# design 1

**Design 1: layout detail**

Window x 45 to 70, y 7 to 32 um. Cells in gray, sequential cells in the stronger gray; small squares are vias.
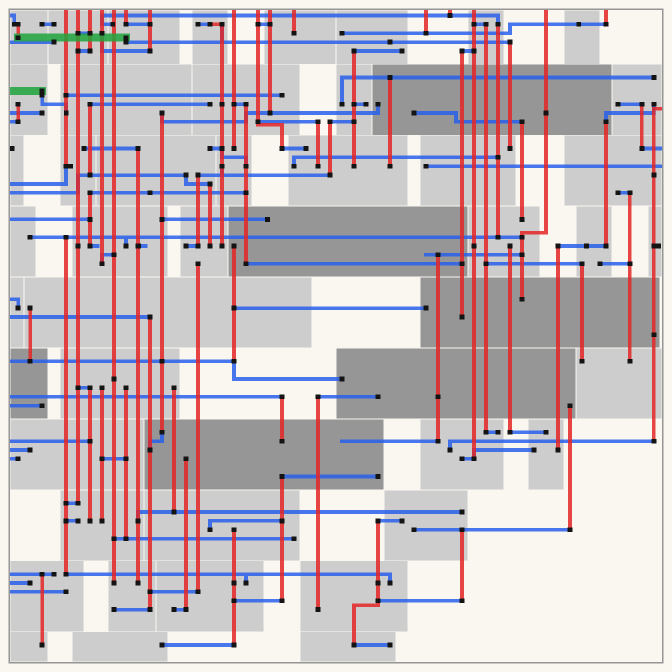
## config.mk

```make
export PLATFORM = sky130hd
export DESIGN_NAME = ball_pocket_tracker_flat
export DESIGN_NICKNAME = d
export VERILOG_FILES = /design/src/rtl/billiard_pkg.sv /design/src/rtl/ball_pocket_tracker_if.sv /design/src/rtl/pocket_overlap_counter.sv /design/src/rtl/ball_pocket_tracker.sv /design/src/flat_wrapper.sv
export SDC_FILE = /design/constraint.sdc
export NUM_CORES = 1
export LEC_CHECK = 0
export CORE_MARGIN = 5
export CORE_UTILIZATION = 56
export DETAILED_ROUTE_END_ITERATION = 6
export PLACE_DENSITY = 0.79
export SETUP_SLACK_MARGIN = 0.2
export SLEW_MARGIN = 40
export SYNTH_ARGS = -nofsm -noshare
export SYNTH_HDL_FRONTEND = slang
export SYNTH_SLANG_ARGS = --single-unit
```

## constraint.sdc

```tcl
create_clock -name clk -period 2.45 [get_ports clk]
set_input_delay 0.49 -clock clk [delete_from_list [all_inputs] [get_ports clk]]
set_output_delay 0.49 -clock clk [all_outputs]
set_load 0.01 [all_outputs]
```

## src/rtl/billiard_pkg.sv

```systemverilog
// Shared billiard types and constants: ball count, hole ids, pocket FSM states.
// Pure declarations; no latency and no backpressure.
package billiard_pkg;

    localparam int NUM_BALLS = 2;
    localparam int HOLE_ID_W = 3;
    localparam logic [HOLE_ID_W-1:0] NO_HOLE = 3'd0;
    localparam int OVL_CNT_W = 6;

    typedef enum logic [1:0] {
        S_TRACK,
        S_EVAL,
        S_RERACK,
        S_HOLDOFF
    } pocket_state_t;

endpackage

```

## src/rtl/ball_pocket_tracker_if.sv

```systemverilog
// Pixel/frame inputs and pocket outputs between the VGA draw path and the game controller.
// Plain wires; the master drives the pocket outputs; no backpressure.
interface ball_pocket_tracker_if #(
    parameter int NB = billiard_pkg::NUM_BALLS
) ();
    import billiard_pkg::*;

    logic                 startOfFrame;
    logic [NB:0]          ball_draw;
    logic                 hole_draw;
    logic [HOLE_ID_W-1:0] hole_id;
    logic [3:0]           stage_num;
    logic [HOLE_ID_W-1:0] request_hole;
    logic [NB:0]          balls_in_game;
    logic [NB:0]          ballhole_collide;
    logic [HOLE_ID_W-1:0] curr_Hole_id;

    modport master (
        input  startOfFrame, ball_draw, hole_draw, hole_id, stage_num, request_hole,
        output balls_in_game, ballhole_collide, curr_Hole_id
    );

    modport slave (
        output startOfFrame, ball_draw, hole_draw, hole_id, stage_num, request_hole,
        input  balls_in_game, ballhole_collide, curr_Hole_id
    );
endinterface

```

## src/rtl/pocket_overlap_counter.sv

```systemverilog
// Per-ball saturating overlap counter with latch of the last hole touched.
// Count visible one cycle after inc; clear wins over inc; no backpressure.
module pocket_overlap_counter
    import billiard_pkg::*;
#(
    parameter int POCKET_PIXELS = 16
) (
    input  logic                 clk,
    input  logic                 reset,
    input  logic                 clear,
    input  logic                 inc,
    input  logic [HOLE_ID_W-1:0] holeIn,
    output logic                 atThresh,
    output logic [HOLE_ID_W-1:0] holeOut
);

    logic [OVL_CNT_W-1:0] count;

    always_ff @(posedge clk or posedge reset) begin
        if (reset) begin
            count   <= '0;
            holeOut <= NO_HOLE;
        end else if (clear) begin
            count <= '0;
        end else if (inc) begin
            if (count != '1) count <= count + 1'b1;
            holeOut <= holeIn;
        end
    end

    assign atThresh = (int'(count) >= POCKET_PIXELS);

endmodule

```

## src/rtl/ball_pocket_tracker.sv

```systemverilog
// Accumulates ball/hole overlap per frame and pocket-evaluates at startOfFrame (pulse 2 cycles after).
// No backpressure; frame paced. POCKET_HOLE_FILTER_EN restricts object balls to request_hole.
module ball_pocket_tracker #(
    parameter int NUM_BALLS           = billiard_pkg::NUM_BALLS,
    parameter int POCKET_PIXELS       = 16,
    parameter int HOLDOFF_FRAMES      = 4,
    parameter int WHITE_RESPOT_FRAMES = 3
) (
    input  logic                  clk,
    input  logic                  reset,
    ball_pocket_tracker_if.master bus
);
    import billiard_pkg::*;

    localparam int HW = $clog2(HOLDOFF_FRAMES + 1);

    pocket_state_t        state, nextState;
    logic [3:0]           lastStage;
    logic [HW-1:0]        holdCnt;
    logic [1:0]           respotCnt;
    logic [NUM_BALLS:0]   inGame, collide, qualify, incEn, atThresh, pocketSet;
    logic [HOLE_ID_W-1:0] ballHole [NUM_BALLS+1];
    logic [HOLE_ID_W-1:0] currHole, firstHole;
    logic                 stageChange, cntClear, objQualify;

`ifdef POCKET_HOLE_FILTER_EN
    assign objQualify = (bus.request_hole == NO_HOLE) || (bus.hole_id == bus.request_hole);
`else
    // Target hole only matters when filtering is built in.
    logic unusedReqHole;
    assign objQualify    = 1'b1;
    assign unusedReqHole = ^bus.request_hole;
`endif

    assign qualify     = {{NUM_BALLS{objQualify}}, 1'b1};
    assign stageChange = (bus.stage_num != lastStage);
    assign cntClear    = (state == S_EVAL) || (state == S_RERACK);
    assign incEn       = {(NUM_BALLS+1){(state == S_TRACK) && bus.hole_draw}}
                         & inGame & bus.ball_draw & qualify;
    assign pocketSet   = inGame & atThresh;

    for (genvar g = 0; g <= NUM_BALLS; g++) begin : gBall
        pocket_overlap_counter #(.POCKET_PIXELS(POCKET_PIXELS)) uCnt (
            .clk     (clk),
            .reset   (reset),
            .clear   (cntClear),
            .inc     (incEn[g]),
            .holeIn  (bus.hole_id),
            .atThresh(atThresh[g]),
            .holeOut (ballHole[g])
        );
    end

    // Descending scan leaves the lowest-index pocketed ball's hole.
    always_comb begin
        firstHole = NO_HOLE;
        for (int i = NUM_BALLS; i >= 0; i--) begin
            if (pocketSet[i]) firstHole = ballHole[i];
        end
    end

    always_ff @(posedge clk or posedge reset) begin
        if (reset) state <= S_TRACK;
        else       state <= nextState;
    end

    always_comb begin
        nextState = state;
        if (stageChange && state != S_RERACK) begin
            nextState = S_RERACK;
        end else begin
            case (state)
                S_TRACK:   if (bus.startOfFrame) nextState = S_EVAL;
                S_EVAL:    nextState = S_TRACK;
                S_RERACK:  nextState = S_HOLDOFF;
                S_HOLDOFF: if (bus.startOfFrame && holdCnt <= HW'(1)) nextState = S_TRACK;
                default:   nextState = S_TRACK;
            endcase
        end
    end

    always_ff @(posedge clk or posedge reset) begin
        if (reset) begin
            inGame    <= '1;
            collide   <= '0;
            currHole  <= NO_HOLE;
            lastStage <= '0;
            holdCnt   <= '0;
            respotCnt <= '0;
        end else begin
            collide <= '0;
            if (state == S_RERACK) begin
                inGame    <= '1;
                respotCnt <= '0;
                lastStage <= bus.stage_num;
                holdCnt   <= HW'(HOLDOFF_FRAMES);
            end else if (nextState != S_RERACK) begin
                if (state == S_EVAL) begin
                    collide <= pocketSet;
                    inGame  <= inGame & ~pocketSet;
                    if (pocketSet != '0) currHole  <= firstHole;
                    if (pocketSet[0])    respotCnt <= 2'(WHITE_RESPOT_FRAMES);
                end else if (!inGame[0] && bus.startOfFrame) begin
                    if (respotCnt <= 2'd1) begin
                        respotCnt <= '0;
                        inGame[0] <= 1'b1;
                    end else begin
                        respotCnt <= respotCnt - 2'd1;
                    end
                end
                if (state == S_HOLDOFF && bus.startOfFrame && holdCnt != '0)
                    holdCnt <= holdCnt - 1'b1;
            end
        end
    end

    assign bus.balls_in_game    = inGame;
    assign bus.ballhole_collide = collide;
    assign bus.curr_Hole_id     = currHole;

endmodule

```

## src/flat_wrapper.sv

```systemverilog
// flat-port wrapper written by rule: the top's interface ports become plain ports
module ball_pocket_tracker_flat import billiard_pkg::*;
#(
    parameter int NUM_BALLS           = billiard_pkg::NUM_BALLS,
    parameter int POCKET_PIXELS       = 16,
    parameter int HOLDOFF_FRAMES      = 4,
    parameter int WHITE_RESPOT_FRAMES = 3
)
  (clk, reset, bus_startOfFrame, bus_ball_draw, bus_hole_draw, bus_hole_id, bus_stage_num, bus_request_hole, bus_balls_in_game, bus_ballhole_collide, bus_curr_Hole_id);
  ball_pocket_tracker_if bus_i ();
  input  logic clk;
  input  logic reset;
  input wire logic [$bits(bus_i.startOfFrame)-1:0] bus_startOfFrame;
  input wire logic [$bits(bus_i.ball_draw)-1:0] bus_ball_draw;
  input wire logic [$bits(bus_i.hole_draw)-1:0] bus_hole_draw;
  input wire logic [$bits(bus_i.hole_id)-1:0] bus_hole_id;
  input wire logic [$bits(bus_i.stage_num)-1:0] bus_stage_num;
  input wire logic [$bits(bus_i.request_hole)-1:0] bus_request_hole;
  output wire logic [$bits(bus_i.balls_in_game)-1:0] bus_balls_in_game;
  output wire logic [$bits(bus_i.ballhole_collide)-1:0] bus_ballhole_collide;
  output wire logic [$bits(bus_i.curr_Hole_id)-1:0] bus_curr_Hole_id;
  assign bus_i.startOfFrame = bus_startOfFrame;
  assign bus_i.ball_draw = bus_ball_draw;
  assign bus_i.hole_draw = bus_hole_draw;
  assign bus_i.hole_id = bus_hole_id;
  assign bus_i.stage_num = bus_stage_num;
  assign bus_i.request_hole = bus_request_hole;
  assign bus_balls_in_game = bus_i.balls_in_game;
  assign bus_ballhole_collide = bus_i.ballhole_collide;
  assign bus_curr_Hole_id = bus_i.curr_Hole_id;
  ball_pocket_tracker #(.NUM_BALLS(NUM_BALLS), .POCKET_PIXELS(POCKET_PIXELS), .HOLDOFF_FRAMES(HOLDOFF_FRAMES), .WHITE_RESPOT_FRAMES(WHITE_RESPOT_FRAMES)) u_core (.clk(clk), .reset(reset), .bus(bus_i));
endmodule
```

==> Slide: Implementation Results <==
Physical Implementation Snapshot

Detailed routing
  • Drc violations: 0

Worst setup path
  • CP cell instances: inv_1, ha_1, nand2_2, nor3_1, mux2_2
  • Worst EP required: 2.64 ns
  • Critical Path AT: 2.22 ns
  • Crit-path max FO: 7
  • Crit. End Element: flip-flop
  • Crit path from: u_core.state[0]

Synth
  • List of most frequent post-synthesis cells: 44 x dfrtp_1, 27 x nor2_1, 15 x nand2_1, 13 x mux2_2
  • Avg Cell Area, Syn: 11.4 sq um
  • Ys cells: 219
  • Area leader, netlist: dfrtp_1
  • Dominant cell area share: 44.2%
  • Commonest flop: dfrtp_1

Final timing
  • Fmax: 493 MHz
  • Setup TNS: 0 ns
  • Min Tclk post-route: 2.03 ns
  • Final Max Slew Viols: 0
  • Fin worst setup slack: 0.422 ns

Job
  • Total of max-cap violations: 0

Power
  • Power Dens Cells: 876 mW/mm^2

Finish
  • Fill cells: 342
  • # clk buffers: 6
  • Nonclk buf count: 30
  • Seq/total area: 40.2%

Place
  • Post-DP HPWL: 3440 um
  • Worst slack, placed: 0.169 ns

Clock network
  • CTS buffer count: 5
  • CTS Sinks: 47

Status
  • Status: completed

GRT
  • Largest net degree at the start of global routing: 19
Notes on 'layout detail' of design 1 above:
layer	color
met1	blue
met3	green
met2	red
sequential cells in the window	5
cells with their middle in the window	41
netlist names of flops here include	`u_core.holdCnt` (2), `u_core.lastStage` (2)
most frequent	dfrtp_1 (5)

[worst max-delay path: cells and delay by family, from the launching register on]
family / cells / cell delay (ns)
buffers and inverters: 1 / 0.11
multiplexers: 1 / 0.39
adder cells (fa/ha/maj): 1 / 0.25
flip-flops: 1 / 0.46
AND/OR/NAND/NOR: 2 / 0.72
[cells by family (layout without fill, tap and decap cells)]
family,after synthesis,count (layout),share of synthesized area (%)
AND/OR/NAND/NOR,77,77,16.9
multiplexers,20,20,8.85
buffers and inverters,14,47,2.16
flip-flops,47,47,47.4
AND-OR/OR-AND,31,31,11.7
XOR/XNOR,20,20,7.94
adder cells (fa/ha/maj),10,10,5.03
[layer usage]
metal	share of wire [%]	wire length [um]	global-route usage, %
met1	46	2150	23.5
met2	49	2310	28.3
met3	3.2	151	3.98
met4	1.3	62	4.72
met5	0	0	0
[power by group]
part	internal [W]	switching [W]
registers	0.000934	0.000131
clock network	0.000330	0.000255
logic	0.000424	0.000493
[per-stage QoR]
step / hold WS (ns) / cell area (sq um)
CTS: 0.484 / 2930
finish: 0.473 / 2930
global route: 0.512 / 2930
global placement: 0.476 / 2810
detailed placement: 0.489 / 2810
floorplan: 0.478 / 2490

# design 2

**Design 2: M4 wires**

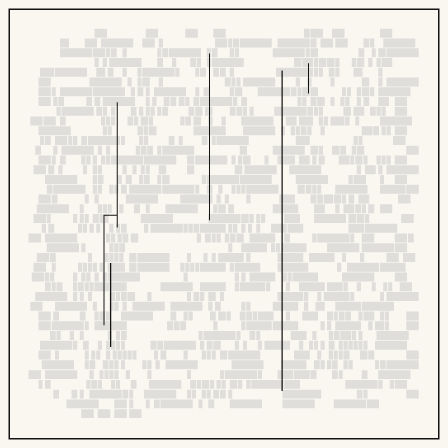
**Design 2: supply network**

Scale bar: 20 um. Pins as bars on the die edge. Tap cells in gray.
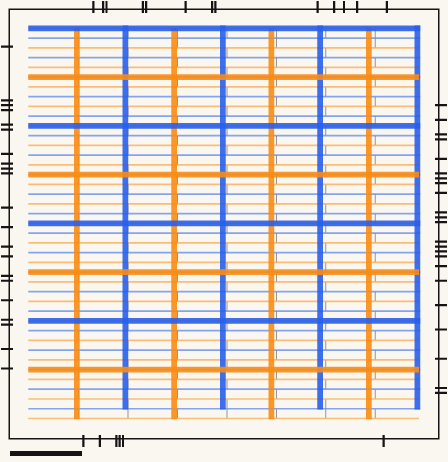
==> src/rtl/flash_adc_pkg.sv <==
// Shared constants and helpers for the flash ADC back-end.
// Used by the decoder RTL and by the controller model.
package flash_adc_pkg;

    localparam int N_CMP  = 32;
    localparam int CODE_W = 6;

    // Per-sample status bits produced alongside the output code.
    typedef struct packed {
        logic underflow;
        logic overflow;
        logic bubble;
        logic thermo_err;
    } flags_t;

    function automatic logic maj3(input logic a, input logic b, input logic c);
        return (a & b) | (a & c) | (b & c);
    endfunction

endpackage

==> src/rtl/flash_popcount.sv <==
// Combinational ones-counter turning a corrected thermometer word into a code.
module flash_popcount #(
    parameter int N_CMP  = 32,
    parameter int CODE_W = 6
) (
    input  logic [N_CMP-1:0]  bits_i,
    output logic [CODE_W-1:0] count_o
);

    always_comb begin
        count_o = '0;
        for (int i = 0; i < N_CMP; i++) begin
            count_o = count_o + CODE_W'(bits_i[i]);
        end
    end

endmodule

==> src/rtl/flash_thermo_decoder.sv <==
// Three-stage thermometer-to-binary decoder: capture, bubble correction, encode.
// Also tracks a saturating count of samples that needed correction.
module flash_thermo_decoder #(
    parameter int N_CMP  = flash_adc_pkg::N_CMP,
    parameter int CODE_W = flash_adc_pkg::CODE_W,
    parameter int CNT_W  = 16
) (
    input  logic              clk,
    input  logic              rst,
    input  logic [N_CMP-1:0]  Q,
    input  logic              in_valid,
    output logic [CODE_W-1:0] code,
    output logic              out_valid,
    output logic              underflow,
    output logic              overflow,
    output logic              bubble,
    output logic              thermo_err,
    input  logic              cnt_clr,
    output logic [CNT_W-1:0]  bubble_cnt
);

    import flash_adc_pkg::*;

    // Stage 1: capture
    logic [N_CMP-1:0] q_q;
    logic             v1_q;

    always_ff @(posedge clk or posedge rst) begin
        if (rst) begin
            q_q  <= '0;
            v1_q <= 1'b0;
        end else begin
            v1_q <= in_valid;
            if (in_valid) begin
                q_q <= Q;
            end
        end
    end

    // Stage 2: majority-of-three correction. The word is padded with a
    // virtual 1 below bit 0 and a virtual 0 above the top comparator.
    logic [N_CMP+1:0] q_ext;
    logic [N_CMP-1:0] c_d;
    logic [N_CMP-1:0] c_q;
    logic             v2_q;
    logic             bub_q;

    assign q_ext = {1'b0, q_q, 1'b1};

    generate
        for (genvar gi = 0; gi < N_CMP; gi++) begin : g_corr
            assign c_d[gi] = maj3(q_ext[gi], q_ext[gi+1], q_ext[gi+2]);
        end
    endgenerate

    always_ff @(posedge clk or posedge rst) begin
        if (rst) begin
            c_q   <= '0;
            v2_q  <= 1'b0;
            bub_q <= 1'b0;
        end else begin
            v2_q <= v1_q;
            if (v1_q) begin
                c_q   <= c_d;
                bub_q <= (c_d != q_q);
            end
        end
    end

    // Stage 3: encode and flag
    logic [CODE_W-1:0] pop_code;
    logic              thermo_err_d;
    flags_t            flags_d;
    flags_t            flags_q;
    logic [CODE_W-1:0] code_q;
    logic              out_valid_q;

    flash_popcount #(
        .N_CMP  (N_CMP),
        .CODE_W (CODE_W)
    ) u_popcount (
        .bits_i  (c_q),
        .count_o (pop_code)
    );

    // A 0 directly below a 1 anywhere means the word is not a thermometer.
    assign thermo_err_d = |(~c_q[N_CMP-2:0] & c_q[N_CMP-1:1]);

    always_comb begin
        flags_d            = '0;
        flags_d.underflow  = (pop_code == '0);
        flags_d.overflow   = (pop_code == CODE_W'(N_CMP));
        flags_d.bubble     = bub_q;
        flags_d.thermo_err = thermo_err_d;
    end

    always_ff @(posedge clk or posedge rst) begin
        if (rst) begin
            code_q      <= '0;
            flags_q     <= '0;
            out_valid_q <= 1'b0;
        end else begin
            out_valid_q <= v2_q;
            if (v2_q) begin
                code_q  <= pop_code;
                flags_q <= flags_d;
            end
        end
    end

    // Bubble-event counter: clear has priority over increment, no wrap.
    logic [CNT_W-1:0] cnt_d;
    logic [CNT_W-1:0] cnt_q;

    always_comb begin
        cnt_d = cnt_q;
        if (cnt_clr) begin
            cnt_d = '0;
        end else if (v2_q && bub_q && (cnt_q != {CNT_W{1'b1}})) begin
            cnt_d = cnt_q + 1'b1;
        end
    end

    always_ff @(posedge clk or posedge rst) begin
        if (rst) begin
            cnt_q <= '0;
        end else begin
            cnt_q <= cnt_d;
        end
    end

    assign code       = code_q;
    assign out_valid  = out_valid_q;
    assign underflow  = flags_q.underflow;
    assign overflow   = flags_q.overflow;
    assign bubble     = flags_q.bubble;
    assign thermo_err = flags_q.thermo_err;
    assign bubble_cnt = cnt_q;

endmodule
==> config.mk <==
export PLATFORM = sky130hd
export DESIGN_NAME = flash_thermo_decoder
export DESIGN_NICKNAME = d
export VERILOG_FILES = /design/src/rtl/flash_adc_pkg.sv /design/src/rtl/flash_popcount.sv /design/src/rtl/flash_thermo_decoder.sv
export SDC_FILE = /design/constraint.sdc
export NUM_CORES = 1
export LEC_CHECK = 0
export ABC_AREA = 1
export CAP_MARGIN = 20
export CORE_MARGIN = 5
export CORE_UTILIZATION = 48
export CTS_CLUSTER_SIZE = 30
export DETAILED_ROUTE_END_ITERATION = 16
export PLACE_DENSITY_LB_ADDON = 0.05
export SYNTH_ARGS = -nofsm -noshare
export SYNTH_HDL_FRONTEND = slang
export SYNTH_HIERARCHICAL = 1
export SYNTH_SLANG_ARGS = --single-unit
==> constraint.sdc <==
create_clock -name clk -period 5.5 [get_ports clk]
set_input_delay 1.1 -clock clk [delete_from_list [all_inputs] [get_ports clk]]
set_output_delay 1.1 -clock clk [all_outputs]
set_load 0.05 [all_outputs]
==> Slide: Implementation Results <==
Physical Implementation Snapshot

Floorplanning
  • Die area: 0.0142 sq mm

Worst setup path
  • R2r endpoint: underflow
  • CP cell instances: fa_1, ha_1, inv_1, fa_1, fa_1, fa_1, fa_1, fa_1, inv_1, fa_1, inv_1, fa_1, inv_1, nand2_1, nand2_1, nand3_1, nand2_1, o41ai_1
  • CP Launch Type: flip-flop

Final timing
  • Setup TNS: 0 ns

Min path
  • Tightest Hold Check Type: flip-flop to flip-flop

Power
  • P_clk: 0.000640 W
  • Top pwr grp: combinational logic

GRT
  • Gr usage total: 20.6%
  • Vias in the first global route: 4815

Status
  • Status: completed

Detailed routing
  • Routed Antenna Nets: 0
  • Number of vias per cell: 5.15

Synth
  • Most numerous cell in the Yosys netlist: nand2_1
  • Yosys chip area: 0.00574 sq mm

Finish
  • Fill cells: 1152
## Picture notes: 'M4 wires' of design 2
longest straight run	89.1 um
nets with wire on the layer	4
share of all routed wire	1.7%
wire length on this layer	235 um
main direction	vertical
DR vias: 4913
Post-Route WL: 13900 um

## Picture notes: 'supply network' of design 2
net	color
VSS	orange
VDD	blue
rows	40
signal pins	63
met1 rails	41
core area: 0.0119 sq mm
worst vdd ir: 0.620 mV
die width: 119 um

[per-stage QoR]
step                      cell area, sq um  power (W)
final                                 6800    0.00418
after global routing                  6800    0.00470
after CTS                             6780    0.00422
after detailed placement              6480    0.00357
after global placement                6480    0.00345
after floorplan                       5740    0.00299
[cells in the final DEF (no fill, tap or decap), drive strengths merged]
cell / instances
o21ai: 88
xnor2: 1
nor2: 83
xor2: 3
o41ai: 1
inv: 125
o21bai: 2
nand2: 193
clkdlybuf4s50: 61
o31ai: 1
bufinv: 1
clkinvlp: 1
dfrtp: 94
clkinv: 2
mux2: 1
or2: 2
o22ai: 19
nand4: 17
buf: 4
nor3: 4
clkbuf: 13
a31oi: 6
fa: 25
ha: 13
nand3: 37
a21oi: 10
[metal layers]
metal	vias to the layer above	global-route usage (%)	share of wire [%]	routed length (um)
li1	2478	-	-	-
met1	2319	26.6	45	6230
met2	100	35.4	50	6930
met3	16	2.99	3.6	504
met4	0	6.80	1.7	235
met5	-	0	0	0
[cell families after synthesis]
group | count (synthesis)
AND/OR/NAND/NOR | 336
adder cells (fa/ha/maj) | 38
multiplexers | 1
buffers and inverters | 145
AND-OR/OR-AND | 127
flip-flops | 94
XOR/XNOR | 4

# design 3

**Design 3: layout detail**

Window x 31 to 56, y 2 to 27 um. Cells in gray, sequential cells in the stronger gray; small squares are vias.
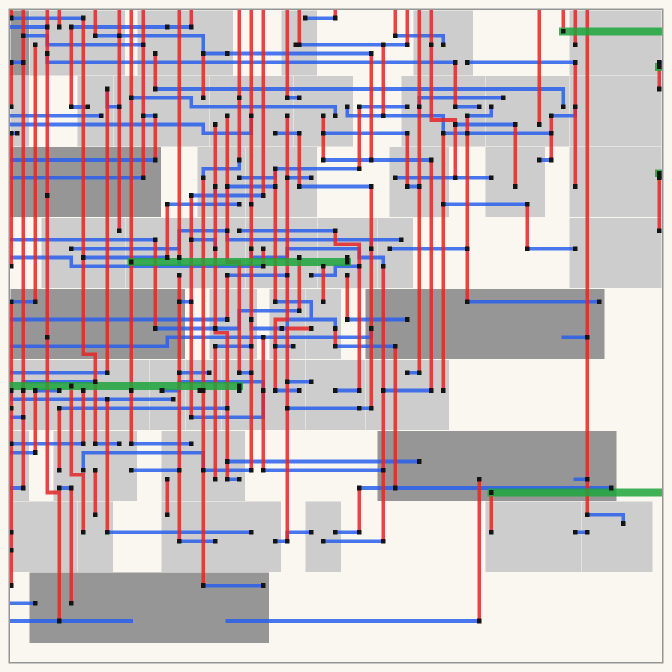
**src/rtl/bin_to_bcd_serializer_pkg.sv**
```systemverilog
// Shared types and constants for the sequential binary-to-BCD serializer.
package bin_to_bcd_serializer_pkg;

  typedef enum logic [1:0] {
    S_IDLE,
    S_CONV,
    S_EMIT
  } state_t;

  localparam int         BCD_W         = 4;
  localparam logic [3:0] DABBLE_THRESH = 4'd5;
  localparam logic [3:0] DABBLE_ADD    = 4'd3;

endpackage

```
**src/rtl/bcd_dabble_cell.sv**
```systemverilog
// One double-dabble correction cell: a BCD nibble of 5 or more gets +3 so the
// following left shift carries correctly into the next decimal digit.
module bcd_dabble_cell
  import bin_to_bcd_serializer_pkg::*;
(
  input  logic [BCD_W-1:0] digit,
  output logic [BCD_W-1:0] adjusted
);

  assign adjusted = (digit >= DABBLE_THRESH) ? digit + DABBLE_ADD : digit;

endmodule

```
**src/rtl/bin_to_bcd_serializer.sv**
```systemverilog
// Shift-add-3 binary-to-BCD converter that streams digits MS-first, one per handshake.
// Optional macro LEADING_ZERO_SUPPRESS_EN: skip leading zero digits (value 0 still emits one 0).
module bin_to_bcd_serializer
  import bin_to_bcd_serializer_pkg::*;
#(
  parameter int BIN_W = 8,
  parameter int NDIG  = 3
) (
  input  logic                    clk,
  input  logic                    rst_b,
  input  logic                    in_valid,
  output logic                    in_ready,
  input  logic [BIN_W-1:0]        bin_in,
  output logic                    out_valid,
  input  logic                    out_ready,
  output logic [3:0]              bcd_out,
  output logic [$clog2(NDIG)-1:0] out_idx,
  output logic                    out_last
);

  localparam int IDX_W   = $clog2(NDIG);
  localparam int CNT_W   = $clog2(BIN_W + 1);
  localparam int BCD_TOT = BCD_W * NDIG;
  localparam int SR_W    = BIN_W + BCD_TOT;

  state_t            state;
  state_t            state_nxt;
  logic [SR_W-1:0]   sr;
  logic [SR_W-1:0]   sr_shift;
  logic [BCD_TOT-1:0] bcd_adj;
  logic [CNT_W-1:0]  cnt;
  logic [IDX_W-1:0]  idx;
  logic              alive;
  logic              accept;
  logic              conv_done;
  logic              out_hs;

`ifdef LEADING_ZERO_SUPPRESS_EN
  // Highest non-zero digit position; falls back to the units digit for value 0.
  function automatic logic [IDX_W-1:0] lead_idx(input logic [BCD_TOT-1:0] bcd);
    logic [IDX_W-1:0] top;
    top = '0;
    for (int d = 1; d < NDIG; d++) begin
      if (bcd[BCD_W*d +: BCD_W] != '0) top = IDX_W'(d);
    end
    return top;
  endfunction
`endif

  for (genvar g = 0; g < NDIG; g++) begin : g_cell
    bcd_dabble_cell u_cell (
      .digit   (sr[BIN_W + BCD_W*g +: BCD_W]),
      .adjusted(bcd_adj[BCD_W*g +: BCD_W])
    );
  end

  // Corrected BCD nibbles and the remaining binary bits shift left together.
  assign sr_shift  = SR_W'({bcd_adj, sr[BIN_W-1:0]} << 1);

  assign accept    = in_valid & in_ready;
  assign conv_done = (state == S_CONV) && (cnt == CNT_W'(BIN_W - 1));
  assign out_hs    = out_valid & out_ready;

  assign in_ready  = alive && (state == S_IDLE);
  assign out_valid = (state == S_EMIT);
  assign out_idx   = out_valid ? idx : '0;
  assign out_last  = out_valid && (idx == '0);
  assign bcd_out   = out_valid ? sr[BIN_W + BCD_W*int'(idx) +: BCD_W] : 4'd0;

  always_ff @(posedge clk or negedge rst_b) begin
    if (!rst_b) state <= S_IDLE;
    else        state <= state_nxt;
  end

  always_comb begin
    state_nxt = state;
    case (state)
      S_IDLE:  if (accept) state_nxt = S_CONV;
      S_CONV:  if (conv_done) state_nxt = S_EMIT;
      S_EMIT:  if (out_hs && idx == '0) state_nxt = S_IDLE;
      default: state_nxt = S_IDLE;
    endcase
  end

  always_ff @(posedge clk or negedge rst_b) begin
    if (!rst_b) begin
      sr    <= '0;
      cnt   <= '0;
      idx   <= '0;
      alive <= 1'b0;
    end else begin
      alive <= 1'b1;
      case (state)
        S_IDLE: begin
          if (accept) begin
            sr  <= {{BCD_TOT{1'b0}}, bin_in};
            cnt <= '0;
          end
        end
        S_CONV: begin
          sr  <= sr_shift;
          cnt <= cnt + 1'b1;
          if (conv_done) begin
`ifdef LEADING_ZERO_SUPPRESS_EN
            idx <= lead_idx(sr_shift[SR_W-1 -: BCD_TOT]);
`else
            idx <= IDX_W'(NDIG - 1);
`endif
          end
        end
        S_EMIT: begin
          if (out_hs && idx != '0) idx <= idx - 1'b1;
        end
        default: ;
      endcase
    end
  end

endmodule
```
**config.mk**
```make
export PLATFORM = sky130hd
export DESIGN_NAME = bin_to_bcd_serializer
export DESIGN_NICKNAME = d
export VERILOG_FILES = /design/src/rtl/bin_to_bcd_serializer_pkg.sv /design/src/rtl/bcd_dabble_cell.sv /design/src/rtl/bin_to_bcd_serializer.sv
export SDC_FILE = /design/constraint.sdc
export NUM_CORES = 1
export LEC_CHECK = 0
export CAP_MARGIN = 20
export CORE_MARGIN = 2
export CORE_UTILIZATION = 59
export DETAILED_ROUTE_END_ITERATION = 10
export GPL_ROUTABILITY_DRIVEN = 0
export HOLD_SLACK_MARGIN = 0.05
export PLACE_DENSITY = 0.84
export SLEW_MARGIN = 20
export SYNTH_ARGS = -nofsm -noshare
export SYNTH_HDL_FRONTEND = slang
export SYNTH_SLANG_ARGS = --single-unit
```
**constraint.sdc**
```tcl
create_clock -name clk -period 2.2 [get_ports clk]
set_clock_uncertainty 0.05 [all_clocks]
set_input_delay 0.22 -clock clk [delete_from_list [all_inputs] [get_ports clk]]
set_output_delay 0.22 -clock clk [all_outputs]
set_load 0.01 [all_outputs]
```
==> Slide: Implementation Results <==
Physical Implementation Snapshot

Clock network
  • Root Driver: clkbuf_4
  • CTS Sinks: 29
  • CTS clk-pin slew, worst paths: 0.10 ns

Finish
  • Most instantiated logic cells after routing: 27 x dfrtp_1, 20 x clkdlybuf4s50_1, 16 x nand2_1, 14 x inv_1
  • Nonclk buf count: 25
  • Leading cell kind: multi-input combinational cells

GRT
  • Grt met3 use: 5.93%

Worst setup path
  • Worst path buffer plus inverter count: 1
  • R2r endpoint: sr[14]
  • Worst-case reg-to-reg path depth: 5
  • R2r startpoint: sr[12]

Power
  • Clk pwr share: 12.3%
  • P_clk: 0.000313 W

Floorplanning
  • Die width: 58.3 um

Detailed routing
  • Metal1 wirelength: 1530 um

Synth
  • Yosys chip area: 0.00174 sq mm

Status
  • Status: completed
About 'layout detail' of design 3:
layer	color
met1	blue
met2	red
met3	green
netlist names of flops here include	`sr` (5)
most frequent	inv_1 (7), clkdlybuf4s50_1 (5), dfrtp_1 (5)
cells with their middle in the window	46
sequential cells in the window	5

[stage by stage]
stage	hold WS [ns]	cells	worst slack [ns]	instance area [sq um]
after floorplan	-0.126	170	0.736	1740
after detailed placement	0.429	216	0.388	1940
after global placement	0.409	216	0.472	1940
after global routing	0.252	224	0.0201	2000
final	0.224	224	0.128	2000
after CTS	0.229	224	0.0380	1990
[sequential cells by signal, indices dropped and copies added (netlist names)]
register	cells
state	2
cnt	4
idx	2
sr	20
alive	1
[how the worst min path moves through the flow]
stage | endpoint | slack, ns | cells after the start
after floorplan | alive | -0.13 | 0
after global placement | cnt[3] | 0.41 | 1
after detailed placement | cnt[3] | 0.43 | 1
after CTS | cnt[0] | 0.23 | 2
after global routing | state[0] | 0.25 | 2
final | sr[15] | 0.22 | 2
[logic make-up (layout without fill, tap and decap cells)]
| family | count (synthesis) | count (layout) | synth area share, % |
|---|---|---|---|
| flops | 29 | 29 | 41.7 |
| buf+inv | 24 | 47 | 7.63 |
| simple gates | 50 | 50 | 16.5 |
| compound gates | 51 | 51 | 24.3 |
| xor+xnor | 2 | 2 | 1.01 |
| fa+ha+maj | 8 | 8 | 5.76 |
| other cells | 1 | 1 | 0.216 |
| mux | 5 | 5 | 2.88 |

# design 4

**Design 4: metal layers overlaid**

Two of the layers only.
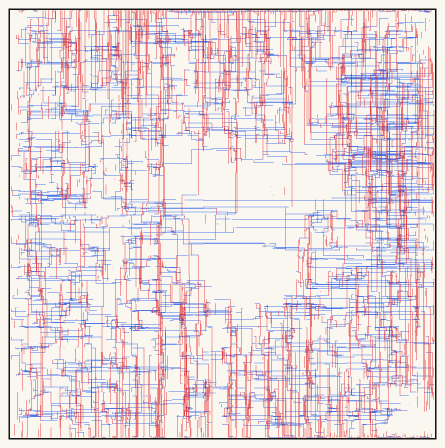
--- src/rtl/redmule_tcdm_splitter.sv ---
// Splits a wide RedMulE memory request into MP independently granted 32-bit TCDM
// requests and reassembles the per-port responses into in-order wide responses.
module redmule_tcdm_splitter #(
  parameter int unsigned MP    = 4,
  parameter int unsigned DEPTH = 2,
  parameter int unsigned AW    = 32
) (
  input  logic             clk_i,
  input  logic             rst_ni,
  input  logic             clear_i,
  input  logic             up_req_i,
  output logic             up_gnt_o,
  input  logic [AW-1:0]    up_add_i,
  input  logic             up_wen_i,
  input  logic [MP*4-1:0]  up_be_i,
  input  logic [MP*32-1:0] up_data_i,
  output logic             up_r_valid_o,
  output logic [MP*32-1:0] up_r_data_o,
  output logic [MP-1:0]    tcdm_req_o,
  input  logic [MP-1:0]    tcdm_gnt_i,
  output logic [MP*AW-1:0] tcdm_add_o,
  output logic [MP-1:0]    tcdm_wen_o,
  output logic [MP*4-1:0]  tcdm_be_o,
  output logic [MP*32-1:0] tcdm_data_o,
  input  logic [MP-1:0]    tcdm_r_valid_i,
  input  logic [MP*32-1:0] tcdm_r_data_i,
  output logic             busy_o,
  output logic             err_o
);

  localparam int unsigned CW = $clog2(DEPTH + 1);
  localparam int unsigned PW = (DEPTH > 1) ? $clog2(DEPTH) : 1;

  logic [CW-1:0] cnt_q, cnt_d;
  logic [MP-1:0] granted_q, granted_d;
  logic          err_q, err_d;
  logic [31:0]   mem_q  [MP][DEPTH];
  logic [31:0]   mem_d  [MP][DEPTH];
  logic [PW-1:0] wptr_q [MP];
  logic [PW-1:0] wptr_d [MP];
  logic [PW-1:0] rptr_q [MP];
  logic [PW-1:0] rptr_d [MP];
  logic [CW-1:0] fcnt_q [MP];
  logic [CW-1:0] fcnt_d [MP];

  logic          active;
  logic          credit_ok;
  logic          pop;
  logic [MP-1:0] fifo_ne;

  function automatic logic [PW-1:0] ptr_inc(input logic [PW-1:0] p);
    return (p == PW'(DEPTH - 1)) ? '0 : p + PW'(1);
  endfunction

  // Handshake, port fan-out and response assembly
  always_comb begin
    active    = rst_ni & ~clear_i;
    credit_ok = (cnt_q < CW'(DEPTH));
    for (int unsigned ii = 0; ii < MP; ii++) begin
      fifo_ne[ii]               = (fcnt_q[ii] != '0);
      tcdm_add_o[ii*AW +: AW]   = up_add_i + AW'(4 * ii);
      tcdm_wen_o[ii]            = up_wen_i;
      tcdm_be_o[ii*4 +: 4]      = up_be_i[ii*4 +: 4];
      tcdm_data_o[ii*32 +: 32]  = up_data_i[ii*32 +: 32];
    end
    tcdm_req_o   = {MP{up_req_i & credit_ok & active}} & ~granted_q;
    up_gnt_o     = up_req_i & credit_ok & active & (&(granted_q | tcdm_gnt_i));
    pop          = active & (&fifo_ne);
    up_r_valid_o = pop;
    for (int unsigned ii = 0; ii < MP; ii++) begin
      up_r_data_o[ii*32 +: 32] = pop ? mem_q[ii][rptr_q[ii]] : 32'h0;
    end
    busy_o = active & ((cnt_q != '0) | (|granted_q));
    err_o  = active & err_q;
  end

  // Next-state: grant tracking, credit counter, per-port response FIFOs
  always_comb begin
    cnt_d     = cnt_q;
    granted_d = granted_q;
    err_d     = err_q;
    mem_d     = mem_q;
    wptr_d    = wptr_q;
    rptr_d    = rptr_q;
    fcnt_d    = fcnt_q;

    if (up_gnt_o) begin
      granted_d = '0;
    end else begin
      granted_d = granted_q | (tcdm_req_o & tcdm_gnt_i);
    end

    if (up_gnt_o && !pop) begin
      cnt_d = cnt_q + CW'(1);
    end else if (!up_gnt_o && pop) begin
      cnt_d = cnt_q - CW'(1);
    end

    for (int unsigned ii = 0; ii < MP; ii++) begin
      logic full, push;
      full = (fcnt_q[ii] == CW'(DEPTH));
      push = tcdm_r_valid_i[ii] & (~full | pop);
      // A full FIFO can still accept when the same cycle pops it
      if (tcdm_r_valid_i[ii] && full && !pop) begin
        err_d = 1'b1;
      end
      if (push) begin
        mem_d[ii][wptr_q[ii]] = tcdm_r_data_i[ii*32 +: 32];
        wptr_d[ii]            = ptr_inc(wptr_q[ii]);
      end
      if (pop) begin
        rptr_d[ii] = ptr_inc(rptr_q[ii]);
      end
      fcnt_d[ii] = fcnt_q[ii] + CW'(push) - CW'(pop);
    end

    if (clear_i) begin
      cnt_d     = '0;
      granted_d = '0;
      err_d     = 1'b0;
      for (int unsigned ii = 0; ii < MP; ii++) begin
        wptr_d[ii] = '0;
        rptr_d[ii] = '0;
        fcnt_d[ii] = '0;
      end
    end
  end

  always_ff @(posedge clk_i or negedge rst_ni) begin
    if (!rst_ni) begin
      cnt_q     <= '0;
      granted_q <= '0;
      err_q     <= 1'b0;
      for (int unsigned ii = 0; ii < MP; ii++) begin
        wptr_q[ii] <= '0;
        rptr_q[ii] <= '0;
        fcnt_q[ii] <= '0;
        for (int unsigned jj = 0; jj < DEPTH; jj++) begin
          mem_q[ii][jj] <= '0;
        end
      end
    end else begin
      cnt_q     <= cnt_d;
      granted_q <= granted_d;
      err_q     <= err_d;
      wptr_q    <= wptr_d;
      rptr_q    <= rptr_d;
      fcnt_q    <= fcnt_d;
      mem_q     <= mem_d;
    end
  end

endmodule
--- config.mk ---
export PLATFORM = sky130hd
export DESIGN_NAME = redmule_tcdm_splitter
export DESIGN_NICKNAME = d
export VERILOG_FILES = /design/src/rtl/redmule_tcdm_splitter.sv
export SDC_FILE = /design/constraint.sdc
export NUM_CORES = 1
export LEC_CHECK = 0
export CELL_PAD_IN_SITES_DETAIL_PLACEMENT = 1
export CELL_PAD_IN_SITES_GLOBAL_PLACEMENT = 2
export CORE_AREA = 2 2 286 288
export DETAILED_ROUTE_END_ITERATION = 12
export DIE_AREA = 0 0 288 290
export PLACE_DENSITY_LB_ADDON = 0.05
export SYNTH_ARGS = -nofsm -noshare
export SYNTH_HDL_FRONTEND = slang
export SYNTH_SLANG_ARGS = --single-unit
export TNS_END_PERCENT = 50
--- constraint.sdc ---
create_clock -name clk_i -period 3.5 [get_ports clk_i]
set_input_delay 0.525 -clock clk_i [delete_from_list [all_inputs] [get_ports clk_i]]
set_output_delay 0.525 -clock clk_i [all_outputs]
set_load 0.05 [all_outputs]
==> Slide: Implementation Results <==
Physical Implementation Snapshot

Power
  • Int Pwr: 0.00822 W
  • Logic pwr share: 23.4%

Floorplanning
  • Die Y-Extent: 290 um
  • Die area: 0.0835 sq mm

Final timing
  • Worst Skew: 0.0154 ns
  • RSZ-0062 raised after global routing: no

Synth
  • MUX area fraction: 27.8%
  • Commonest flop: dfrtp_1
  • Dominant cell area share: 44.3%
  • Ys cells: 1388
  • Synth warnings: 0

Detailed routing
  • Metal1 wirelength: 22800 um
  • Routed Antenna Nets: 0
  • Number of vias per cell: 4.10

Clock network
  • CTS Sinks: 279

Finish
  • Register area: 0.00699 sq mm
  • Layout cells sized above 1: 37.3%
  • Final Cell Area: 0.0236 sq mm

GRT
  • Total grt overflow: 0

Worst setup path
  • Slowest cell delay on critical path: 0.59 ns

Status
  • Status: completed
Notes on 'metal layers overlaid' of design 4 above:
layer	color	wire length
met1	blue	22.8 mm
met2	red	28.9 mm
gr usage total: 13.8%
Post-Route WL: 58400 um
DR vias: 11200
WL/cell: 21.3 um

-- critical path, delay by kind of cell --
| family | cells | cell delay (ns) |
|---|---|---|
| xor gates and xnor gates | 1 | 0.28 |
| and+or+nand+nor | 3 | 0.70 |
| buffers and inverters | 3 | 1.04 |
| adders and majority gates | 1 | 0.21 |
-- power groups by stage --
stage	Combinational (W)	Clock (W)	Sequential (W)
3_3_place_gp	0.00270	0	0.00461
3_5_place_dp	0.00275	0	0.00467
4_1_cts	0.00276	0.00439	0.00461
2_1_floorplan	0.00228	0	0.00452
6_report	0.00269	0.00418	0.00460
5_1_grt	0.00292	0.00452	0.00474
-- area by class of cell --
class                   instances  share of cell area [%]
repair buffers                497                    29.4
clock inverters                11                   0.721
clock buffers                  61                    5.08
well taps                    1060                    5.62
multi-input cells             816                    29.3
inverters                      15                   0.239
flip-flops and latches        279                    29.6
diodes                          2                  0.0212
-- timing repair --
action	4_1_cts	5_1_grt
resized	0	1
setup buffers	0	0
endpoints found under the setup margin	0	1
-- sequential cells by signal, indices dropped and copies added, names as in the netlist --
name and flops:
wptr_q 4, cnt_q 2, fcnt_q 8, granted_q 4, err_q 1, rptr_q 4, mem_q 256

# design 5

**Design 5: metal layers overlaid**

Two of the layers only.
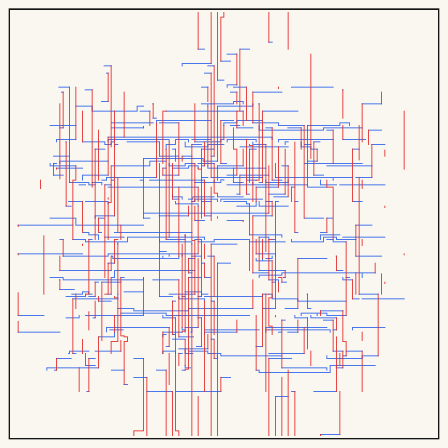
**Design 5: supply network**

Scale bar: 20 um. Pins as bars on the die edge. Tap cells in gray.
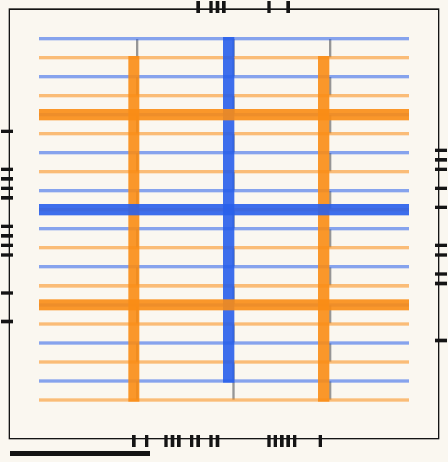
**src/rtl/risc_int_pkg.sv**
```systemverilog
// risc_int_pkg: shared state type, default sizing and id-width helper for int_controller.
package risc_int_pkg;
    typedef enum logic [1:0] {IDLE, REQ, SERVICE} state_t;
    localparam int N_IRQ_DEF = 8;
    localparam int TIMEOUT_DEF = 16;
    function automatic int id_w(input int n);
        return (n < 2) ? 1 : $clog2(n);
    endfunction
endpackage

```
**src/rtl/int_controller_if.sv**
```systemverilog
// int_controller_if: request/mask/handshake bundle between int_controller (master) and the core side (slave).
// INT_TIMEOUT_EN adds timeout_err.
interface int_controller_if
    import risc_int_pkg::*;
#(
    parameter int N_IRQ = N_IRQ_DEF,
    parameter int ID_W = id_w(N_IRQ)
) ();
    logic [N_IRQ-1:0] irq;
    logic mask_we;
    logic [N_IRQ-1:0] mask_wdata;
    logic int_ack;
    logic eoi;
    logic INT;
    logic [ID_W-1:0] int_id;
    logic [N_IRQ-1:0] mask_out;
    logic [N_IRQ-1:0] pending_out;
    logic busy;
`ifdef INT_TIMEOUT_EN
    logic timeout_err;
    modport master (input irq, mask_we, mask_wdata, int_ack, eoi,
                    output INT, int_id, mask_out, pending_out, busy, timeout_err);
    modport slave (output irq, mask_we, mask_wdata, int_ack, eoi,
                   input INT, int_id, mask_out, pending_out, busy, timeout_err);
`else
    modport master (input irq, mask_we, mask_wdata, int_ack, eoi,
                    output INT, int_id, mask_out, pending_out, busy);
    modport slave (output irq, mask_we, mask_wdata, int_ack, eoi,
                   input INT, int_id, mask_out, pending_out, busy);
`endif
endinterface

```
**src/rtl/int_prio_enc.sv**
```systemverilog
// int_prio_enc: combinational lowest-index-wins priority encoder.
module int_prio_enc
    import risc_int_pkg::*;
#(
    parameter int N_IRQ = N_IRQ_DEF,
    parameter int ID_W = id_w(N_IRQ)
) (
    input  logic [N_IRQ-1:0] eligible,
    output logic [ID_W-1:0]  id,
    output logic             valid
);
    always_comb begin
        id = '0;
        for (int i = N_IRQ - 1; i >= 0; i--) id = eligible[i] ? ID_W'(i) : id;
    end
    assign valid = |eligible;
endmodule

```
**src/rtl/int_controller.sv**
```systemverilog
// int_controller: edge-detecting, maskable, fixed-priority interrupt source driving the core's INT handshake.
// INT_TIMEOUT_EN adds an unacknowledged-INT timeout that returns to IDLE and pulses timeout_err.
module int_controller
    import risc_int_pkg::*;
#(
    parameter int N_IRQ = N_IRQ_DEF
`ifdef INT_TIMEOUT_EN
    , parameter int TIMEOUT = TIMEOUT_DEF
`endif
) (
    input logic clk,
    input logic rst,
    int_controller_if.master bus
);
    localparam int ID_W = id_w(N_IRQ);
    state_t state, state_n;
    logic [N_IRQ-1:0] irq_q, pending, pending_n, mask, mask_n, clr;
    logic [ID_W-1:0] int_id, int_id_n, enc_id;
    logic enc_valid;
`ifdef INT_TIMEOUT_EN
    localparam int CNT_W = $clog2(TIMEOUT + 1);
    logic [CNT_W-1:0] cnt, cnt_n;
    logic timeout_err, timeout_err_n;
`endif

    int_prio_enc #(.N_IRQ(N_IRQ), .ID_W(ID_W)) u_enc (
        .eligible(pending & ~mask),
        .id(enc_id),
        .valid(enc_valid)
    );

    always_ff @(posedge clk) begin
        if (!rst) begin
            state <= IDLE;
            irq_q <= '0;
            pending <= '0;
            mask <= '0;
            int_id <= '0;
`ifdef INT_TIMEOUT_EN
            cnt <= '0;
            timeout_err <= 1'b0;
`endif
        end else begin
            state <= state_n;
            irq_q <= bus.irq;
            pending <= pending_n;
            mask <= mask_n;
            int_id <= int_id_n;
`ifdef INT_TIMEOUT_EN
            cnt <= cnt_n;
            timeout_err <= timeout_err_n;
`endif
        end
    end

    // A new edge is OR-ed in after the ack clear, so set wins on collision.
    always_comb begin
        state_n = state;
        int_id_n = int_id;
        clr = '0;
        mask_n = bus.mask_we ? bus.mask_wdata : mask;
`ifdef INT_TIMEOUT_EN
        cnt_n = '0;
        timeout_err_n = 1'b0;
`endif
        case (state)
            IDLE: begin
                state_n = enc_valid ? REQ : IDLE;
                int_id_n = enc_valid ? enc_id : int_id;
            end
            REQ: begin
                if (bus.int_ack) begin
                    state_n = SERVICE;
                    clr = N_IRQ'(1) << int_id;
                end
`ifdef INT_TIMEOUT_EN
                else if (cnt == CNT_W'(TIMEOUT - 1)) begin
                    state_n = IDLE;
                    timeout_err_n = 1'b1;
                end else cnt_n = cnt + 1'b1;
`endif
            end
            SERVICE: state_n = bus.eoi ? IDLE : SERVICE;
            default: state_n = IDLE;
        endcase
        pending_n = (pending & ~clr) | (bus.irq & ~irq_q);
    end

    assign bus.INT = state == REQ;
    assign bus.busy = state != IDLE;
    assign bus.int_id = int_id;
    assign bus.mask_out = mask;
    assign bus.pending_out = pending;
`ifdef INT_TIMEOUT_EN
    assign bus.timeout_err = timeout_err;
`endif
endmodule
```
**src/flat_wrapper.sv**
```systemverilog
// flat-port wrapper written by rule: the top's interface ports become plain ports
module int_controller_flat import risc_int_pkg::*;
#(
    parameter int N_IRQ = N_IRQ_DEF

)
  (clk, rst, bus_irq, bus_mask_we, bus_mask_wdata, bus_int_ack, bus_eoi, bus_INT, bus_int_id, bus_mask_out, bus_pending_out, bus_busy);
  int_controller_if #(.N_IRQ(N_IRQ)) bus_i ();
  input logic clk;
  input logic rst;
  input wire logic [$bits(bus_i.irq)-1:0] bus_irq;
  input wire logic [$bits(bus_i.mask_we)-1:0] bus_mask_we;
  input wire logic [$bits(bus_i.mask_wdata)-1:0] bus_mask_wdata;
  input wire logic [$bits(bus_i.int_ack)-1:0] bus_int_ack;
  input wire logic [$bits(bus_i.eoi)-1:0] bus_eoi;
  output wire logic [$bits(bus_i.INT)-1:0] bus_INT;
  output wire logic [$bits(bus_i.int_id)-1:0] bus_int_id;
  output wire logic [$bits(bus_i.mask_out)-1:0] bus_mask_out;
  output wire logic [$bits(bus_i.pending_out)-1:0] bus_pending_out;
  output wire logic [$bits(bus_i.busy)-1:0] bus_busy;
  assign bus_i.irq = bus_irq;
  assign bus_i.mask_we = bus_mask_we;
  assign bus_i.mask_wdata = bus_mask_wdata;
  assign bus_i.int_ack = bus_int_ack;
  assign bus_i.eoi = bus_eoi;
  assign bus_INT = bus_i.INT;
  assign bus_int_id = bus_i.int_id;
  assign bus_mask_out = bus_i.mask_out;
  assign bus_pending_out = bus_i.pending_out;
  assign bus_busy = bus_i.busy;
  int_controller #(.N_IRQ(N_IRQ)) u_core (.clk(clk), .rst(rst), .bus(bus_i));
endmodule
```
**config.mk**
```make
export PLATFORM = sky130hd
export DESIGN_NAME = int_controller_flat
export DESIGN_NICKNAME = d
export VERILOG_FILES = /design/src/rtl/risc_int_pkg.sv /design/src/rtl/int_controller_if.sv /design/src/rtl/int_prio_enc.sv /design/src/rtl/int_controller.sv /design/src/flat_wrapper.sv
export SDC_FILE = /design/constraint.sdc
export NUM_CORES = 1
export LEC_CHECK = 0
export ABC_AREA = 0
export CORE_MARGIN = 4
export CORE_UTILIZATION = 40
export DETAILED_ROUTE_END_ITERATION = 10
export PLACE_DENSITY = 0.73
export SETUP_SLACK_MARGIN = 0.05
export SLEW_MARGIN = 25
export SYNTH_ARGS = -nofsm -noshare
export SYNTH_HDL_FRONTEND = slang
export SYNTH_HIERARCHICAL = 1
export SYNTH_SLANG_ARGS = --single-unit
```
**constraint.sdc**
```tcl
create_clock -name clk -period 3.5 [get_ports clk]
set_input_delay 0.525 -clock clk [delete_from_list [all_inputs] [get_ports clk]]
set_output_delay 0.525 -clock clk [all_outputs]
set_load 0.01 [all_outputs]
```
==> Slide: Implementation Results <==
Physical Implementation Snapshot

Status
  • Status: completed

Synth
  • Dominant cell area share: 51.3%
  • Floorplan Nets: 146
  • Ys flops: 29
  • List of most frequent post-synthesis cells: 29 x dfxtp_1, 14 x nand2_1, 13 x nor2_1, 10 x nor2b_1, 9 x inv_1
  • Cell area after synthesis: 0.00113 sq mm
  • Avg Cell Area, Syn: 9.06 sq um

Worst setup path
  • Worst-case reg-to-reg path depth: 5
  • Critical Path AT: 1.51 ns
  • Crit-path max FO: 8

Min path
  • Hold Path Cell Cnt: 1
  • Min-delay src: u_core/irq_q[3]

Power
  • Int Pwr: 0.000540 W
  • Logic pwr share: 20.9%
  • Pleak: 0.680 nW

Detailed routing
  • Routed Antenna Nets: 0

Floorplanning
  • Site row count: 19

GRT
  • Total grt overflow: 0

Clock network
  • Clk buf depth: 2
  • CTS tree: yes
  • H-tree level count: 2
  • Root Driver: clkbuf_4

Finish
  • Layout cells sized above 1: 5.88%
Notes on 'metal layers overlaid' of design 5 above:
layer	color	wire length
met1	blue	1140 um
met2	red	1370 um
DR vias: 1040
WL/cell: 13.7 um
gr usage total: 16.7%

Notes on 'supply network' of design 5 above:
net	color
VDD	blue
VSS	orange
met1 rails	20
signal pins	42
worst vdd ir: 0.350 mV
Die Y-Extent: 61.2 um
core area: 0.00273 sq mm
die width: 61.2 um

[through the flow]
step           instance area [sq um]  power, W  setup WS, ns  std cells  util [%]
2_1_floorplan                   1130  0.000459          2.07        125         -
5_1_grt                         1620  0.000782          1.33        201      59.3
3_3_place_gp                    1570  0.000540          1.34        194      57.3
6_report                        1620  0.000740          1.47        201      59.3
4_1_cts                         1620  0.000749          1.45        201      59.3
3_5_place_dp                    1570  0.000544          1.17        194      57.3
[kinds of logic (layout without fill, tap and decap cells)]
kind of cell,Yosys count,in the layout
AOI/OAI and AO/OA,25,25
buffers and inverters,13,58
DFF,29,29
muxes,8,8
and+or+nand+nor,50,50
[cell type report]
class | instances | area (sq um)
fill | 278 | 1110
sequential | 29 | 581
multi-input combinational | 83 | 499
timing repair buffer | 41 | 410
clock buffer | 7 | 55.1
tap | 31 | 38.8
inverter | 10 | 37.5
[sequential cells by signal, indices dropped and copies added (netlist names)]
register,count
u_core/bus.int_id,3
u_core/bus.pending_out,8
u_core/irq_q,8
u_core/state,2
u_core/bus.mask_out,8
[worst max-delay path, cell delays in order (launching register included)]
cell and delay (ns):
dfxtp_1 0.47, nor2b_1 0.16, clkdlybuf4s50_1 0.54

# design 6

**config.mk**
```make
export PLATFORM = sky130hd
export DESIGN_NAME = seg_disp_sched
export DESIGN_NICKNAME = d
export VERILOG_FILES = /design/src/rtl/seg_disp_sched.sv
export SDC_FILE = /design/constraint.sdc
export NUM_CORES = 1
export LEC_CHECK = 0
export ABC_AREA = 1
export CELL_PAD_IN_SITES_DETAIL_PLACEMENT = 1
export CELL_PAD_IN_SITES_GLOBAL_PLACEMENT = 2
export CORE_ASPECT_RATIO = 1.25
export CORE_MARGIN = 2
export CORE_UTILIZATION = 28
export DETAILED_ROUTE_END_ITERATION = 8
export PLACE_DENSITY_LB_ADDON = 0.1
export SETUP_SLACK_MARGIN = 0.3
export SYNTH_ARGS = -nofsm -noshare
export SYNTH_HDL_FRONTEND = slang
export SYNTH_SLANG_ARGS = --single-unit
export TNS_END_PERCENT = 50
```
**constraint.sdc**
```tcl
create_clock -name i_CLK -period 2.2 [get_ports i_CLK]
set_input_delay 0.33 -clock i_CLK [delete_from_list [all_inputs] [get_ports i_CLK]]
set_output_delay 0.33 -clock i_CLK [all_outputs]
set_load 0.01 [all_outputs]
```
**src/rtl/seg_disp_sched.sv**
```systemverilog
// seg_disp_sched -- shares the 4-digit 8-segment display driver between
// N_REQ requesters. Round-robin arbitration, minimum display time per
// owner, a blanking gap on each owner change, and the driver scan tick.
//
// Ports:
//   i_CLK        clock, all state changes on the rising edge
//   i_RST_N      synchronous active-low reset
//   i_REQ        request level, one bit per requester
//   i_REQ_DATA   20-bit display words, requester k at [20k+19:20k]
//   o_ACK        one-cycle accept pulse (one-hot or zero)
//   o_DATA       word presented to the driver (16 bits hex + 4 dp)
//   o_OE         driver output enable
//   o_TICK       one-cycle scan strobe, every TICK_DIV cycles
//   o_OWNER      index of the current owner
//   o_BUSY       high when not IDLE
//
// Build option: SEG_DISP_SCHED_AUTOBLANK_EN -- when defined, an owner whose
// hold has expired with no request pending releases the display (back to
// IDLE, OE low, word retained). When undefined, SHOW persists.
//
// state | meaning
// ------+-----------------------------------------------------------
// IDLE  | no owner yet (or released), OE low
// SHOW  | owner's word displayed, hold counter running on o_TICK
// BLANK | new word latched, OE low for BLANK_TICKS ticks
module seg_disp_sched #(
   parameter int N_REQ       = 2,
   parameter int TICK_DIV    = 131072,
   parameter int HOLD_TICKS  = 64,
   parameter int BLANK_TICKS = 2
) (
   input  logic                       i_CLK,
   input  logic                       i_RST_N,
   input  logic [N_REQ-1:0]           i_REQ,
   input  logic [20*N_REQ-1:0]        i_REQ_DATA,
   output logic [N_REQ-1:0]           o_ACK,
   output logic [19:0]                o_DATA,
   output logic                       o_OE,
   output logic                       o_TICK,
   output logic [$clog2(N_REQ)-1:0]   o_OWNER,
   output logic                       o_BUSY
);

   localparam int OW = $clog2(N_REQ);
   localparam int PW = $clog2(TICK_DIV);

   localparam logic [1:0] S_IDLE  = 2'd0;
   localparam logic [1:0] S_SHOW  = 2'd1;
   localparam logic [1:0] S_BLANK = 2'd2;

   localparam logic [PW-1:0] PRESC_LAST = PW'(TICK_DIV - 1);
   localparam logic [15:0]   HOLD_MAX   = 16'(HOLD_TICKS);
   localparam logic [7:0]    BLANK_LAST = 8'(BLANK_TICKS - 1);

   logic [1:0]    state;
   logic [PW-1:0] presc;
   logic [15:0]   hold_cnt;
   logic [7:0]    blank_cnt;
   logic [OW-1:0] last_owner;
   logic          hold_done;

   logic [19:0]   req_word [N_REQ];
   logic [OW:0]   rr_k;
   logic [OW-1:0] win_idx;
   logic [OW-1:0] oth_idx;
   logic          any_win;
   logic          any_oth;

   always_comb begin
      for (int i = 0; i < N_REQ; i++) begin
         req_word[i] = i_REQ_DATA[20*i +: 20];
      end
   end

   // Search from last_owner+1 with wrap. Walking the offsets downward lets
   // the nearest hit overwrite the farther ones. Offset N_REQ is last_owner
   // itself: eligible from IDLE, excluded for a hand-over ("other").
   always_comb begin
      rr_k    = '0;
      win_idx = last_owner;
      oth_idx = last_owner;
      any_win = 1'b0;
      any_oth = 1'b0;
      for (int i = N_REQ; i >= 1; i--) begin
         rr_k = {1'b0, last_owner} + (OW+1)'(i);
         if (rr_k >= (OW+1)'(N_REQ)) begin
            rr_k = rr_k - (OW+1)'(N_REQ);
         end
         if (i_REQ[rr_k[OW-1:0]]) begin
            win_idx = rr_k[OW-1:0];
            any_win = 1'b1;
            if (i != N_REQ) begin
               oth_idx = rr_k[OW-1:0];
               any_oth = 1'b1;
            end
         end
      end
   end

   assign hold_done = (hold_cnt >= HOLD_MAX);

   always_ff @(posedge i_CLK) begin
      if (!i_RST_N) begin
         state      <= S_IDLE;
         presc      <= '0;
         hold_cnt   <= '0;
         blank_cnt  <= '0;
         last_owner <= OW'(N_REQ - 1);
         o_ACK      <= '0;
         o_DATA     <= '0;
         o_OE       <= 1'b0;
         o_TICK     <= 1'b0;
         o_OWNER    <= '0;
         o_BUSY     <= 1'b0;
      end else begin
         o_ACK <= '0;

         if (presc == PRESC_LAST) begin
            presc  <= '0;
            o_TICK <= 1'b1;
         end else begin
            presc  <= presc + 1'b1;
            o_TICK <= 1'b0;
         end

         case (state)
            S_IDLE: begin
               if (any_win) begin
                  o_ACK      <= N_REQ'(1) << win_idx;
                  o_DATA     <= req_word[win_idx];
                  o_OWNER    <= win_idx;
                  last_owner <= win_idx;
                  hold_cnt   <= '0;
                  o_OE       <= 1'b1;
                  o_BUSY     <= 1'b1;
                  state      <= S_SHOW;
               end
            end

            S_SHOW: begin
               // saturate so the counter cannot wrap on a long hold
               if (o_TICK && !hold_done) begin
                  hold_cnt <= hold_cnt + 16'd1;
               end
               if (hold_done && any_oth) begin
                  o_ACK      <= N_REQ'(1) << oth_idx;
                  o_DATA     <= req_word[oth_idx];
                  o_OWNER    <= oth_idx;
                  last_owner <= oth_idx;
                  blank_cnt  <= '0;
                  o_OE       <= 1'b0;
                  state      <= S_BLANK;
               end else if (i_REQ[o_OWNER]) begin
                  // owner refresh: new word, hold keeps running
                  o_ACK  <= N_REQ'(1) << o_OWNER;
                  o_DATA <= req_word[o_OWNER];
`ifdef SEG_DISP_SCHED_AUTOBLANK_EN
               end else if (hold_done) begin
                  o_OE   <= 1'b0;
                  o_BUSY <= 1'b0;
                  state  <= S_IDLE;
`endif
               end
            end

            S_BLANK: begin
               if (o_TICK) begin
                  if (blank_cnt == BLANK_LAST) begin
                     hold_cnt <= '0;
                     o_OE     <= 1'b1;
                     state    <= S_SHOW;
                  end else begin
                     blank_cnt <= blank_cnt + 8'd1;
                  end
               end
            end

            default: begin
               o_OE   <= 1'b0;
               o_BUSY <= 1'b0;
               state  <= S_IDLE;
            end
         endcase
      end
   end

endmodule

```
**Design 6: routing congestion**

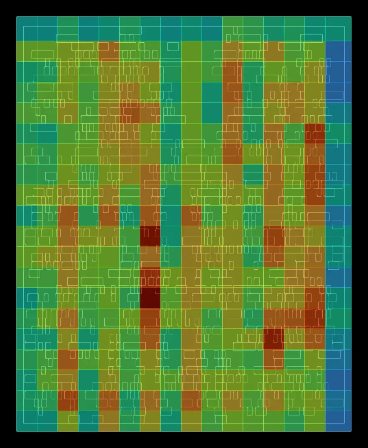
gr usage total: 16.3%
GR peak layer: met2
met1 Use GR: 19.6%
grt met3 use: 4.27%
WL/cell: 13.4 um

**Design 6: layout detail**

Window x 72 to 97, y 22 to 47 um. Cells in gray, sequential cells in the stronger gray; small squares are vias.
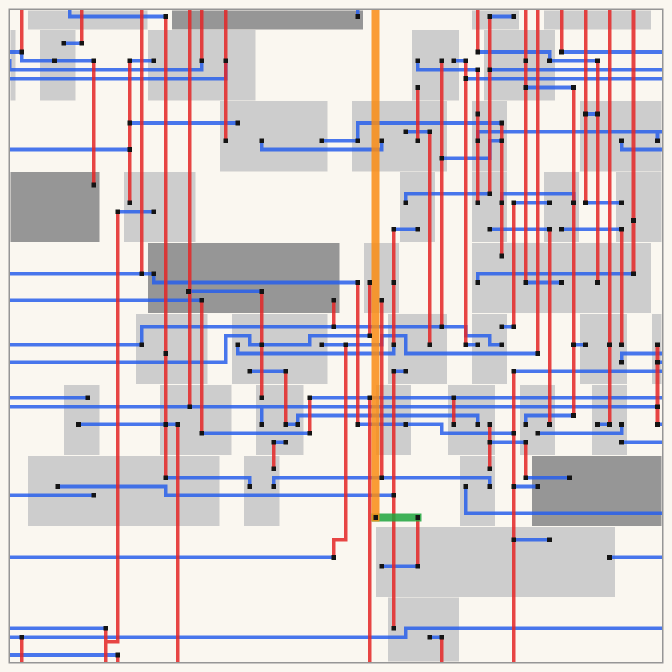
layer	color
met4	orange
met2	red
met3	green
met1	blue
cells with their middle in the window	33
netlist names of flops here include	`last_owner` (1), `o_OWNER` (1)
most frequent	nand2_1 (8), buf_4 (4), nand2_4 (3)
sequential cells in the window	2

==> Slide: Implementation Results <==
Physical Implementation Snapshot

Finish
  • Layout cells sized above 1: 9.17%
  • Final Cell Area: 0.00535 sq mm
  • Ant diodes: 0
  • Inverters: 91
  • Fin util: 37.3%

Floorplanning
  • Die area: 0.0156 sq mm
  • Die Y-Extent: 139 um

Clock network
  • CTS Sinks: 70
  • H-tree level count: 3
  • Root Driver: clkbuf_16
  • Post-cts resize count: 2

Min path
  • Hold Path Cell Cnt: 1

Detailed routing
  • Metal1 wirelength: 5520 um

Job
  • Total of max-cap violations: 0

Synth
  • Yosys chip area: 0.00410 sq mm
  • Floorplan Nets: 696

Final timing
  • Setup TNS: 0 ns
  • Fmax: 565 MHz

Status
  • Status: completed

Power
  • Power Dens Cells: 1210 mW/mm^2
[registers in the layout, indices dropped and copies added, names as in the netlist]
| name | flops |
|---|---|
| o_OWNER | 1 |
| blank_cnt | 8 |
| last_owner | 1 |
| presc | 17 |
| state | 2 |
| o_TICK | 1 |
| o_OE | 1 |
| o_DATA | 20 |
| o_BUSY | 1 |
| hold_cnt | 16 |
| o_ACK | 2 |
[synthesized netlist by cell type]
library cell,number
o21bai_1,1
o21ai_0,13
mux2i_1,7
inv_2,4
nor2_4,1
inv_1,87
nand3_1,33
or2_2,1
nand2_2,5
a21oi_1,60
nand3_2,4
dfxtp_1,70
o21bai_4,1
o21ai_1,18
nand2_4,4
nor3_1,10
buf_4,3
clkbuf_4,1
o221a_2,1
ha_1,10
xor2_1,5
buf_6,9
nor4_1,1
nand4_1,11
clkbuf_1,9
buf_2,4
xnor2_1,1
nand2_1,177
nor2_1,91

# design 7

**Design 7: routing congestion**

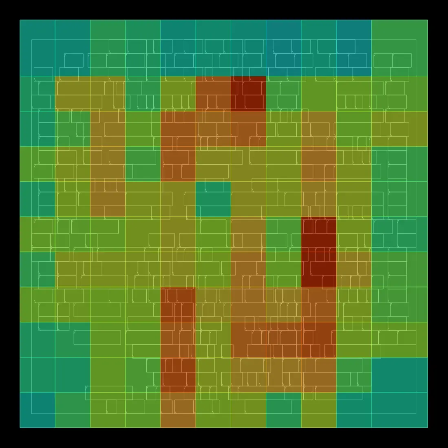
**Design 7: supply network**

Scale bar: 20 um. Pins as bars on the die edge. Tap cells in gray.
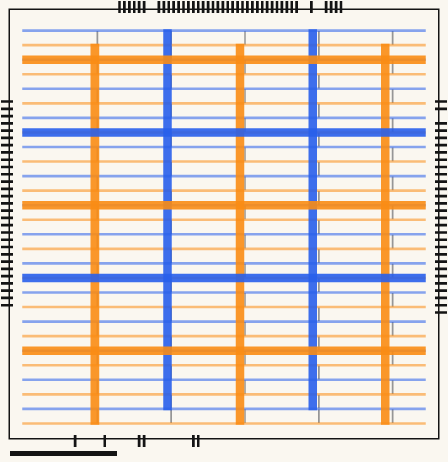
**Design 7: metal layers overlaid**

Two of the layers only.
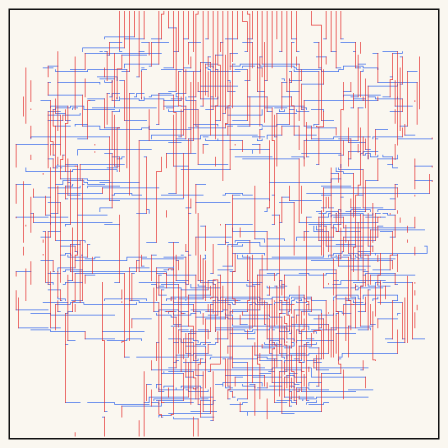
## config.mk

```make
export PLATFORM = sky130hd
export DESIGN_NAME = spi_master_arb_flat
export DESIGN_NICKNAME = d
export VERILOG_FILES = /design/src/rtl/spi_master_arb_if.sv /design/src/rtl/spi_master_arb.sv /design/src/flat_wrapper.sv
export SDC_FILE = /design/constraint.sdc
export NUM_CORES = 1
export LEC_CHECK = 0
export CAP_MARGIN = 5
export CORE_MARGIN = 2
export CORE_UTILIZATION = 45
export CTS_CLUSTER_SIZE = 30
export DETAILED_ROUTE_END_ITERATION = 10
export GPL_ROUTABILITY_DRIVEN = 0
export PLACE_DENSITY = 0.92
export SYNTH_ARGS = -nofsm -noshare
export SYNTH_HDL_FRONTEND = slang
export SYNTH_SLANG_ARGS = --single-unit
```

## constraint.sdc

```tcl
create_clock -name clk -period 2.85 [get_ports clk]
set_input_delay 0.57 -clock clk [delete_from_list [all_inputs] [get_ports clk]]
set_output_delay 0.57 -clock clk [all_outputs]
set_load 0.01 [all_outputs]
```

## src/rtl/spi_master_arb_if.sv

```systemverilog
// spi_master_arb_if: requester handshake, response and spi_master-facing bus of
// spi_master_arb. The "master" modport is the arbiter's view; the "slave" modport
// is the view of the requesters plus the spi_master instance.
interface spi_master_arb_if #(
  parameter int ADDR_WIDTH = 16,
  parameter int DATA_WIDTH = 8,
  parameter int NREQ       = 2
);
  logic [NREQ-1:0]            req_valid;
  logic [NREQ-1:0]            req_read;
  logic [NREQ*ADDR_WIDTH-1:0] req_addr;
  logic [NREQ*DATA_WIDTH-1:0] req_data;
  logic [NREQ-1:0]            req_ack;
  logic [NREQ-1:0]            rsp_done;
  logic [DATA_WIDTH-1:0]      rsp_data;
  logic                       rsp_err;
  logic                       busy;
  logic                       spi_start;
  logic                       spi_read;
  logic [ADDR_WIDTH-1:0]      spi_addr;
  logic [DATA_WIDTH-1:0]      spi_data;
  logic                       spi_cs_n;
  logic                       spi_ready;
  logic [DATA_WIDTH-1:0]      spi_rdbk;

  modport master (
    input  req_valid, req_read, req_addr, req_data,
    input  spi_cs_n, spi_ready, spi_rdbk,
    output req_ack, rsp_done, rsp_data, rsp_err, busy,
    output spi_start, spi_read, spi_addr, spi_data
  );

  modport slave (
    output req_valid, req_read, req_addr, req_data,
    output spi_cs_n, spi_ready, spi_rdbk,
    input  req_ack, rsp_done, rsp_data, rsp_err, busy,
    input  spi_start, spi_read, spi_addr, spi_data
  );
endinterface

```

## src/rtl/spi_master_arb.sv

```systemverilog
// spi_master_arb: round-robin arbiter and sequencer sharing one spi_master among
// NREQ requesters. Latches the winning request, drives spi_start, follows the
// master's chip select and returns read-back data with a per-requester done pulse.
// Optional feature: define SPI_MASTER_ARB_TIMEOUT_EN to add a chip-select watchdog
// in WAIT_CS (TIMEOUT_CYCLES); without it WAIT_CS waits indefinitely.
module spi_master_arb #(
  parameter int ADDR_WIDTH     = 16,
  parameter int DATA_WIDTH     = 8,
  parameter int NREQ           = 2,
  parameter int GAP_CYCLES     = 4,
  parameter int RDBK_WAIT      = 7,
  parameter int TIMEOUT_CYCLES = 255
) (
  input  logic             clk,
  input  logic             rst_n,
  spi_master_arb_if.master bus
);

  localparam int IW     = (NREQ > 1) ? $clog2(NREQ) : 1;
  localparam int MAXC_A = (GAP_CYCLES > RDBK_WAIT) ? GAP_CYCLES : RDBK_WAIT;
  localparam int MAXC_B = (MAXC_A > TIMEOUT_CYCLES) ? MAXC_A : TIMEOUT_CYCLES;
  localparam int MAXC   = (MAXC_B > 2) ? MAXC_B : 2;
  localparam int CW     = $clog2(MAXC + 1);

  // START spans three state cycles so spi_start (registered) is high for two of them
  localparam logic [CW-1:0] START_LAST = CW'(2);
  localparam logic [CW-1:0] GAP_LAST   = CW'((GAP_CYCLES > 1) ? GAP_CYCLES - 1 : 0);
  localparam logic [CW-1:0] RDBK_LAST  = CW'((RDBK_WAIT > 1) ? RDBK_WAIT - 1 : 0);
`ifdef SPI_MASTER_ARB_TIMEOUT_EN
  localparam logic [CW-1:0] TMO_LAST   = CW'((TIMEOUT_CYCLES > 1) ? TIMEOUT_CYCLES - 1 : 0);
`endif

  typedef enum logic [2:0] {
    IDLE,
    START,
    WAIT_CS,
    ACTIVE,
    POST,
    GAP
  } state_t;

  state_t                state;
  logic [IW-1:0]         ptr;
  logic [NREQ-1:0]       owner;
  logic [CW-1:0]         cnt;
  logic                  rd_q;
  logic [ADDR_WIDTH-1:0] addr_q;
  logic [DATA_WIDTH-1:0] data_q;
  logic                  start_q;
  logic [NREQ-1:0]       ack_q;
  logic [NREQ-1:0]       done_q;
  logic [DATA_WIDTH-1:0] rdata_q;
  logic                  err_q;
  logic                  busy_q;

  logic                  win_found;
  logic [IW-1:0]         win;
  logic [IW-1:0]         next_ptr;
  logic [NREQ-1:0]       win_oh;
  logic                  sel_read;
  logic [ADDR_WIDTH-1:0] sel_addr;
  logic [DATA_WIDTH-1:0] sel_data;
  int unsigned           idx;

  function automatic logic [CW-1:0] sat_inc(input logic [CW-1:0] v);
    return (v == '1) ? v : v + 1'b1;
  endfunction

  // Round-robin search: first set req_valid from ptr upward, wrapping modulo NREQ
  always_comb begin
    win_found = 1'b0;
    win       = '0;
    idx       = 0;
    for (int unsigned i = 0; i < NREQ; i++) begin
      idx = 32'(ptr) + i;
      if (idx >= NREQ) idx = idx - NREQ;
      if (!win_found && bus.req_valid[IW'(idx)]) begin
        win_found = 1'b1;
        win       = IW'(idx);
      end
    end
  end

  // Winner one-hot, wrapped next pointer and the winner's request fields
  always_comb begin
    win_oh   = '0;
    sel_read = 1'b0;
    sel_addr = '0;
    sel_data = '0;
    next_ptr = (win == IW'(NREQ - 1)) ? '0 : win + 1'b1;
    for (int unsigned i = 0; i < NREQ; i++) begin
      if (win == IW'(i)) begin
        win_oh[i] = 1'b1;
        sel_read  = bus.req_read[i];
        sel_addr  = bus.req_addr[i*ADDR_WIDTH +: ADDR_WIDTH];
        sel_data  = bus.req_data[i*DATA_WIDTH +: DATA_WIDTH];
      end
    end
  end

  // Sequencer FSM with registered outputs
  always_ff @(posedge clk or negedge rst_n) begin
    if (!rst_n) begin
      state   <= IDLE;
      ptr     <= '0;
      owner   <= '0;
      cnt     <= '0;
      rd_q    <= 1'b0;
      addr_q  <= '0;
      data_q  <= '0;
      start_q <= 1'b0;
      ack_q   <= '0;
      done_q  <= '0;
      rdata_q <= '0;
      err_q   <= 1'b0;
      busy_q  <= 1'b0;
    end else begin
      ack_q  <= '0;
      done_q <= '0;
      case (state)
        IDLE: begin
          if (win_found) begin
            ack_q  <= win_oh;
            owner  <= win_oh;
            rd_q   <= sel_read;
            addr_q <= sel_addr;
            data_q <= sel_data;
            ptr    <= next_ptr;
            cnt    <= '0;
            busy_q <= 1'b1;
            state  <= START;
          end
        end
        START: begin
          start_q <= 1'b1;
          if (cnt == START_LAST) begin
            cnt   <= '0;
            state <= WAIT_CS;
          end else begin
            cnt <= sat_inc(cnt);
          end
        end
        WAIT_CS: begin
          if (!bus.spi_cs_n) begin
            start_q <= 1'b0;
            state   <= ACTIVE;
          end
`ifdef SPI_MASTER_ARB_TIMEOUT_EN
          else if (cnt == TMO_LAST) begin
            start_q <= 1'b0;
            done_q  <= owner;
            err_q   <= 1'b1;
            rdata_q <= '0;
            cnt     <= '0;
            state   <= GAP;
          end else begin
            cnt <= sat_inc(cnt);
          end
`endif
        end
        ACTIVE: begin
          if (bus.spi_cs_n) begin
            cnt   <= '0;
            state <= POST;
          end
        end
        POST: begin
          if (!rd_q) begin
            done_q  <= owner;
            err_q   <= 1'b0;
            rdata_q <= '0;
            cnt     <= '0;
            state   <= GAP;
          end else if (bus.spi_ready) begin
            done_q  <= owner;
            err_q   <= 1'b0;
            rdata_q <= bus.spi_rdbk;
            cnt     <= '0;
            state   <= GAP;
          end else if (cnt == RDBK_LAST) begin
            done_q  <= owner;
            err_q   <= 1'b1;
            rdata_q <= '0;
            cnt     <= '0;
            state   <= GAP;
          end else begin
            cnt <= sat_inc(cnt);
          end
        end
        GAP: begin
          rdata_q <= '0;
          err_q   <= 1'b0;
          if (cnt == GAP_LAST) begin
            cnt    <= '0;
            busy_q <= 1'b0;
            state  <= IDLE;
          end else begin
            cnt <= sat_inc(cnt);
          end
        end
        default: begin
          start_q <= 1'b0;
          busy_q  <= 1'b0;
          state   <= IDLE;
        end
      endcase
    end
  end

  assign bus.req_ack   = ack_q;
  assign bus.rsp_done  = done_q;
  assign bus.rsp_data  = rdata_q;
  assign bus.rsp_err   = err_q;
  assign bus.busy      = busy_q;
  assign bus.spi_start = start_q;
  assign bus.spi_read  = rd_q;
  assign bus.spi_addr  = addr_q;
  assign bus.spi_data  = data_q;

endmodule

```

## src/flat_wrapper.sv

```systemverilog
// flat-port wrapper written by rule: the top's interface ports become plain ports
module spi_master_arb_flat 
#(
  parameter int ADDR_WIDTH     = 16,
  parameter int DATA_WIDTH     = 8,
  parameter int NREQ           = 2,
  parameter int GAP_CYCLES     = 4,
  parameter int RDBK_WAIT      = 7,
  parameter int TIMEOUT_CYCLES = 255
)
  (clk, rst_n, bus_req_valid, bus_req_read, bus_req_addr, bus_req_data, bus_spi_cs_n, bus_spi_ready, bus_spi_rdbk, bus_req_ack, bus_rsp_done, bus_rsp_data, bus_rsp_err, bus_busy, bus_spi_start, bus_spi_read, bus_spi_addr, bus_spi_data);
  spi_master_arb_if #(.ADDR_WIDTH(ADDR_WIDTH), .DATA_WIDTH(DATA_WIDTH), .NREQ(NREQ)) bus_i ();
  input  logic clk;
  input  logic rst_n;
  input wire logic [$bits(bus_i.req_valid)-1:0] bus_req_valid;
  input wire logic [$bits(bus_i.req_read)-1:0] bus_req_read;
  input wire logic [$bits(bus_i.req_addr)-1:0] bus_req_addr;
  input wire logic [$bits(bus_i.req_data)-1:0] bus_req_data;
  input wire logic [$bits(bus_i.spi_cs_n)-1:0] bus_spi_cs_n;
  input wire logic [$bits(bus_i.spi_ready)-1:0] bus_spi_ready;
  input wire logic [$bits(bus_i.spi_rdbk)-1:0] bus_spi_rdbk;
  output wire logic [$bits(bus_i.req_ack)-1:0] bus_req_ack;
  output wire logic [$bits(bus_i.rsp_done)-1:0] bus_rsp_done;
  output wire logic [$bits(bus_i.rsp_data)-1:0] bus_rsp_data;
  output wire logic [$bits(bus_i.rsp_err)-1:0] bus_rsp_err;
  output wire logic [$bits(bus_i.busy)-1:0] bus_busy;
  output wire logic [$bits(bus_i.spi_start)-1:0] bus_spi_start;
  output wire logic [$bits(bus_i.spi_read)-1:0] bus_spi_read;
  output wire logic [$bits(bus_i.spi_addr)-1:0] bus_spi_addr;
  output wire logic [$bits(bus_i.spi_data)-1:0] bus_spi_data;
  assign bus_i.req_valid = bus_req_valid;
  assign bus_i.req_read = bus_req_read;
  assign bus_i.req_addr = bus_req_addr;
  assign bus_i.req_data = bus_req_data;
  assign bus_i.spi_cs_n = bus_spi_cs_n;
  assign bus_i.spi_ready = bus_spi_ready;
  assign bus_i.spi_rdbk = bus_spi_rdbk;
  assign bus_req_ack = bus_i.req_ack;
  assign bus_rsp_done = bus_i.rsp_done;
  assign bus_rsp_data = bus_i.rsp_data;
  assign bus_rsp_err = bus_i.rsp_err;
  assign bus_busy = bus_i.busy;
  assign bus_spi_start = bus_i.spi_start;
  assign bus_spi_read = bus_i.spi_read;
  assign bus_spi_addr = bus_i.spi_addr;
  assign bus_spi_data = bus_i.spi_data;
  spi_master_arb #(.ADDR_WIDTH(ADDR_WIDTH), .DATA_WIDTH(DATA_WIDTH), .NREQ(NREQ), .GAP_CYCLES(GAP_CYCLES), .RDBK_WAIT(RDBK_WAIT), .TIMEOUT_CYCLES(TIMEOUT_CYCLES)) u_core (.clk(clk), .rst_n(rst_n), .bus(bus_i));
endmodule
```

==> Slide: Implementation Results <==
Physical Implementation Snapshot

Synth
  • Ys flops: 53
  • Ys cells: 262
  • Top cells, area: dfrtp_1 51%, mux2i_1 7.3%, a21oi_1 7.1%
  • List of most frequent post-synthesis cells: 53 x dfrtp_1, 37 x a21oi_1, 28 x nor2_1, 19 x mux2i_1, 13 x o21ai_0
  • MUX area fraction: 8.18%
  • XOR Share, Synth: 0.337%

GRT
  • GR peak layer: met2
  • Largest net degree at the start of global routing: 36
  • Total grt overflow: 0

Power
  • Sequential share of power: 38.5%
  • Int Pwr: 0.00205 W
  • Overall power: 0.00328 W

Clock network
  • CTS tree: yes

Detailed routing
  • Iter 0 DRT Violations: 158

Floorplanning
  • Fp util: 46.9%

Finish
  • Fill cells: 459
  • Ant diodes: 0
  • Most instantiated logic cells after routing: 102 x clkdlybuf4s50_1, 53 x dfrtp_1, 37 x a21oi_1, 28 x nor2_1, 19 x mux2i_1

Min path
  • Tightest Hold Check Type: primary input to async pin

Status
  • Status: completed

Job
  • Log Warnings: 27

Final timing
  • WHS: 0.354 ns
  • Final period util: 78.3%

Worst setup path
  • R2r endpoint: u_core.cnt[6]
About 'routing congestion' of design 7:
gr usage total: 20.0%
grt met3 use: 5.32%
met1 Use GR: 24.6%
M2 GR Usage: 34.7%
WL/cell: 15.0 um

About 'supply network' of design 7:
net	color
VSS	orange
VDD	blue
met1 rails	28
met5 straps	5
core area: 0.00554 sq mm
die width: 80.0 um

About 'metal layers overlaid' of design 7:
layer	color	wire length
met2	red	3310 um
met1	blue	2620 um
DR vias: 2361
Post-Route WL: 6510 um

[power groups by stage]
stage / logic, W / registers (W) / clock network [W]
floorplan: 0.000870 / 0.00128 / 0
global placement: 0.00156 / 0.00125 / 0
detailed placement: 0.00162 / 0.00127 / 0
CTS: 0.00162 / 0.00126 / 0.000431
global route: 0.00175 / 0.00131 / 0.000455
finish: 0.00161 / 0.00126 / 0.000412
[worst max path at each step]
stage	to	slack (ns)	cells after the start
detailed placement	u_core.cnt[5]	0.33	5
floorplan	u_core.bus.rsp_data[0]	1.11	6
global route	u_core.cnt[5]	0.51	5
CTS	u_core.cnt[5]	0.63	5
finish	u_core.cnt[4]	0.62	5
global placement	u_core.cnt[5]	0.37	5
[area by class of cell]
class,count,area (sq um),area share (%)
flip-flops and latches,53,1330,35.1
multi-input cells,181,1160,30.6
repair buffers,111,1090,28.7
well taps,72,90.1,2.38
clock buffers,5,68.8,1.82
inverters,8,30.0,0.794
clock inverters,3,21.3,0.563
[metal layers]
layer  routed length, um  share of wire, %  vias up
met1                2620                40     1107
met5                   0                 0        -
met3                 507               7.8        8
met2                3310                51      101
li1                    -                 -     1145
met4                  70               1.1        0

# design 8

--- src/rtl/stopwatch_bcd_counter_pkg.sv ---
// Shared types and constants for the stopwatch BCD counter:
// control FSM states, BCD digit width and per-digit rollover limits.
package stopwatch_pkg;

  typedef enum logic [1:0] {
    IDLE  = 2'd0,
    RUN   = 2'd1,
    PAUSE = 2'd2
  } state_e;

  localparam int BCD_W = 4;

  localparam logic [BCD_W-1:0] DIG_MAX_DEC  = 4'd9;
  localparam logic [BCD_W-1:0] DIG_MAX_SEXT = 4'd5;

endpackage

--- src/rtl/stopwatch_bcd_counter_bcd_digit.sv ---
// One BCD digit that counts 0..MAX and rolls over to 0.
// carry_out is combinational so a chain of digits ripples within one cycle.
module bcd_digit
  import stopwatch_pkg::*;
#(
  parameter logic [BCD_W-1:0] MAX = DIG_MAX_DEC
) (
  input  logic             clock_in,
  input  logic             reset_n,
  input  logic             inc,
  input  logic             clr,
  output logic [BCD_W-1:0] digit,
  output logic             carry_out
);

  assign carry_out = inc & (digit == MAX);

  always_ff @(posedge clock_in or negedge reset_n) begin
    if (!reset_n) begin
      digit <= '0;
    end else if (clr) begin
      digit <= '0;
    end else if (inc) begin
      digit <= (digit == MAX) ? '0 : digit + BCD_W'(1);
    end
  end

endmodule

--- src/rtl/stopwatch_bcd_counter.sv ---
// Stopwatch SS.cc counter: edge-detects div_clk_in, prescales edges into
// hundredth ticks and counts BCD digits under a start/stop/clear FSM.
// Optional lap snapshot display is enabled with STOPWATCH_LAP_EN.
module stopwatch_bcd_counter
  import stopwatch_pkg::*;
#(
  parameter int TICKS_PER_COUNT = 20,
  parameter int PRESCALE_W      = 8
) (
  input  logic             clock_in,
  input  logic             reset_n,
  input  logic             div_clk_in,
  input  logic             start_stop,
  input  logic             clear,
  output logic             running,
  output logic [BCD_W-1:0] sec_tens,
  output logic [BCD_W-1:0] sec_ones,
  output logic [BCD_W-1:0] tenths,
  output logic [BCD_W-1:0] hundredths,
  output logic             overflow,
`ifdef STOPWATCH_LAP_EN
  input  logic             lap,
  output logic             lap_active,
`endif
  output state_e           state_dbg
);

  localparam logic [PRESCALE_W-1:0] PRESCALE_MAX = PRESCALE_W'(TICKS_PER_COUNT - 1);

  state_e                state, state_next;
  logic                  div_q;
  logic                  div_edge;
  logic [PRESCALE_W-1:0] prescale;
  logic                  count_tick;
  logic                  c_hun, c_ten, c_ones, c_wrap;
  logic [BCD_W-1:0]      live_st, live_so, live_te, live_hu;

  assign div_edge  = div_clk_in & ~div_q;
  assign running   = (state == RUN);
  assign state_dbg = state;

  always_ff @(posedge clock_in or negedge reset_n) begin
    if (!reset_n) state <= IDLE;
    else          state <= state_next;
  end

  always_comb begin
    state_next = state;
    if (clear) begin
      state_next = IDLE;
    end else if (start_stop) begin
      unique case (state)
        IDLE:    state_next = RUN;
        RUN:     state_next = PAUSE;
        PAUSE:   state_next = RUN;
        default: state_next = IDLE;
      endcase
    end
  end

  // count_tick is registered, so digits move two cycles after the final edge.
  // Masking it with clear keeps a tick from leaking into the IDLE state.
  always_ff @(posedge clock_in or negedge reset_n) begin
    if (!reset_n) begin
      div_q      <= 1'b0;
      prescale   <= '0;
      count_tick <= 1'b0;
    end else begin
      div_q      <= div_clk_in;
      count_tick <= ~clear & (state == RUN) & div_edge & (prescale == PRESCALE_MAX);
      if (clear || state == IDLE) begin
        prescale <= '0;
      end else if (state == RUN && div_edge) begin
        prescale <= (prescale == PRESCALE_MAX) ? '0 : prescale + PRESCALE_W'(1);
      end
    end
  end

  bcd_digit #(.MAX(DIG_MAX_DEC)) u_hundredths (
    .clock_in(clock_in), .reset_n(reset_n), .inc(count_tick), .clr(clear),
    .digit(live_hu), .carry_out(c_hun)
  );
  bcd_digit #(.MAX(DIG_MAX_DEC)) u_tenths (
    .clock_in(clock_in), .reset_n(reset_n), .inc(c_hun), .clr(clear),
    .digit(live_te), .carry_out(c_ten)
  );
  bcd_digit #(.MAX(DIG_MAX_DEC)) u_sec_ones (
    .clock_in(clock_in), .reset_n(reset_n), .inc(c_ten), .clr(clear),
    .digit(live_so), .carry_out(c_ones)
  );
  bcd_digit #(.MAX(DIG_MAX_SEXT)) u_sec_tens (
    .clock_in(clock_in), .reset_n(reset_n), .inc(c_ones), .clr(clear),
    .digit(live_st), .carry_out(c_wrap)
  );

  always_ff @(posedge clock_in or negedge reset_n) begin
    if (!reset_n)    overflow <= 1'b0;
    else if (clear)  overflow <= 1'b0;
    else if (c_wrap) overflow <= 1'b1;
  end

`ifdef STOPWATCH_LAP_EN
  logic                   lap_q;
  logic [4*BCD_W-1:0]     snap;

  // Lap only toggles in RUN; any exit from RUN drops back to the live view.
  always_ff @(posedge clock_in or negedge reset_n) begin
    if (!reset_n) begin
      lap_q <= 1'b0;
      snap  <= '0;
    end else if (clear || state_next != RUN) begin
      lap_q <= 1'b0;
    end else if (state == RUN && lap) begin
      lap_q <= ~lap_q;
      if (!lap_q) snap <= {live_st, live_so, live_te, live_hu};
    end
  end

  assign lap_active = lap_q;
  assign {sec_tens, sec_ones, tenths, hundredths} =
    lap_q ? snap : {live_st, live_so, live_te, live_hu};
`else
  assign {sec_tens, sec_ones, tenths, hundredths} = {live_st, live_so, live_te, live_hu};
`endif

endmodule

--- config.mk ---
export PLATFORM = sky130hd
export DESIGN_NAME = stopwatch_bcd_counter
export DESIGN_NICKNAME = d
export VERILOG_FILES = /design/src/rtl/stopwatch_bcd_counter_pkg.sv /design/src/rtl/stopwatch_bcd_counter_bcd_digit.sv /design/src/rtl/stopwatch_bcd_counter.sv
export SDC_FILE = /design/constraint.sdc
export NUM_CORES = 1
export LEC_CHECK = 0
export ABC_AREA = 1
export CORE_MARGIN = 2
export CORE_UTILIZATION = 60
export CTS_BUF_LIST = sky130_fd_sc_hd__clkbuf_8
export CTS_CLUSTER_DIAMETER = 80
export CTS_CLUSTER_SIZE = 20
export DETAILED_ROUTE_END_ITERATION = 6
export DONT_BUFFER_PORTS = 1
export PLACE_DENSITY = 0.79
export SETUP_SLACK_MARGIN = 0.15
export SYNTH_ARGS = -nofsm -noshare
export SYNTH_HDL_FRONTEND = slang
export SYNTH_SLANG_ARGS = --single-unit
export TNS_END_PERCENT = 100
--- constraint.sdc ---
create_clock -name clock_in -period 1.95 [get_ports clock_in]
set_clock_uncertainty 0.15 [all_clocks]
set_input_delay 0.195 -clock clock_in [delete_from_list [all_inputs] [get_ports clock_in]]
set_output_delay 0.195 -clock clock_in [all_outputs]
set_load 0.01 [all_outputs]
**Design 8: layout detail**

Window x 30 to 55, y 2 to 27 um. Cells in gray, sequential cells in the stronger gray; small squares are vias.
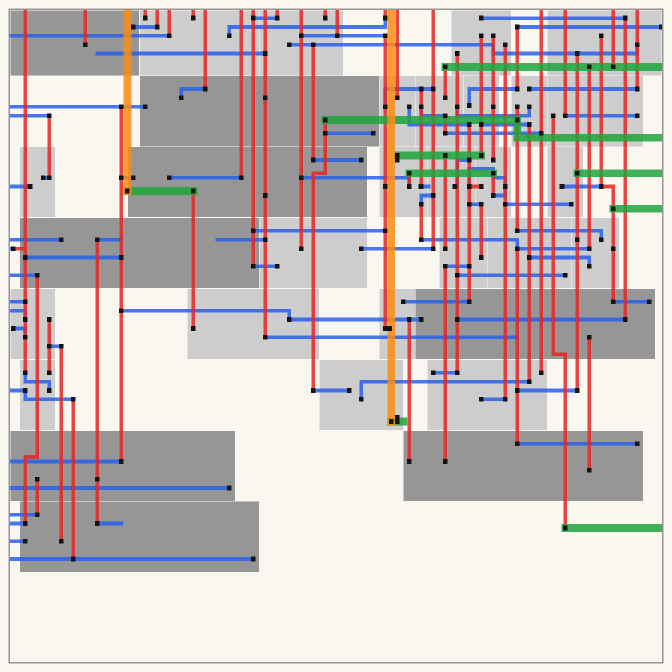
layer	color
met2	red
met4	orange
met1	blue
met3	green
sequential cells in the window	8
most frequent	dfrtp_1 (8), nand3_1 (4)
netlist names of flops here include	`u_hundredths.digit` (4), `prescale` (2)
cells with their middle in the window	32

**Design 8: where the registers sit**

Other sequential cells in the stronger gray, the rest of the logic in the fainter gray.
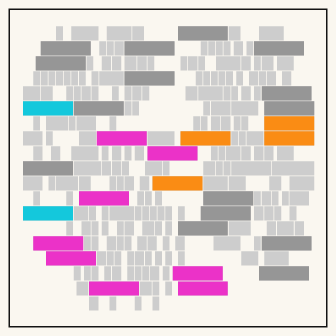
netlist name	color	placed flops
`u_tenths.digit`	orange	4
`state_dbg`	cyan	2
`prescale`	magenta	8
P_seq: 0.000658 W
fin util: 68.8%
Seq/total area: 38.6%

==> Slide: Implementation Results <==
Physical Implementation Snapshot

Finish
  • Layout cells sized above 1: 8.70%
  • Register area: 726 sq um
  • Non-Filler Instances: 261
  • Seq cells: 29
  • Most instantiated logic cells after routing: 58 x nand2_1, 29 x dfrtp_1, 24 x nor2_1, 24 x nand3_1, 23 x inv_1
  • Ant diodes: 0

Detailed routing
  • Post-Route WL: 3530 um

Power
  • P_clk: 0.000484 W
  • Top pwr grp: sequential cells
  • Logic pwr share: 9.9%
  • Sequential share of power: 51.9%
  • Int Pwr: 0.000942 W

Final timing
  • Min Tclk post-route: 1.62 ns
  • Final period util: 83.3%
  • Worst Max-Slew Pin Slew: 0.310 ns

GRT
  • Grt met3 use: 7.03%

Clock network
  • H-tree level count: 2

Synth
  • Top cells, area: dfrtp_1 43%, nand2_1 13%, nand3_1 7.1%
  • Floorplan Nets: 235
  • List of most frequent post-synthesis cells: 58 x nand2_1, 29 x dfrtp_1, 24 x nand3_1, 24 x nor2_1, 22 x inv_1

Worst setup path
  • Worst-case reg-to-reg path depth: 7
  • Levels on crit path: 7
  • Crit-path max FO: 7

Floorplanning
  • Die width: 57.3 um

Status
  • Status: completed
-- kinds of logic after synthesis --
| logic type | synth area share [%] |
|---|---|
| simple gates | 33.6 |
| buf+inv | 7.42 |
| flops | 42.6 |
| compound gates | 6.17 |
| fa+ha+maj | 6.61 |
| xor+xnor | 3.60 |
-- metrics by stage --
| stage | hold slack, ns | power [W] | cell area [sq um] | setup WS [ns] |
|---|---|---|---|---|
| finish | 0.0315 | 0.00127 | 1880 | 0.326 |
| global route | 0.0318 | 0.00134 | 1880 | 0.182 |
| CTS | 0.0196 | 0.00128 | 1870 | 0.300 |
| detailed placement | -0.250 | 0.000769 | 1720 | 0.309 |
| global placement | -0.250 | 0.000763 | 1720 | 0.366 |
| floorplan | -0.251 | 0.000750 | 1700 | 0.471 |
-- state kept, by name (all words and copies together) (netlist names) --
| signal | count |
|---|---|
| div_q | 1 |
| u_sec_ones.digit | 4 |
| u_hundredths.digit | 4 |
| count_tick | 1 |
| overflow | 1 |
| u_sec_tens.digit | 4 |
| u_tenths.digit | 4 |
| state_dbg | 2 |
| prescale | 8 |

# design 9

**Design 9: metal layers overlaid**

Two of the layers only.
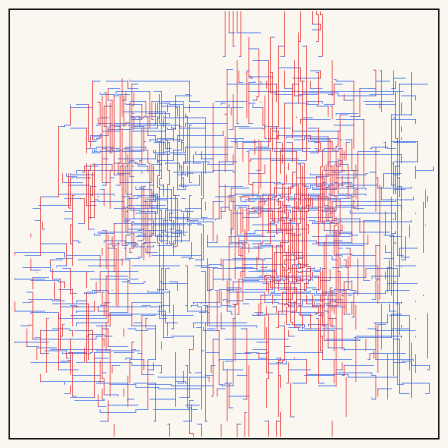
**Design 9: layout detail**

Window x 62 to 87, y 12 to 37 um. Cells in gray, sequential cells in the stronger gray; small squares are vias.
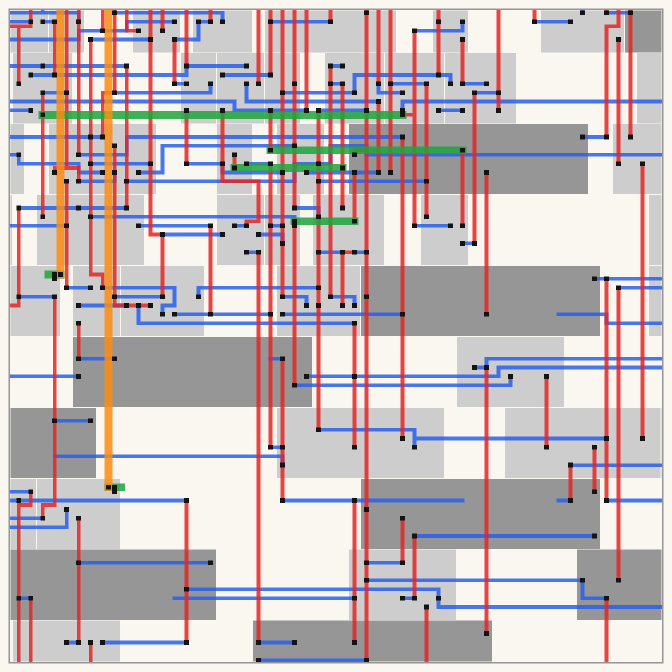
**Design 9: where the registers sit**

Other sequential cells in the stronger gray, the rest of the logic in the fainter gray.
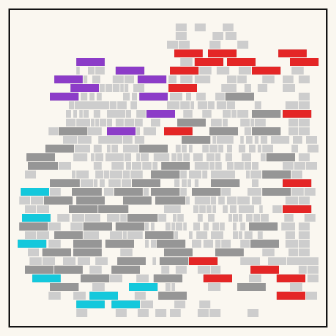
## src/rtl/data_loader_pkg.sv

```systemverilog
// Shared constants for the UART-driven memory loader: widths, default bit
// timing and the state encodings used by the loader FSM and the receiver.
package data_loader_pkg;

  localparam int ADDR_W               = 18;
  localparam int DATA_W               = 8;
  localparam int CLKS_PER_BIT_DEFAULT = 434;  // 50 MHz / 115200 baud

  // Loader FSM encoding
  localparam logic [1:0] ST_IDLE    = 2'b00;
  localparam logic [1:0] ST_LOADING = 2'b01;
  localparam logic [1:0] ST_DONE    = 2'b10;

  // UART receiver encoding
  localparam logic [2:0] RX_IDLE  = 3'd0;
  localparam logic [2:0] RX_START = 3'd1;
  localparam logic [2:0] RX_DATA  = 3'd2;
  localparam logic [2:0] RX_STOP  = 3'd3;
  localparam logic [2:0] RX_WAIT  = 3'd4;

endpackage

```

## src/rtl/data_loader_uart_rx.sv

```systemverilog
// 8N1 UART receiver: two-flop input synchroniser, mid-bit sampling,
// false-start rejection and stop-bit error reporting.
module uart_rx_core #(
  parameter int CLKS_PER_BIT = data_loader_pkg::CLKS_PER_BIT_DEFAULT,
  parameter int DATA_W       = data_loader_pkg::DATA_W
) (
  input  logic              clk,
  input  logic              rst_n,
  input  logic              rx_serial,
  output logic              rx_tick,
  output logic [DATA_W-1:0] rx_byte,
  output logic              rx_err
);
  import data_loader_pkg::*;

  localparam int CNT_W = (CLKS_PER_BIT > 2) ? $clog2(CLKS_PER_BIT) : 1;
  localparam int IDX_W = (DATA_W > 2) ? $clog2(DATA_W) : 1;
  localparam logic [CNT_W-1:0] BIT_END  = CNT_W'(CLKS_PER_BIT - 1);
  localparam logic [CNT_W-1:0] HALF_END = CNT_W'(CLKS_PER_BIT / 2 - 1);
  localparam logic [IDX_W-1:0] LAST_IDX = IDX_W'(DATA_W - 1);

  logic              rx_s1, rx_s2, rx_prev;
  logic [2:0]        rx_state;
  logic [CNT_W-1:0]  clk_cnt;
  logic [IDX_W-1:0]  bit_idx;
  logic [DATA_W-1:0] shift;

  // Bring the asynchronous line into the clock domain; rx_prev gives edge detection
  always_ff @(posedge clk or negedge rst_n) begin
    if (!rst_n) begin
      rx_s1   <= 1'b1;
      rx_s2   <= 1'b1;
      rx_prev <= 1'b1;
    end else begin
      rx_s1   <= rx_serial;
      rx_s2   <= rx_s1;
      rx_prev <= rx_s2;
    end
  end

  // Frame sequencer: start check at half bit, then data and stop at bit centres
  always_ff @(posedge clk or negedge rst_n) begin
    if (!rst_n) begin
      rx_state <= RX_IDLE;
      clk_cnt  <= '0;
      bit_idx  <= '0;
      shift    <= '0;
      rx_byte  <= '0;
      rx_tick  <= 1'b0;
      rx_err   <= 1'b0;
    end else begin
      rx_tick <= 1'b0;
      rx_err  <= 1'b0;
      case (rx_state)
        RX_IDLE: begin
          clk_cnt <= '0;
          if (rx_prev && !rx_s2) rx_state <= RX_START;
        end
        RX_START: begin
          if (clk_cnt == HALF_END) begin
            clk_cnt <= '0;
            bit_idx <= '0;
            // Line back high at mid start bit: treat as noise and drop it
            rx_state <= rx_s2 ? RX_IDLE : RX_DATA;
          end else begin
            clk_cnt <= clk_cnt + 1'b1;
          end
        end
        RX_DATA: begin
          if (clk_cnt == BIT_END) begin
            clk_cnt <= '0;
            shift   <= {rx_s2, shift[DATA_W-1:1]};
            if (bit_idx == LAST_IDX) rx_state <= RX_STOP;
            else                     bit_idx  <= bit_idx + 1'b1;
          end else begin
            clk_cnt <= clk_cnt + 1'b1;
          end
        end
        RX_STOP: begin
          if (clk_cnt == BIT_END) begin
            clk_cnt <= '0;
            if (rx_s2) begin
              rx_tick  <= 1'b1;
              rx_byte  <= shift;
              rx_state <= RX_IDLE;
            end else begin
              // Broken frame: wait for the line to recover before hunting again
              rx_err   <= 1'b1;
              rx_state <= RX_WAIT;
            end
          end else begin
            clk_cnt <= clk_cnt + 1'b1;
          end
        end
        RX_WAIT: begin
          if (rx_s2) rx_state <= RX_IDLE;
        end
        default: rx_state <= RX_IDLE;
      endcase
    end
  end

endmodule

```

## src/rtl/data_loader.sv

```systemverilog
// Loads a block of memory from a UART byte stream: each received byte is
// written at the next address from 0 up to the end address latched when
// the start button is pressed.
module data_loader #(
  parameter int CLKS_PER_BIT = data_loader_pkg::CLKS_PER_BIT_DEFAULT,
  parameter int ADDR_W       = data_loader_pkg::ADDR_W,
  parameter int DATA_W       = data_loader_pkg::DATA_W
) (
  input  logic              clk,
  input  logic              rst_n,
  input  logic              rx_serial,
  input  logic              start,
  input  logic [ADDR_W-1:0] end_add,
  output logic [ADDR_W-1:0] addr,
  output logic [DATA_W-1:0] din,
  output logic              wen,
  output logic              busy,
  output logic              fin,
  output logic              frame_err
);
  import data_loader_pkg::*;

  logic              rx_tick, rx_err;
  logic [DATA_W-1:0] rx_byte;
  logic              st_s1, st_s2, st_prev;
  logic              arm;
  logic [1:0]        state;
  logic [ADDR_W-1:0] end_lat;

  uart_rx_core #(
    .CLKS_PER_BIT (CLKS_PER_BIT),
    .DATA_W       (DATA_W)
  ) u_rx (
    .clk       (clk),
    .rst_n     (rst_n),
    .rx_serial (rx_serial),
    .rx_tick   (rx_tick),
    .rx_byte   (rx_byte),
    .rx_err    (rx_err)
  );

  // Synchronise the active-low button and keep the previous value for edge detect
  always_ff @(posedge clk or negedge rst_n) begin
    if (!rst_n) begin
      st_s1   <= 1'b1;
      st_s2   <= 1'b1;
      st_prev <= 1'b1;
    end else begin
      st_s1   <= start;
      st_s2   <= st_s1;
      st_prev <= st_s2;
    end
  end

  assign arm = st_prev & ~st_s2;

  // Loader FSM: arm in IDLE, write one byte per rx_tick, stop after end address
  always_ff @(posedge clk or negedge rst_n) begin
    if (!rst_n) begin
      state     <= ST_IDLE;
      addr      <= '0;
      din       <= '0;
      wen       <= 1'b0;
      busy      <= 1'b0;
      fin       <= 1'b0;
      frame_err <= 1'b0;
      end_lat   <= '0;
    end else begin
      wen <= 1'b0;
      case (state)
        ST_IDLE: begin
          addr <= '0;
          if (arm) begin
            end_lat   <= end_add;
            fin       <= 1'b0;
            frame_err <= 1'b0;
            busy      <= 1'b1;
            state     <= ST_LOADING;
          end
        end
        ST_LOADING: begin
          if (rx_tick) begin
            wen <= 1'b1;
            din <= rx_byte;
          end
          if (rx_err) frame_err <= 1'b1;
          // Advance only after a write lands; the final address is never exceeded
          if (wen) begin
            if (addr == end_lat) state <= ST_DONE;
            else                 addr  <= addr + 1'b1;
          end
        end
        ST_DONE: begin
          fin   <= 1'b1;
          busy  <= 1'b0;
          addr  <= '0;
          state <= ST_IDLE;
        end
        default: state <= ST_IDLE;
      endcase
    end
  end

endmodule

```

## config.mk

```make
export PLATFORM = sky130hd
export DESIGN_NAME = data_loader
export DESIGN_NICKNAME = d
export VERILOG_FILES = /design/src/rtl/data_loader_pkg.sv /design/src/rtl/data_loader_uart_rx.sv /design/src/rtl/data_loader.sv
export SDC_FILE = /design/constraint.sdc
export NUM_CORES = 1
export LEC_CHECK = 0
export CORE_MARGIN = 2
export CORE_UTILIZATION = 47
export DETAILED_ROUTE_END_ITERATION = 10
export GPL_TIMING_DRIVEN = 0
export HOLD_SLACK_MARGIN = 0.12
export PLACE_DENSITY = 0.8
export SLEW_MARGIN = 10
export SYNTH_ARGS = -nofsm -noshare
export SYNTH_HDL_FRONTEND = slang
export SYNTH_HIERARCHICAL = 1
export SYNTH_SLANG_ARGS = --single-unit
```

## constraint.sdc

```tcl
create_clock -name clk -period 2.33 [get_ports clk]
set_input_delay 0.466 -clock clk [delete_from_list [all_inputs] [get_ports clk]]
set_output_delay 0.466 -clock clk [all_outputs]
set_load 0.02 [all_outputs]
```

==> Slide: Implementation Results <==
Physical Implementation Snapshot

Status
  • Status: completed

Synth
  • Avg Cell Area, Syn: 12.2 sq um
  • Cell area after synthesis: 0.00427 sq mm

Finish
  • Fin util: 58.9%
  • Fill cells: 735
  • Inverters: 8

Job
  • Total of max-cap violations: 0

Floorplanning
  • Site row count: 34
  • Tap cell count: 108

Final timing
  • Final setup viols: 0
  • Fin. Hold Viols: 0
  • Final Max Slew Viols: 0
  • Setup TNS: 0 ns

Detailed routing
  • Iter 0 DRT Violations: 137
  • Drc violations: 0
  • Number of vias per cell: 5.61

Min path
  • End point of the worst hold path: st_s2

Clock network
  • Late-Pin Clk Latency: 0.36 ns
  • H-tree level count: 3
  • CTS tree: yes

Power
  • Overall power: 0.00397 W
  • Comb pwr: 0.000912 W
  • Int Pwr: 0.00278 W

GRT
  • M2 GR Usage: 30.9%
  • Grt met3 use: 4.71%

Place
  • DP Area: 0.00494 sq mm

Worst setup path
  • R2r endpoint: end_lat[8]
About 'metal layers overlaid' of design 9:
layer	color	wire length
met1	blue	3600 um
met2	red	4190 um
WL/cell: 15.8 um
Post-Route WL: 8350 um
DR vias: 2957
gr usage total: 18.3%

About 'layout detail' of design 9:
layer	color
met4	orange
met2	red
met1	blue
met3	green
cells with their middle in the window	39
most frequent	dfrtp_1 (6), nand3_1 (4), nand2_1 (3)
sequential cells in the window	6
netlist names of flops here include	`addr` (4), `end_lat` (2)

About 'where the registers sit' of design 9:
netlist name	color	placed flops
`din`	cyan	8
`u_rx/clk_cnt`	purple	9
`end_lat`	red	18
register area: 0.00223 sq mm
Seq/total area: 43.3%

cell families (layout without fill, tap and decap cells):
logic type,Yosys count,after routing,share of synthesized area (%)
AND-OR/OR-AND,53,53,8.91
XOR/XNOR,21,21,4.48
adder cells (fa/ha/maj),6,6,1.76
buffers and inverters,22,91,2.93
flip-flops,89,89,52.3
multiplexers,49,49,12.8
AND/OR/NAND/NOR,110,110,16.8
synthesized netlist by cell type (3+ instances only):
cell type and instances:
a21o_1 5, a21oi_1 15, a22o_1 5, a31oi_1 4, and3_1 7, buf_2 3, buf_6 4, clkbuf_1 4
dfrtp_1 83, dfstp_2 6, ha_1 6, inv_1 8, mux2_1 4, mux2_2 41, mux2i_1 4, nand2_1 21
nand2b_1 6, nand3_1 10, nand4_1 11, nor2_1 9, nor3_1 5, o21ai_0 8, or3_1 6, xnor2_1 17
xor2_1 3
critical path, cell delays in order, from the launching register on:
cell	delay, ns
dfrtp_1	0.49
nor4b_2	0.51
clkbuf_1	0.52
mux2_2	0.40
timing repair:
action,in CTS,in global routing
hold buffers,1,0
buffers inserted,0,0
gates resized,0,0
endpoints found under the hold margin,40,0

# design 10

**Design 10: layout detail**

Window x 56 to 81, y 4 to 29 um. Cells in gray, sequential cells in the stronger gray; small squares are vias.
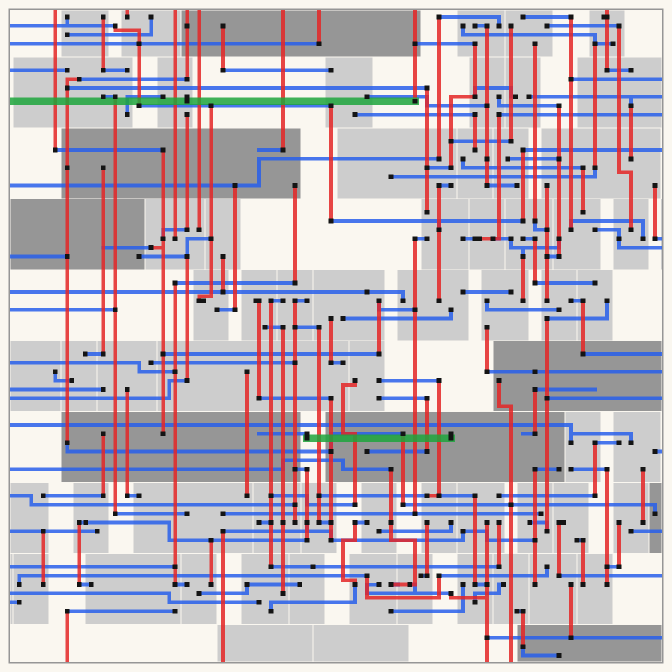
**Design 10: supply network**

Scale bar: 20 um. Pins as bars on the die edge. Tap cells in gray.
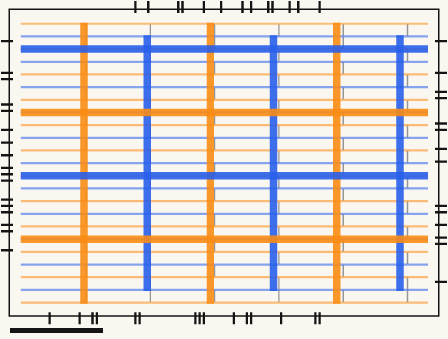
**config.mk**
```make
export PLATFORM = sky130hd
export DESIGN_NAME = fifo_rd_streamer
export DESIGN_NICKNAME = d
export VERILOG_FILES = /design/src/rtl/fifo_rd_streamer.sv
export SDC_FILE = /design/constraint.sdc
export NUM_CORES = 1
export LEC_CHECK = 0
export ABC_AREA = 1
export CAP_MARGIN = 20
export CORE_ASPECT_RATIO = 0.7
export CORE_MARGIN = 2
export CORE_UTILIZATION = 56
export DETAILED_ROUTE_END_ITERATION = 12
export PLACE_DENSITY_LB_ADDON = 0.12
export SLEW_MARGIN = 20
export SYNTH_ARGS = -nofsm -noshare
export SYNTH_HDL_FRONTEND = slang
export SYNTH_SLANG_ARGS = --single-unit
```
**constraint.sdc**
```tcl
create_clock -name clk -period 4.9 [get_ports clk]
set_input_delay 0.49 -clock clk [delete_from_list [all_inputs] [get_ports clk]]
set_output_delay 0.49 -clock clk [all_outputs]
set_load 0.01 [all_outputs]
```
**src/rtl/fifo_rd_streamer.sv**
```systemverilog
// Read-side streamer for the synchronous FIFO. It issues reads and hides the FIFO's
// one-cycle read latency behind a 2-entry holding buffer that feeds a valid/ready stream.
module fifo_rd_streamer #(
    parameter int FIFO_WIDTH = 16,
    parameter int CNT_WIDTH  = 16
) (
    input  logic                  clk,
    input  logic                  rst_n,
    input  logic                  en,
    input  logic                  flush,
    input  logic                  fifo_empty,
    input  logic                  fifo_underflow,
    input  logic [FIFO_WIDTH-1:0] fifo_data_out,
    output logic                  fifo_rd_en,
    output logic                  m_valid,
    output logic [FIFO_WIDTH-1:0] m_data,
    input  logic                  m_ready,
    output logic                  busy,
    output logic [CNT_WIDTH-1:0]  words_out,
    output logic                  err_underflow
);

    localparam logic [1:0] IDLE  = 2'd0;
    localparam logic [1:0] RUN   = 2'd1;
    localparam logic [1:0] FLUSH = 2'd2;

    logic [1:0]            state;
    logic [1:0]            state_next;
    logic [1:0]            occ;
    logic                  rd_pend;
    logic [FIFO_WIDTH-1:0] buf_head;
    logic [FIFO_WIDTH-1:0] buf_tail;
    logic                  pop;
    logic                  capture;
    logic [2:0]            fill;

    assign m_valid = (occ != 2'd0);
    assign m_data  = buf_head;
    assign busy    = (state == FLUSH);
    assign pop     = m_valid && m_ready;

    // Words held or in flight after this edge; a read is only issued if it will fit.
    assign fill    = {1'b0, occ} + {2'b00, rd_pend} - {2'b00, pop};

    // Returning words are dropped while flushing, including one landing on the flush edge.
    assign capture = rd_pend && (state != FLUSH) && !flush;

    always_comb begin
        fifo_rd_en = 1'b0;
        case (state)
            RUN:     fifo_rd_en = !fifo_empty && (fill < 3'd2);
            FLUSH:   fifo_rd_en = !fifo_empty;
            default: fifo_rd_en = 1'b0;
        endcase
    end

    always_comb begin
        state_next = state;
        if (flush) begin
            state_next = FLUSH;
        end else begin
            case (state)
                IDLE:    if (en) state_next = RUN;
                RUN:     if (!en) state_next = IDLE;
                FLUSH:   if (fifo_empty && !rd_pend) state_next = en ? RUN : IDLE;
                default: state_next = IDLE;
            endcase
        end
    end

    always_ff @(posedge clk or negedge rst_n) begin
        if (!rst_n) begin
            state   <= IDLE;
            rd_pend <= 1'b0;
        end else begin
            state   <= state_next;
            rd_pend <= fifo_rd_en;
        end
    end

    // Head is always the oldest word; a pop shifts the tail forward into the head.
    always_ff @(posedge clk or negedge rst_n) begin
        if (!rst_n) begin
            occ      <= 2'd0;
            buf_head <= '0;
            buf_tail <= '0;
        end else if (flush) begin
            occ <= 2'd0;
        end else begin
            case ({pop, capture})
                2'b11: begin
                    if (occ == 2'd2) begin
                        buf_head <= buf_tail;
                        buf_tail <= fifo_data_out;
                    end else begin
                        buf_head <= fifo_data_out;
                    end
                end
                2'b10: begin
                    buf_head <= buf_tail;
                    occ      <= occ - 2'd1;
                end
                2'b01: begin
                    if (occ == 2'd0) begin
                        buf_head <= fifo_data_out;
                    end else begin
                        buf_tail <= fifo_data_out;
                    end
                    occ <= occ + 2'd1;
                end
                default: begin
                end
            endcase
        end
    end

    always_ff @(posedge clk or negedge rst_n) begin
        if (!rst_n) begin
            words_out     <= '0;
            err_underflow <= 1'b0;
        end else begin
            if (pop) words_out <= words_out + CNT_WIDTH'(1);
            if (fifo_underflow) err_underflow <= 1'b1;
        end
    end

endmodule

```
==> Slide: Implementation Results <==
Physical Implementation Snapshot

Final timing
  • Fmax: 260 MHz
  • Fin. Hold Viols: 0
  • Final Max Slew Viols: 0
  • WHS: 0.294 ns
  • Relative slew slack: 36.5%
  • RSZ-0062 raised after global routing: no

Finish
  • Logic area: 0.00138 sq mm
  • Multi-input logic portion of the cell area: 37.6%
  • Seq/total area: 36.7%

Clock network
  • Root Driver: clkbuf_8
  • Post-cts resize count: 0

Worst setup path
  • CP endpoint: fifo_rd_en
  • Critical path type: primary input to primary output

Power
  • Power Dens Cells: 471 mW/mm^2
  • Sequential share of power: 42.8%

Place
  • Routability Congestion: 0.831

Floorplanning
  • Fp util: 57.9%
  • Site row count: 22

Status
  • Status: completed

Min path
  • Tightest Hold Check Type: primary input to async pin

GRT
  • Gr usage total: 24.2%
Notes on 'layout detail' of design 10 above:
layer	color
met3	green
met2	red
met1	blue
cells with their middle in the window	67
sequential cells in the window	7
netlist names of flops here include	`words_out` (4)
most frequent	nand2_1 (14), inv_1 (13), dfrtp_1 (7)

Notes on 'supply network' of design 10 above:
net	color
VSS	orange
VDD	blue
signal pins	59
met5 straps	4
met4 straps	6
rows	22
worst vdd ir: 0.294 mV
core area: 0.00523 sq mm
die width: 91.9 um

flip-flops by register name (all words and copies together), names as in the netlist:
register       cells
rd_pend            1
m_data            16
words_out         16
state              2
buf_tail          16
occ                2
err_underflow      1
per-layer routing:
metal	vias up	track usage [%]
met5	-	0
met4	0	6.53
met3	7	4.59
met2	76	35.0
met1	1183	37.2
li1	1299	-
cell usage after synthesis (all sizes together) (2+ instances only):
cell | number | area (sq um)
nor2 | 30 | 134
nand2 | 72 | 305
inv | 51 | 194
nand3 | 12 | 65.1
buf | 12 | 90.1
clkbuf | 2 | 7.51
ha | 9 | 113
o21ai | 54 | 312
a21oi | 51 | 255
xnor2 | 4 | 35.0
nor3 | 3 | 15.0
or2 | 2 | 12.5
xor2 | 8 | 70.1
dfrtp | 54 | 1350
placed cells by master, fill, tap and decap left out, drive strengths merged:
master         instances
dfrtp                 54
o22ai                  1
xor2                   8
inv                   51
nor2                  30
nand2                 72
clkdlybuf4s50         57
nor3                   3
o21ai                 54
nand4                  1
o211ai                 1
fa                     1
a21boi                 1
buf                    2
clkbuf                 6
or2                    2
xnor2                  4
clkinvlp               1
nand3b                 1
nand3                 12
a21oi                 51
ha                     9

# design 11

**Design 11: layout detail**

Window x 203 to 228, y 59 to 84 um. Cells in gray, sequential cells in the stronger gray; small squares are vias.
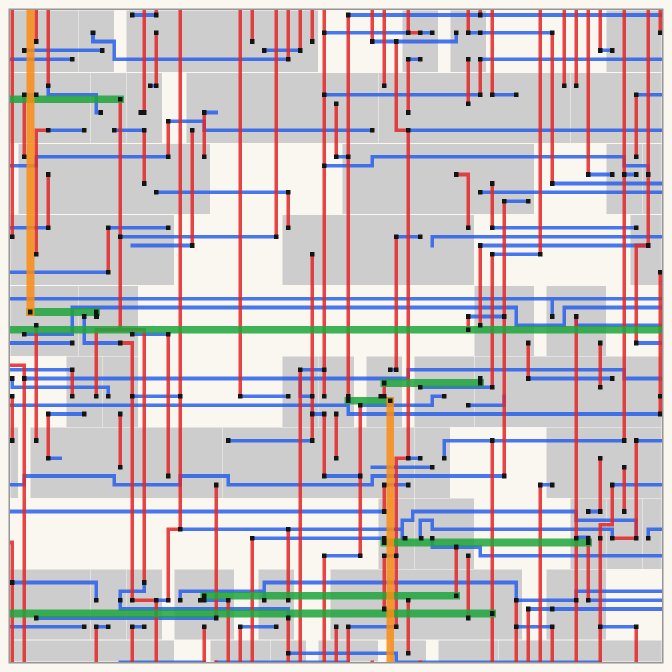
`src/rtl/log_pipe_if.sv`:
```
// log_pipe_if: ready/valid bus for the log_pipe ln(1+u) evaluator.
// Carries both the input stream (in_*) and the result stream (out_*).
// master = producer/consumer side around the block, slave = log_pipe itself.
interface log_pipe_if #(
   parameter int DW = 16
);
   logic          in_valid;
   logic          in_ready;
   logic [DW-1:0] in_data;
   logic          out_valid;
   logic          out_ready;
   logic [DW-1:0] out_data;
   logic          out_sat;

   modport master (
      output in_valid,
      output in_data,
      output out_ready,
      input  in_ready,
      input  out_valid,
      input  out_data,
      input  out_sat
   );

   modport slave (
      input  in_valid,
      input  in_data,
      input  out_ready,
      output in_ready,
      output out_valid,
      output out_data,
      output out_sat
   );
endinterface

```
`src/rtl/log_pipe.sv`:
```
// log_pipe: flow-controlled ln(1+u) evaluator, truncated Taylor series
//   sum_{k=1..N_TERMS} (-1)^(k+1) * u^k / k, one pipeline stage per term.
// Fixed point Q(DW-FRAC-1).FRAC in and out; reciprocal coefficients
// floor(2^FRAC / k) are constants folded at elaboration.
// Optional output clamp: define LOG_PIPE_SAT_EN to saturate out_data to the
// DW-bit range and flag it on out_sat; otherwise out_data wraps, out_sat = 0.
module log_pipe #(
   parameter int DW      = 16,
   parameter int FRAC    = 10,
   parameter int N_TERMS = 4
) (
   input  logic      CLK,
   input  logic      RST_N,
   log_pipe_if.slave bus
);

   localparam int PW  = 2 * DW;        // power register width
   localparam int AW  = 2 * DW + 4;    // accumulator width
   localparam int CW  = FRAC + 2;      // coefficient width, c_1 = 2^FRAC fits as positive
   localparam int XPW = PW + DW;       // full p*x product
   localparam int CPW = PW + CW + 4;   // full p*c product, wide enough to slice AW after shift

   // Reciprocal coefficient c_k = floor(2^FRAC / k)
   function automatic logic [CW-1:0] coef(input int unsigned k);
      int unsigned num;
      num = 32'd1 << FRAC;
      return CW'(num / k);
   endfunction

   logic          v_q   [N_TERMS];
   logic [DW-1:0] x_q   [N_TERMS];
   logic [PW-1:0] p_q   [N_TERMS];
   logic [AW-1:0] acc_q [N_TERMS];

   logic          v_d   [N_TERMS];
   logic [DW-1:0] x_d   [N_TERMS];
   logic [PW-1:0] p_d   [N_TERMS];
   logic [AW-1:0] acc_d [N_TERMS];

   logic          adv;

   // Whole pipeline moves together: advance unless the output is held
   assign adv          = !v_q[N_TERMS-1] || bus.out_ready;
   assign bus.in_ready = adv;
   assign bus.out_valid = v_q[N_TERMS-1];

   // Next-state of every stage: stage 1 loads the input, stage k adds term k
   always_comb begin : stage_next
      logic signed [XPW-1:0] px;
      logic signed [CPW-1:0] pc;
      logic        [PW-1:0]  pn;
      logic        [AW-1:0]  t;
      px = '0;
      pc = '0;
      pn = '0;
      t  = '0;

      v_d[0]   = bus.in_valid;
      x_d[0]   = bus.in_data;
      p_d[0]   = {{(PW-DW){bus.in_data[DW-1]}}, bus.in_data};
      acc_d[0] = {{(AW-DW){bus.in_data[DW-1]}}, bus.in_data};

      for (int unsigned k = 1; k < N_TERMS; k++) begin
         v_d[k] = v_q[k-1];
         x_d[k] = x_q[k-1];

         // p_k = (p_{k-1} * x) >>> FRAC, wrapped to PW
         px = $signed({{DW{p_q[k-1][PW-1]}}, p_q[k-1]})
            * $signed({{PW{x_q[k-1][DW-1]}}, x_q[k-1]});
         px = px >>> FRAC;
         pn = px[PW-1:0];
         p_d[k] = pn;

         // t_k = (p_k * c_k) >>> FRAC; stage index k holds term k+1
         pc = $signed({{(CPW-PW){pn[PW-1]}}, pn})
            * $signed({{(CPW-CW){1'b0}}, coef(k + 1)});
         pc = pc >>> FRAC;
         t  = pc[AW-1:0];

         // Odd terms add, even terms subtract
         if (((k + 1) % 2) == 1)
            acc_d[k] = acc_q[k-1] + t;
         else
            acc_d[k] = acc_q[k-1] - t;
      end
   end

   // Stage registers: async clear, load all stages together on advance
   always_ff @(posedge CLK or negedge RST_N) begin
      if (!RST_N) begin
         for (int unsigned i = 0; i < N_TERMS; i++) begin
            v_q[i]   <= 1'b0;
            x_q[i]   <= '0;
            p_q[i]   <= '0;
            acc_q[i] <= '0;
         end
      end else if (adv) begin
         for (int unsigned i = 0; i < N_TERMS; i++) begin
            v_q[i]   <= v_d[i];
            x_q[i]   <= x_d[i];
            p_q[i]   <= p_d[i];
            acc_q[i] <= acc_d[i];
         end
      end
   end

`ifdef LOG_PIPE_SAT_EN
   localparam logic signed [AW-1:0] ACC_MAX = {{(AW-DW+1){1'b0}}, {(DW-1){1'b1}}};
   localparam logic signed [AW-1:0] ACC_MIN = {{(AW-DW+1){1'b1}}, {(DW-1){1'b0}}};

   logic signed [AW-1:0] acc_n;
   assign acc_n = $signed(acc_q[N_TERMS-1]);

   // Clamp the final accumulator into the DW-bit output range
   always_comb begin
      bus.out_data = acc_n[DW-1:0];
      bus.out_sat  = 1'b0;
      if (acc_n > ACC_MAX) begin
         bus.out_data = ACC_MAX[DW-1:0];
         bus.out_sat  = 1'b1;
      end else if (acc_n < ACC_MIN) begin
         bus.out_data = ACC_MIN[DW-1:0];
         bus.out_sat  = 1'b1;
      end
   end
`else
   assign bus.out_data = acc_q[N_TERMS-1][DW-1:0];
   assign bus.out_sat  = 1'b0;
`endif

endmodule

```
`src/flat_wrapper.sv`:
```
// flat-port wrapper written by rule: the top's interface ports become plain ports
module log_pipe_flat 
#(
   parameter int DW      = 16,
   parameter int FRAC    = 10,
   parameter int N_TERMS = 4
)
  (CLK, RST_N, bus_in_valid, bus_in_data, bus_out_ready, bus_in_ready, bus_out_valid, bus_out_data, bus_out_sat);
  log_pipe_if #(.DW(DW)) bus_i ();
  input  logic CLK;
  input  logic RST_N;
  input wire logic [$bits(bus_i.in_valid)-1:0] bus_in_valid;
  input wire logic [$bits(bus_i.in_data)-1:0] bus_in_data;
  input wire logic [$bits(bus_i.out_ready)-1:0] bus_out_ready;
  output wire logic [$bits(bus_i.in_ready)-1:0] bus_in_ready;
  output wire logic [$bits(bus_i.out_valid)-1:0] bus_out_valid;
  output wire logic [$bits(bus_i.out_data)-1:0] bus_out_data;
  output wire logic [$bits(bus_i.out_sat)-1:0] bus_out_sat;
  assign bus_i.in_valid = bus_in_valid;
  assign bus_i.in_data = bus_in_data;
  assign bus_i.out_ready = bus_out_ready;
  assign bus_in_ready = bus_i.in_ready;
  assign bus_out_valid = bus_i.out_valid;
  assign bus_out_data = bus_i.out_data;
  assign bus_out_sat = bus_i.out_sat;
  log_pipe #(.DW(DW), .FRAC(FRAC), .N_TERMS(N_TERMS)) u_core (.CLK(CLK), .RST_N(RST_N), .bus(bus_i));
endmodule
```
`config.mk`:
```
export PLATFORM = sky130hd
export DESIGN_NAME = log_pipe_flat
export DESIGN_NICKNAME = d
export VERILOG_FILES = /design/src/rtl/log_pipe_if.sv /design/src/rtl/log_pipe.sv /design/src/flat_wrapper.sv
export SDC_FILE = /design/constraint.sdc
export NUM_CORES = 2
export LEC_CHECK = 0
export ABC_CLOCK_PERIOD_IN_PS = 20800
export CORE_MARGIN = 2
export CORE_UTILIZATION = 51
export CTS_CLUSTER_DIAMETER = 30
export DETAILED_ROUTE_END_ITERATION = 16
export PLACE_DENSITY = 0.67
export SLEW_MARGIN = 0
export SYNTH_ARGS = -nofsm -noshare
export SYNTH_HDL_FRONTEND = slang
export SYNTH_SLANG_ARGS = --single-unit
```
`constraint.sdc`:
```
create_clock -name CLK -period 20.8 [get_ports CLK]
set_clock_uncertainty 0.05 [all_clocks]
set_input_delay 6.24 -clock CLK [delete_from_list [all_inputs] [get_ports CLK]]
set_output_delay 6.24 -clock CLK [all_outputs]
set_load 0.02 [all_outputs]
```
==> Slide: Implementation Results <==
Physical Implementation Snapshot

Final timing
  • Min Tclk post-route: 14.81 ns
  • RSZ-0062 raised after global routing: no
  • Worst Max-Slew Pin Slew: 1.01 ns

Finish
  • Final Cell Area: 0.0428 sq mm
  • Logic area: 0.0321 sq mm
  • Top reg by flops: u_core.p_q
  • Commonest Layout Cell: inv_1

GRT
  • Gr usage total: 25.2%
  • GR peak layer: met2
  • Vias in the first global route: 30600

Synth
  • Yosys chip area: 0.0408 sq mm
  • Yosys simple share: 14.4%
  • Synth warnings: 0
  • Synth async-reset ratio: 100%
  • Avg Cell Area, Syn: 9.06 sq um
  • Synth Seq Share: 9.20%
  • List of most frequent post-synthesis cells: 1115 x inv_1, 887 x fa_1, 707 x nand2_1, 379 x ha_1, 274 x and2_1

Clock network
  • Postcts setup bufs: 0
  • Post-cts resize count: 0
  • CTS clk-pin slew, worst paths: 0.07 ns
  • Clk buf depth: 2

Floorplanning
  • Die width: 287 um

Status
  • Status: completed

Job
  • Total of max-cap violations: 0

Detailed routing
  • Routed Antenna Nets: 0
  • Number of vias per cell: 5.20
About 'layout detail' of design 11:
layer	color
met3	green
met4	orange
met1	blue
met2	red
cells with their middle in the window	38
most frequent	nand2_1 (15), fa_1 (12)
sequential cells in the window	0

[metrics by stage]
stage               std cells  worst slack (ns)  utilization, %
finish                   5506              5.99            54.1
detailed placement       5474              5.96            53.3
floorplan                4502              7.36               -
CTS                      5506              5.95            54.1
global route             5506              5.83            54.1
global placement         5474              5.97            53.3
[path summary, 6_finish.rpt]
path | startpoint | endpoint | slack (ns) | depth (start not counted)
worst min register to register | u_core.x_d[30] | u_core.x_d[30] | 0.42 | 2
worst max-delay path | bus_out_ready | bus_in_ready | 5.99 | 5
worst max register to register | u_core.p_q[70] | u_core.acc_q[51] | 7.63 | 48
min in group asynchronous | RST_N | u_core.acc_q[120] | 5.67 | 1
max in group asynchronous | RST_N | u_core.acc_q[77] | 13.92 | 2
worst min-delay path | u_core.x_d[30] | u_core.x_d[30] | 0.42 | 2
[worst max-delay path, cell delays in order]
cell and delay (ns):
clkdlybuf4s50_1 0.45, nor2b_4 0.11, buf_4 0.62, inv_4 0.43, clkdlybuf4s50_1 0.66


==> notes/layouts.md <==
Pictures saved along the way, in no particular order.

Where the registers sit.
Other sequential cells in the stronger gray, the rest of the logic in the fainter gray.
(a)
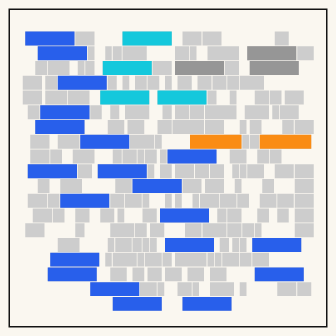
(b)
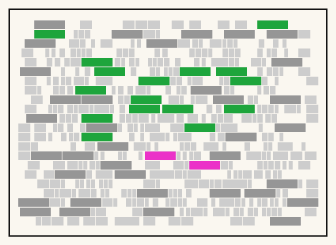
(c)
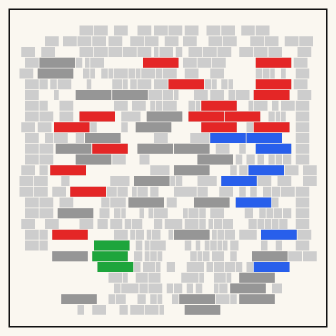
(d)
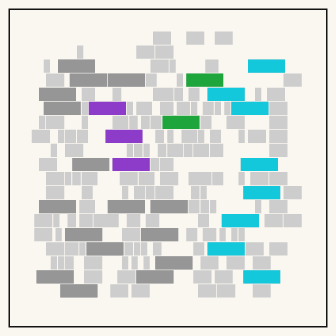
(e)
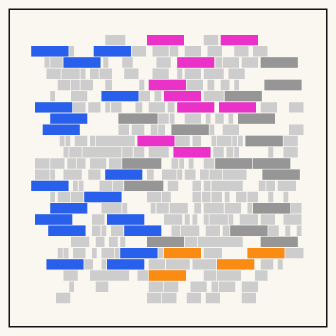
- design 1 = (e)
- design 3 = (a)
- design 7 = (c)
- design 10 = (b)
- design 5 = (d)

Key to (d):
netlist name	color	placed flops
`u_core/state`	green	2
`u_core/bus.int_id`	purple	3
`u_core/bus.mask_out`	cyan	8
not colored	16


==> screenshots <==
M4 wires.
image #1
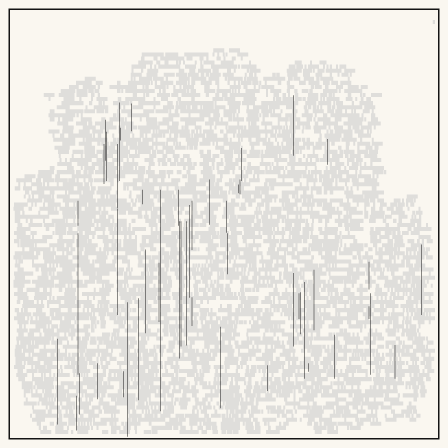
image #2
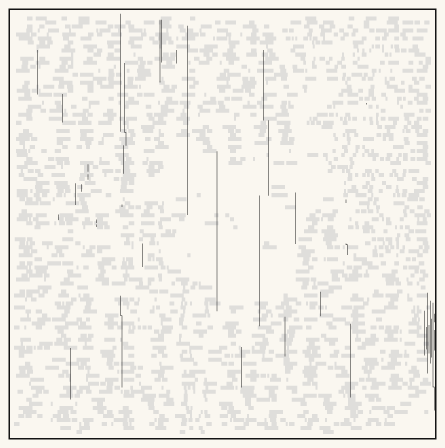
image #3
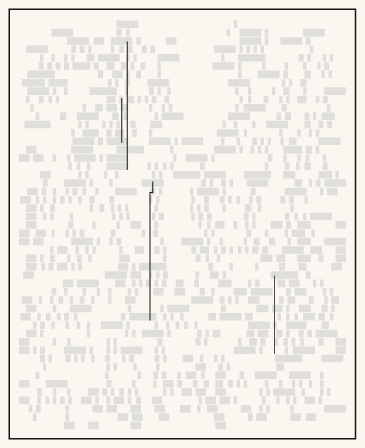
image #2: design 4
image #1: design 11
image #3: design 6

Power is estimated from default activity; no workload was simulated.
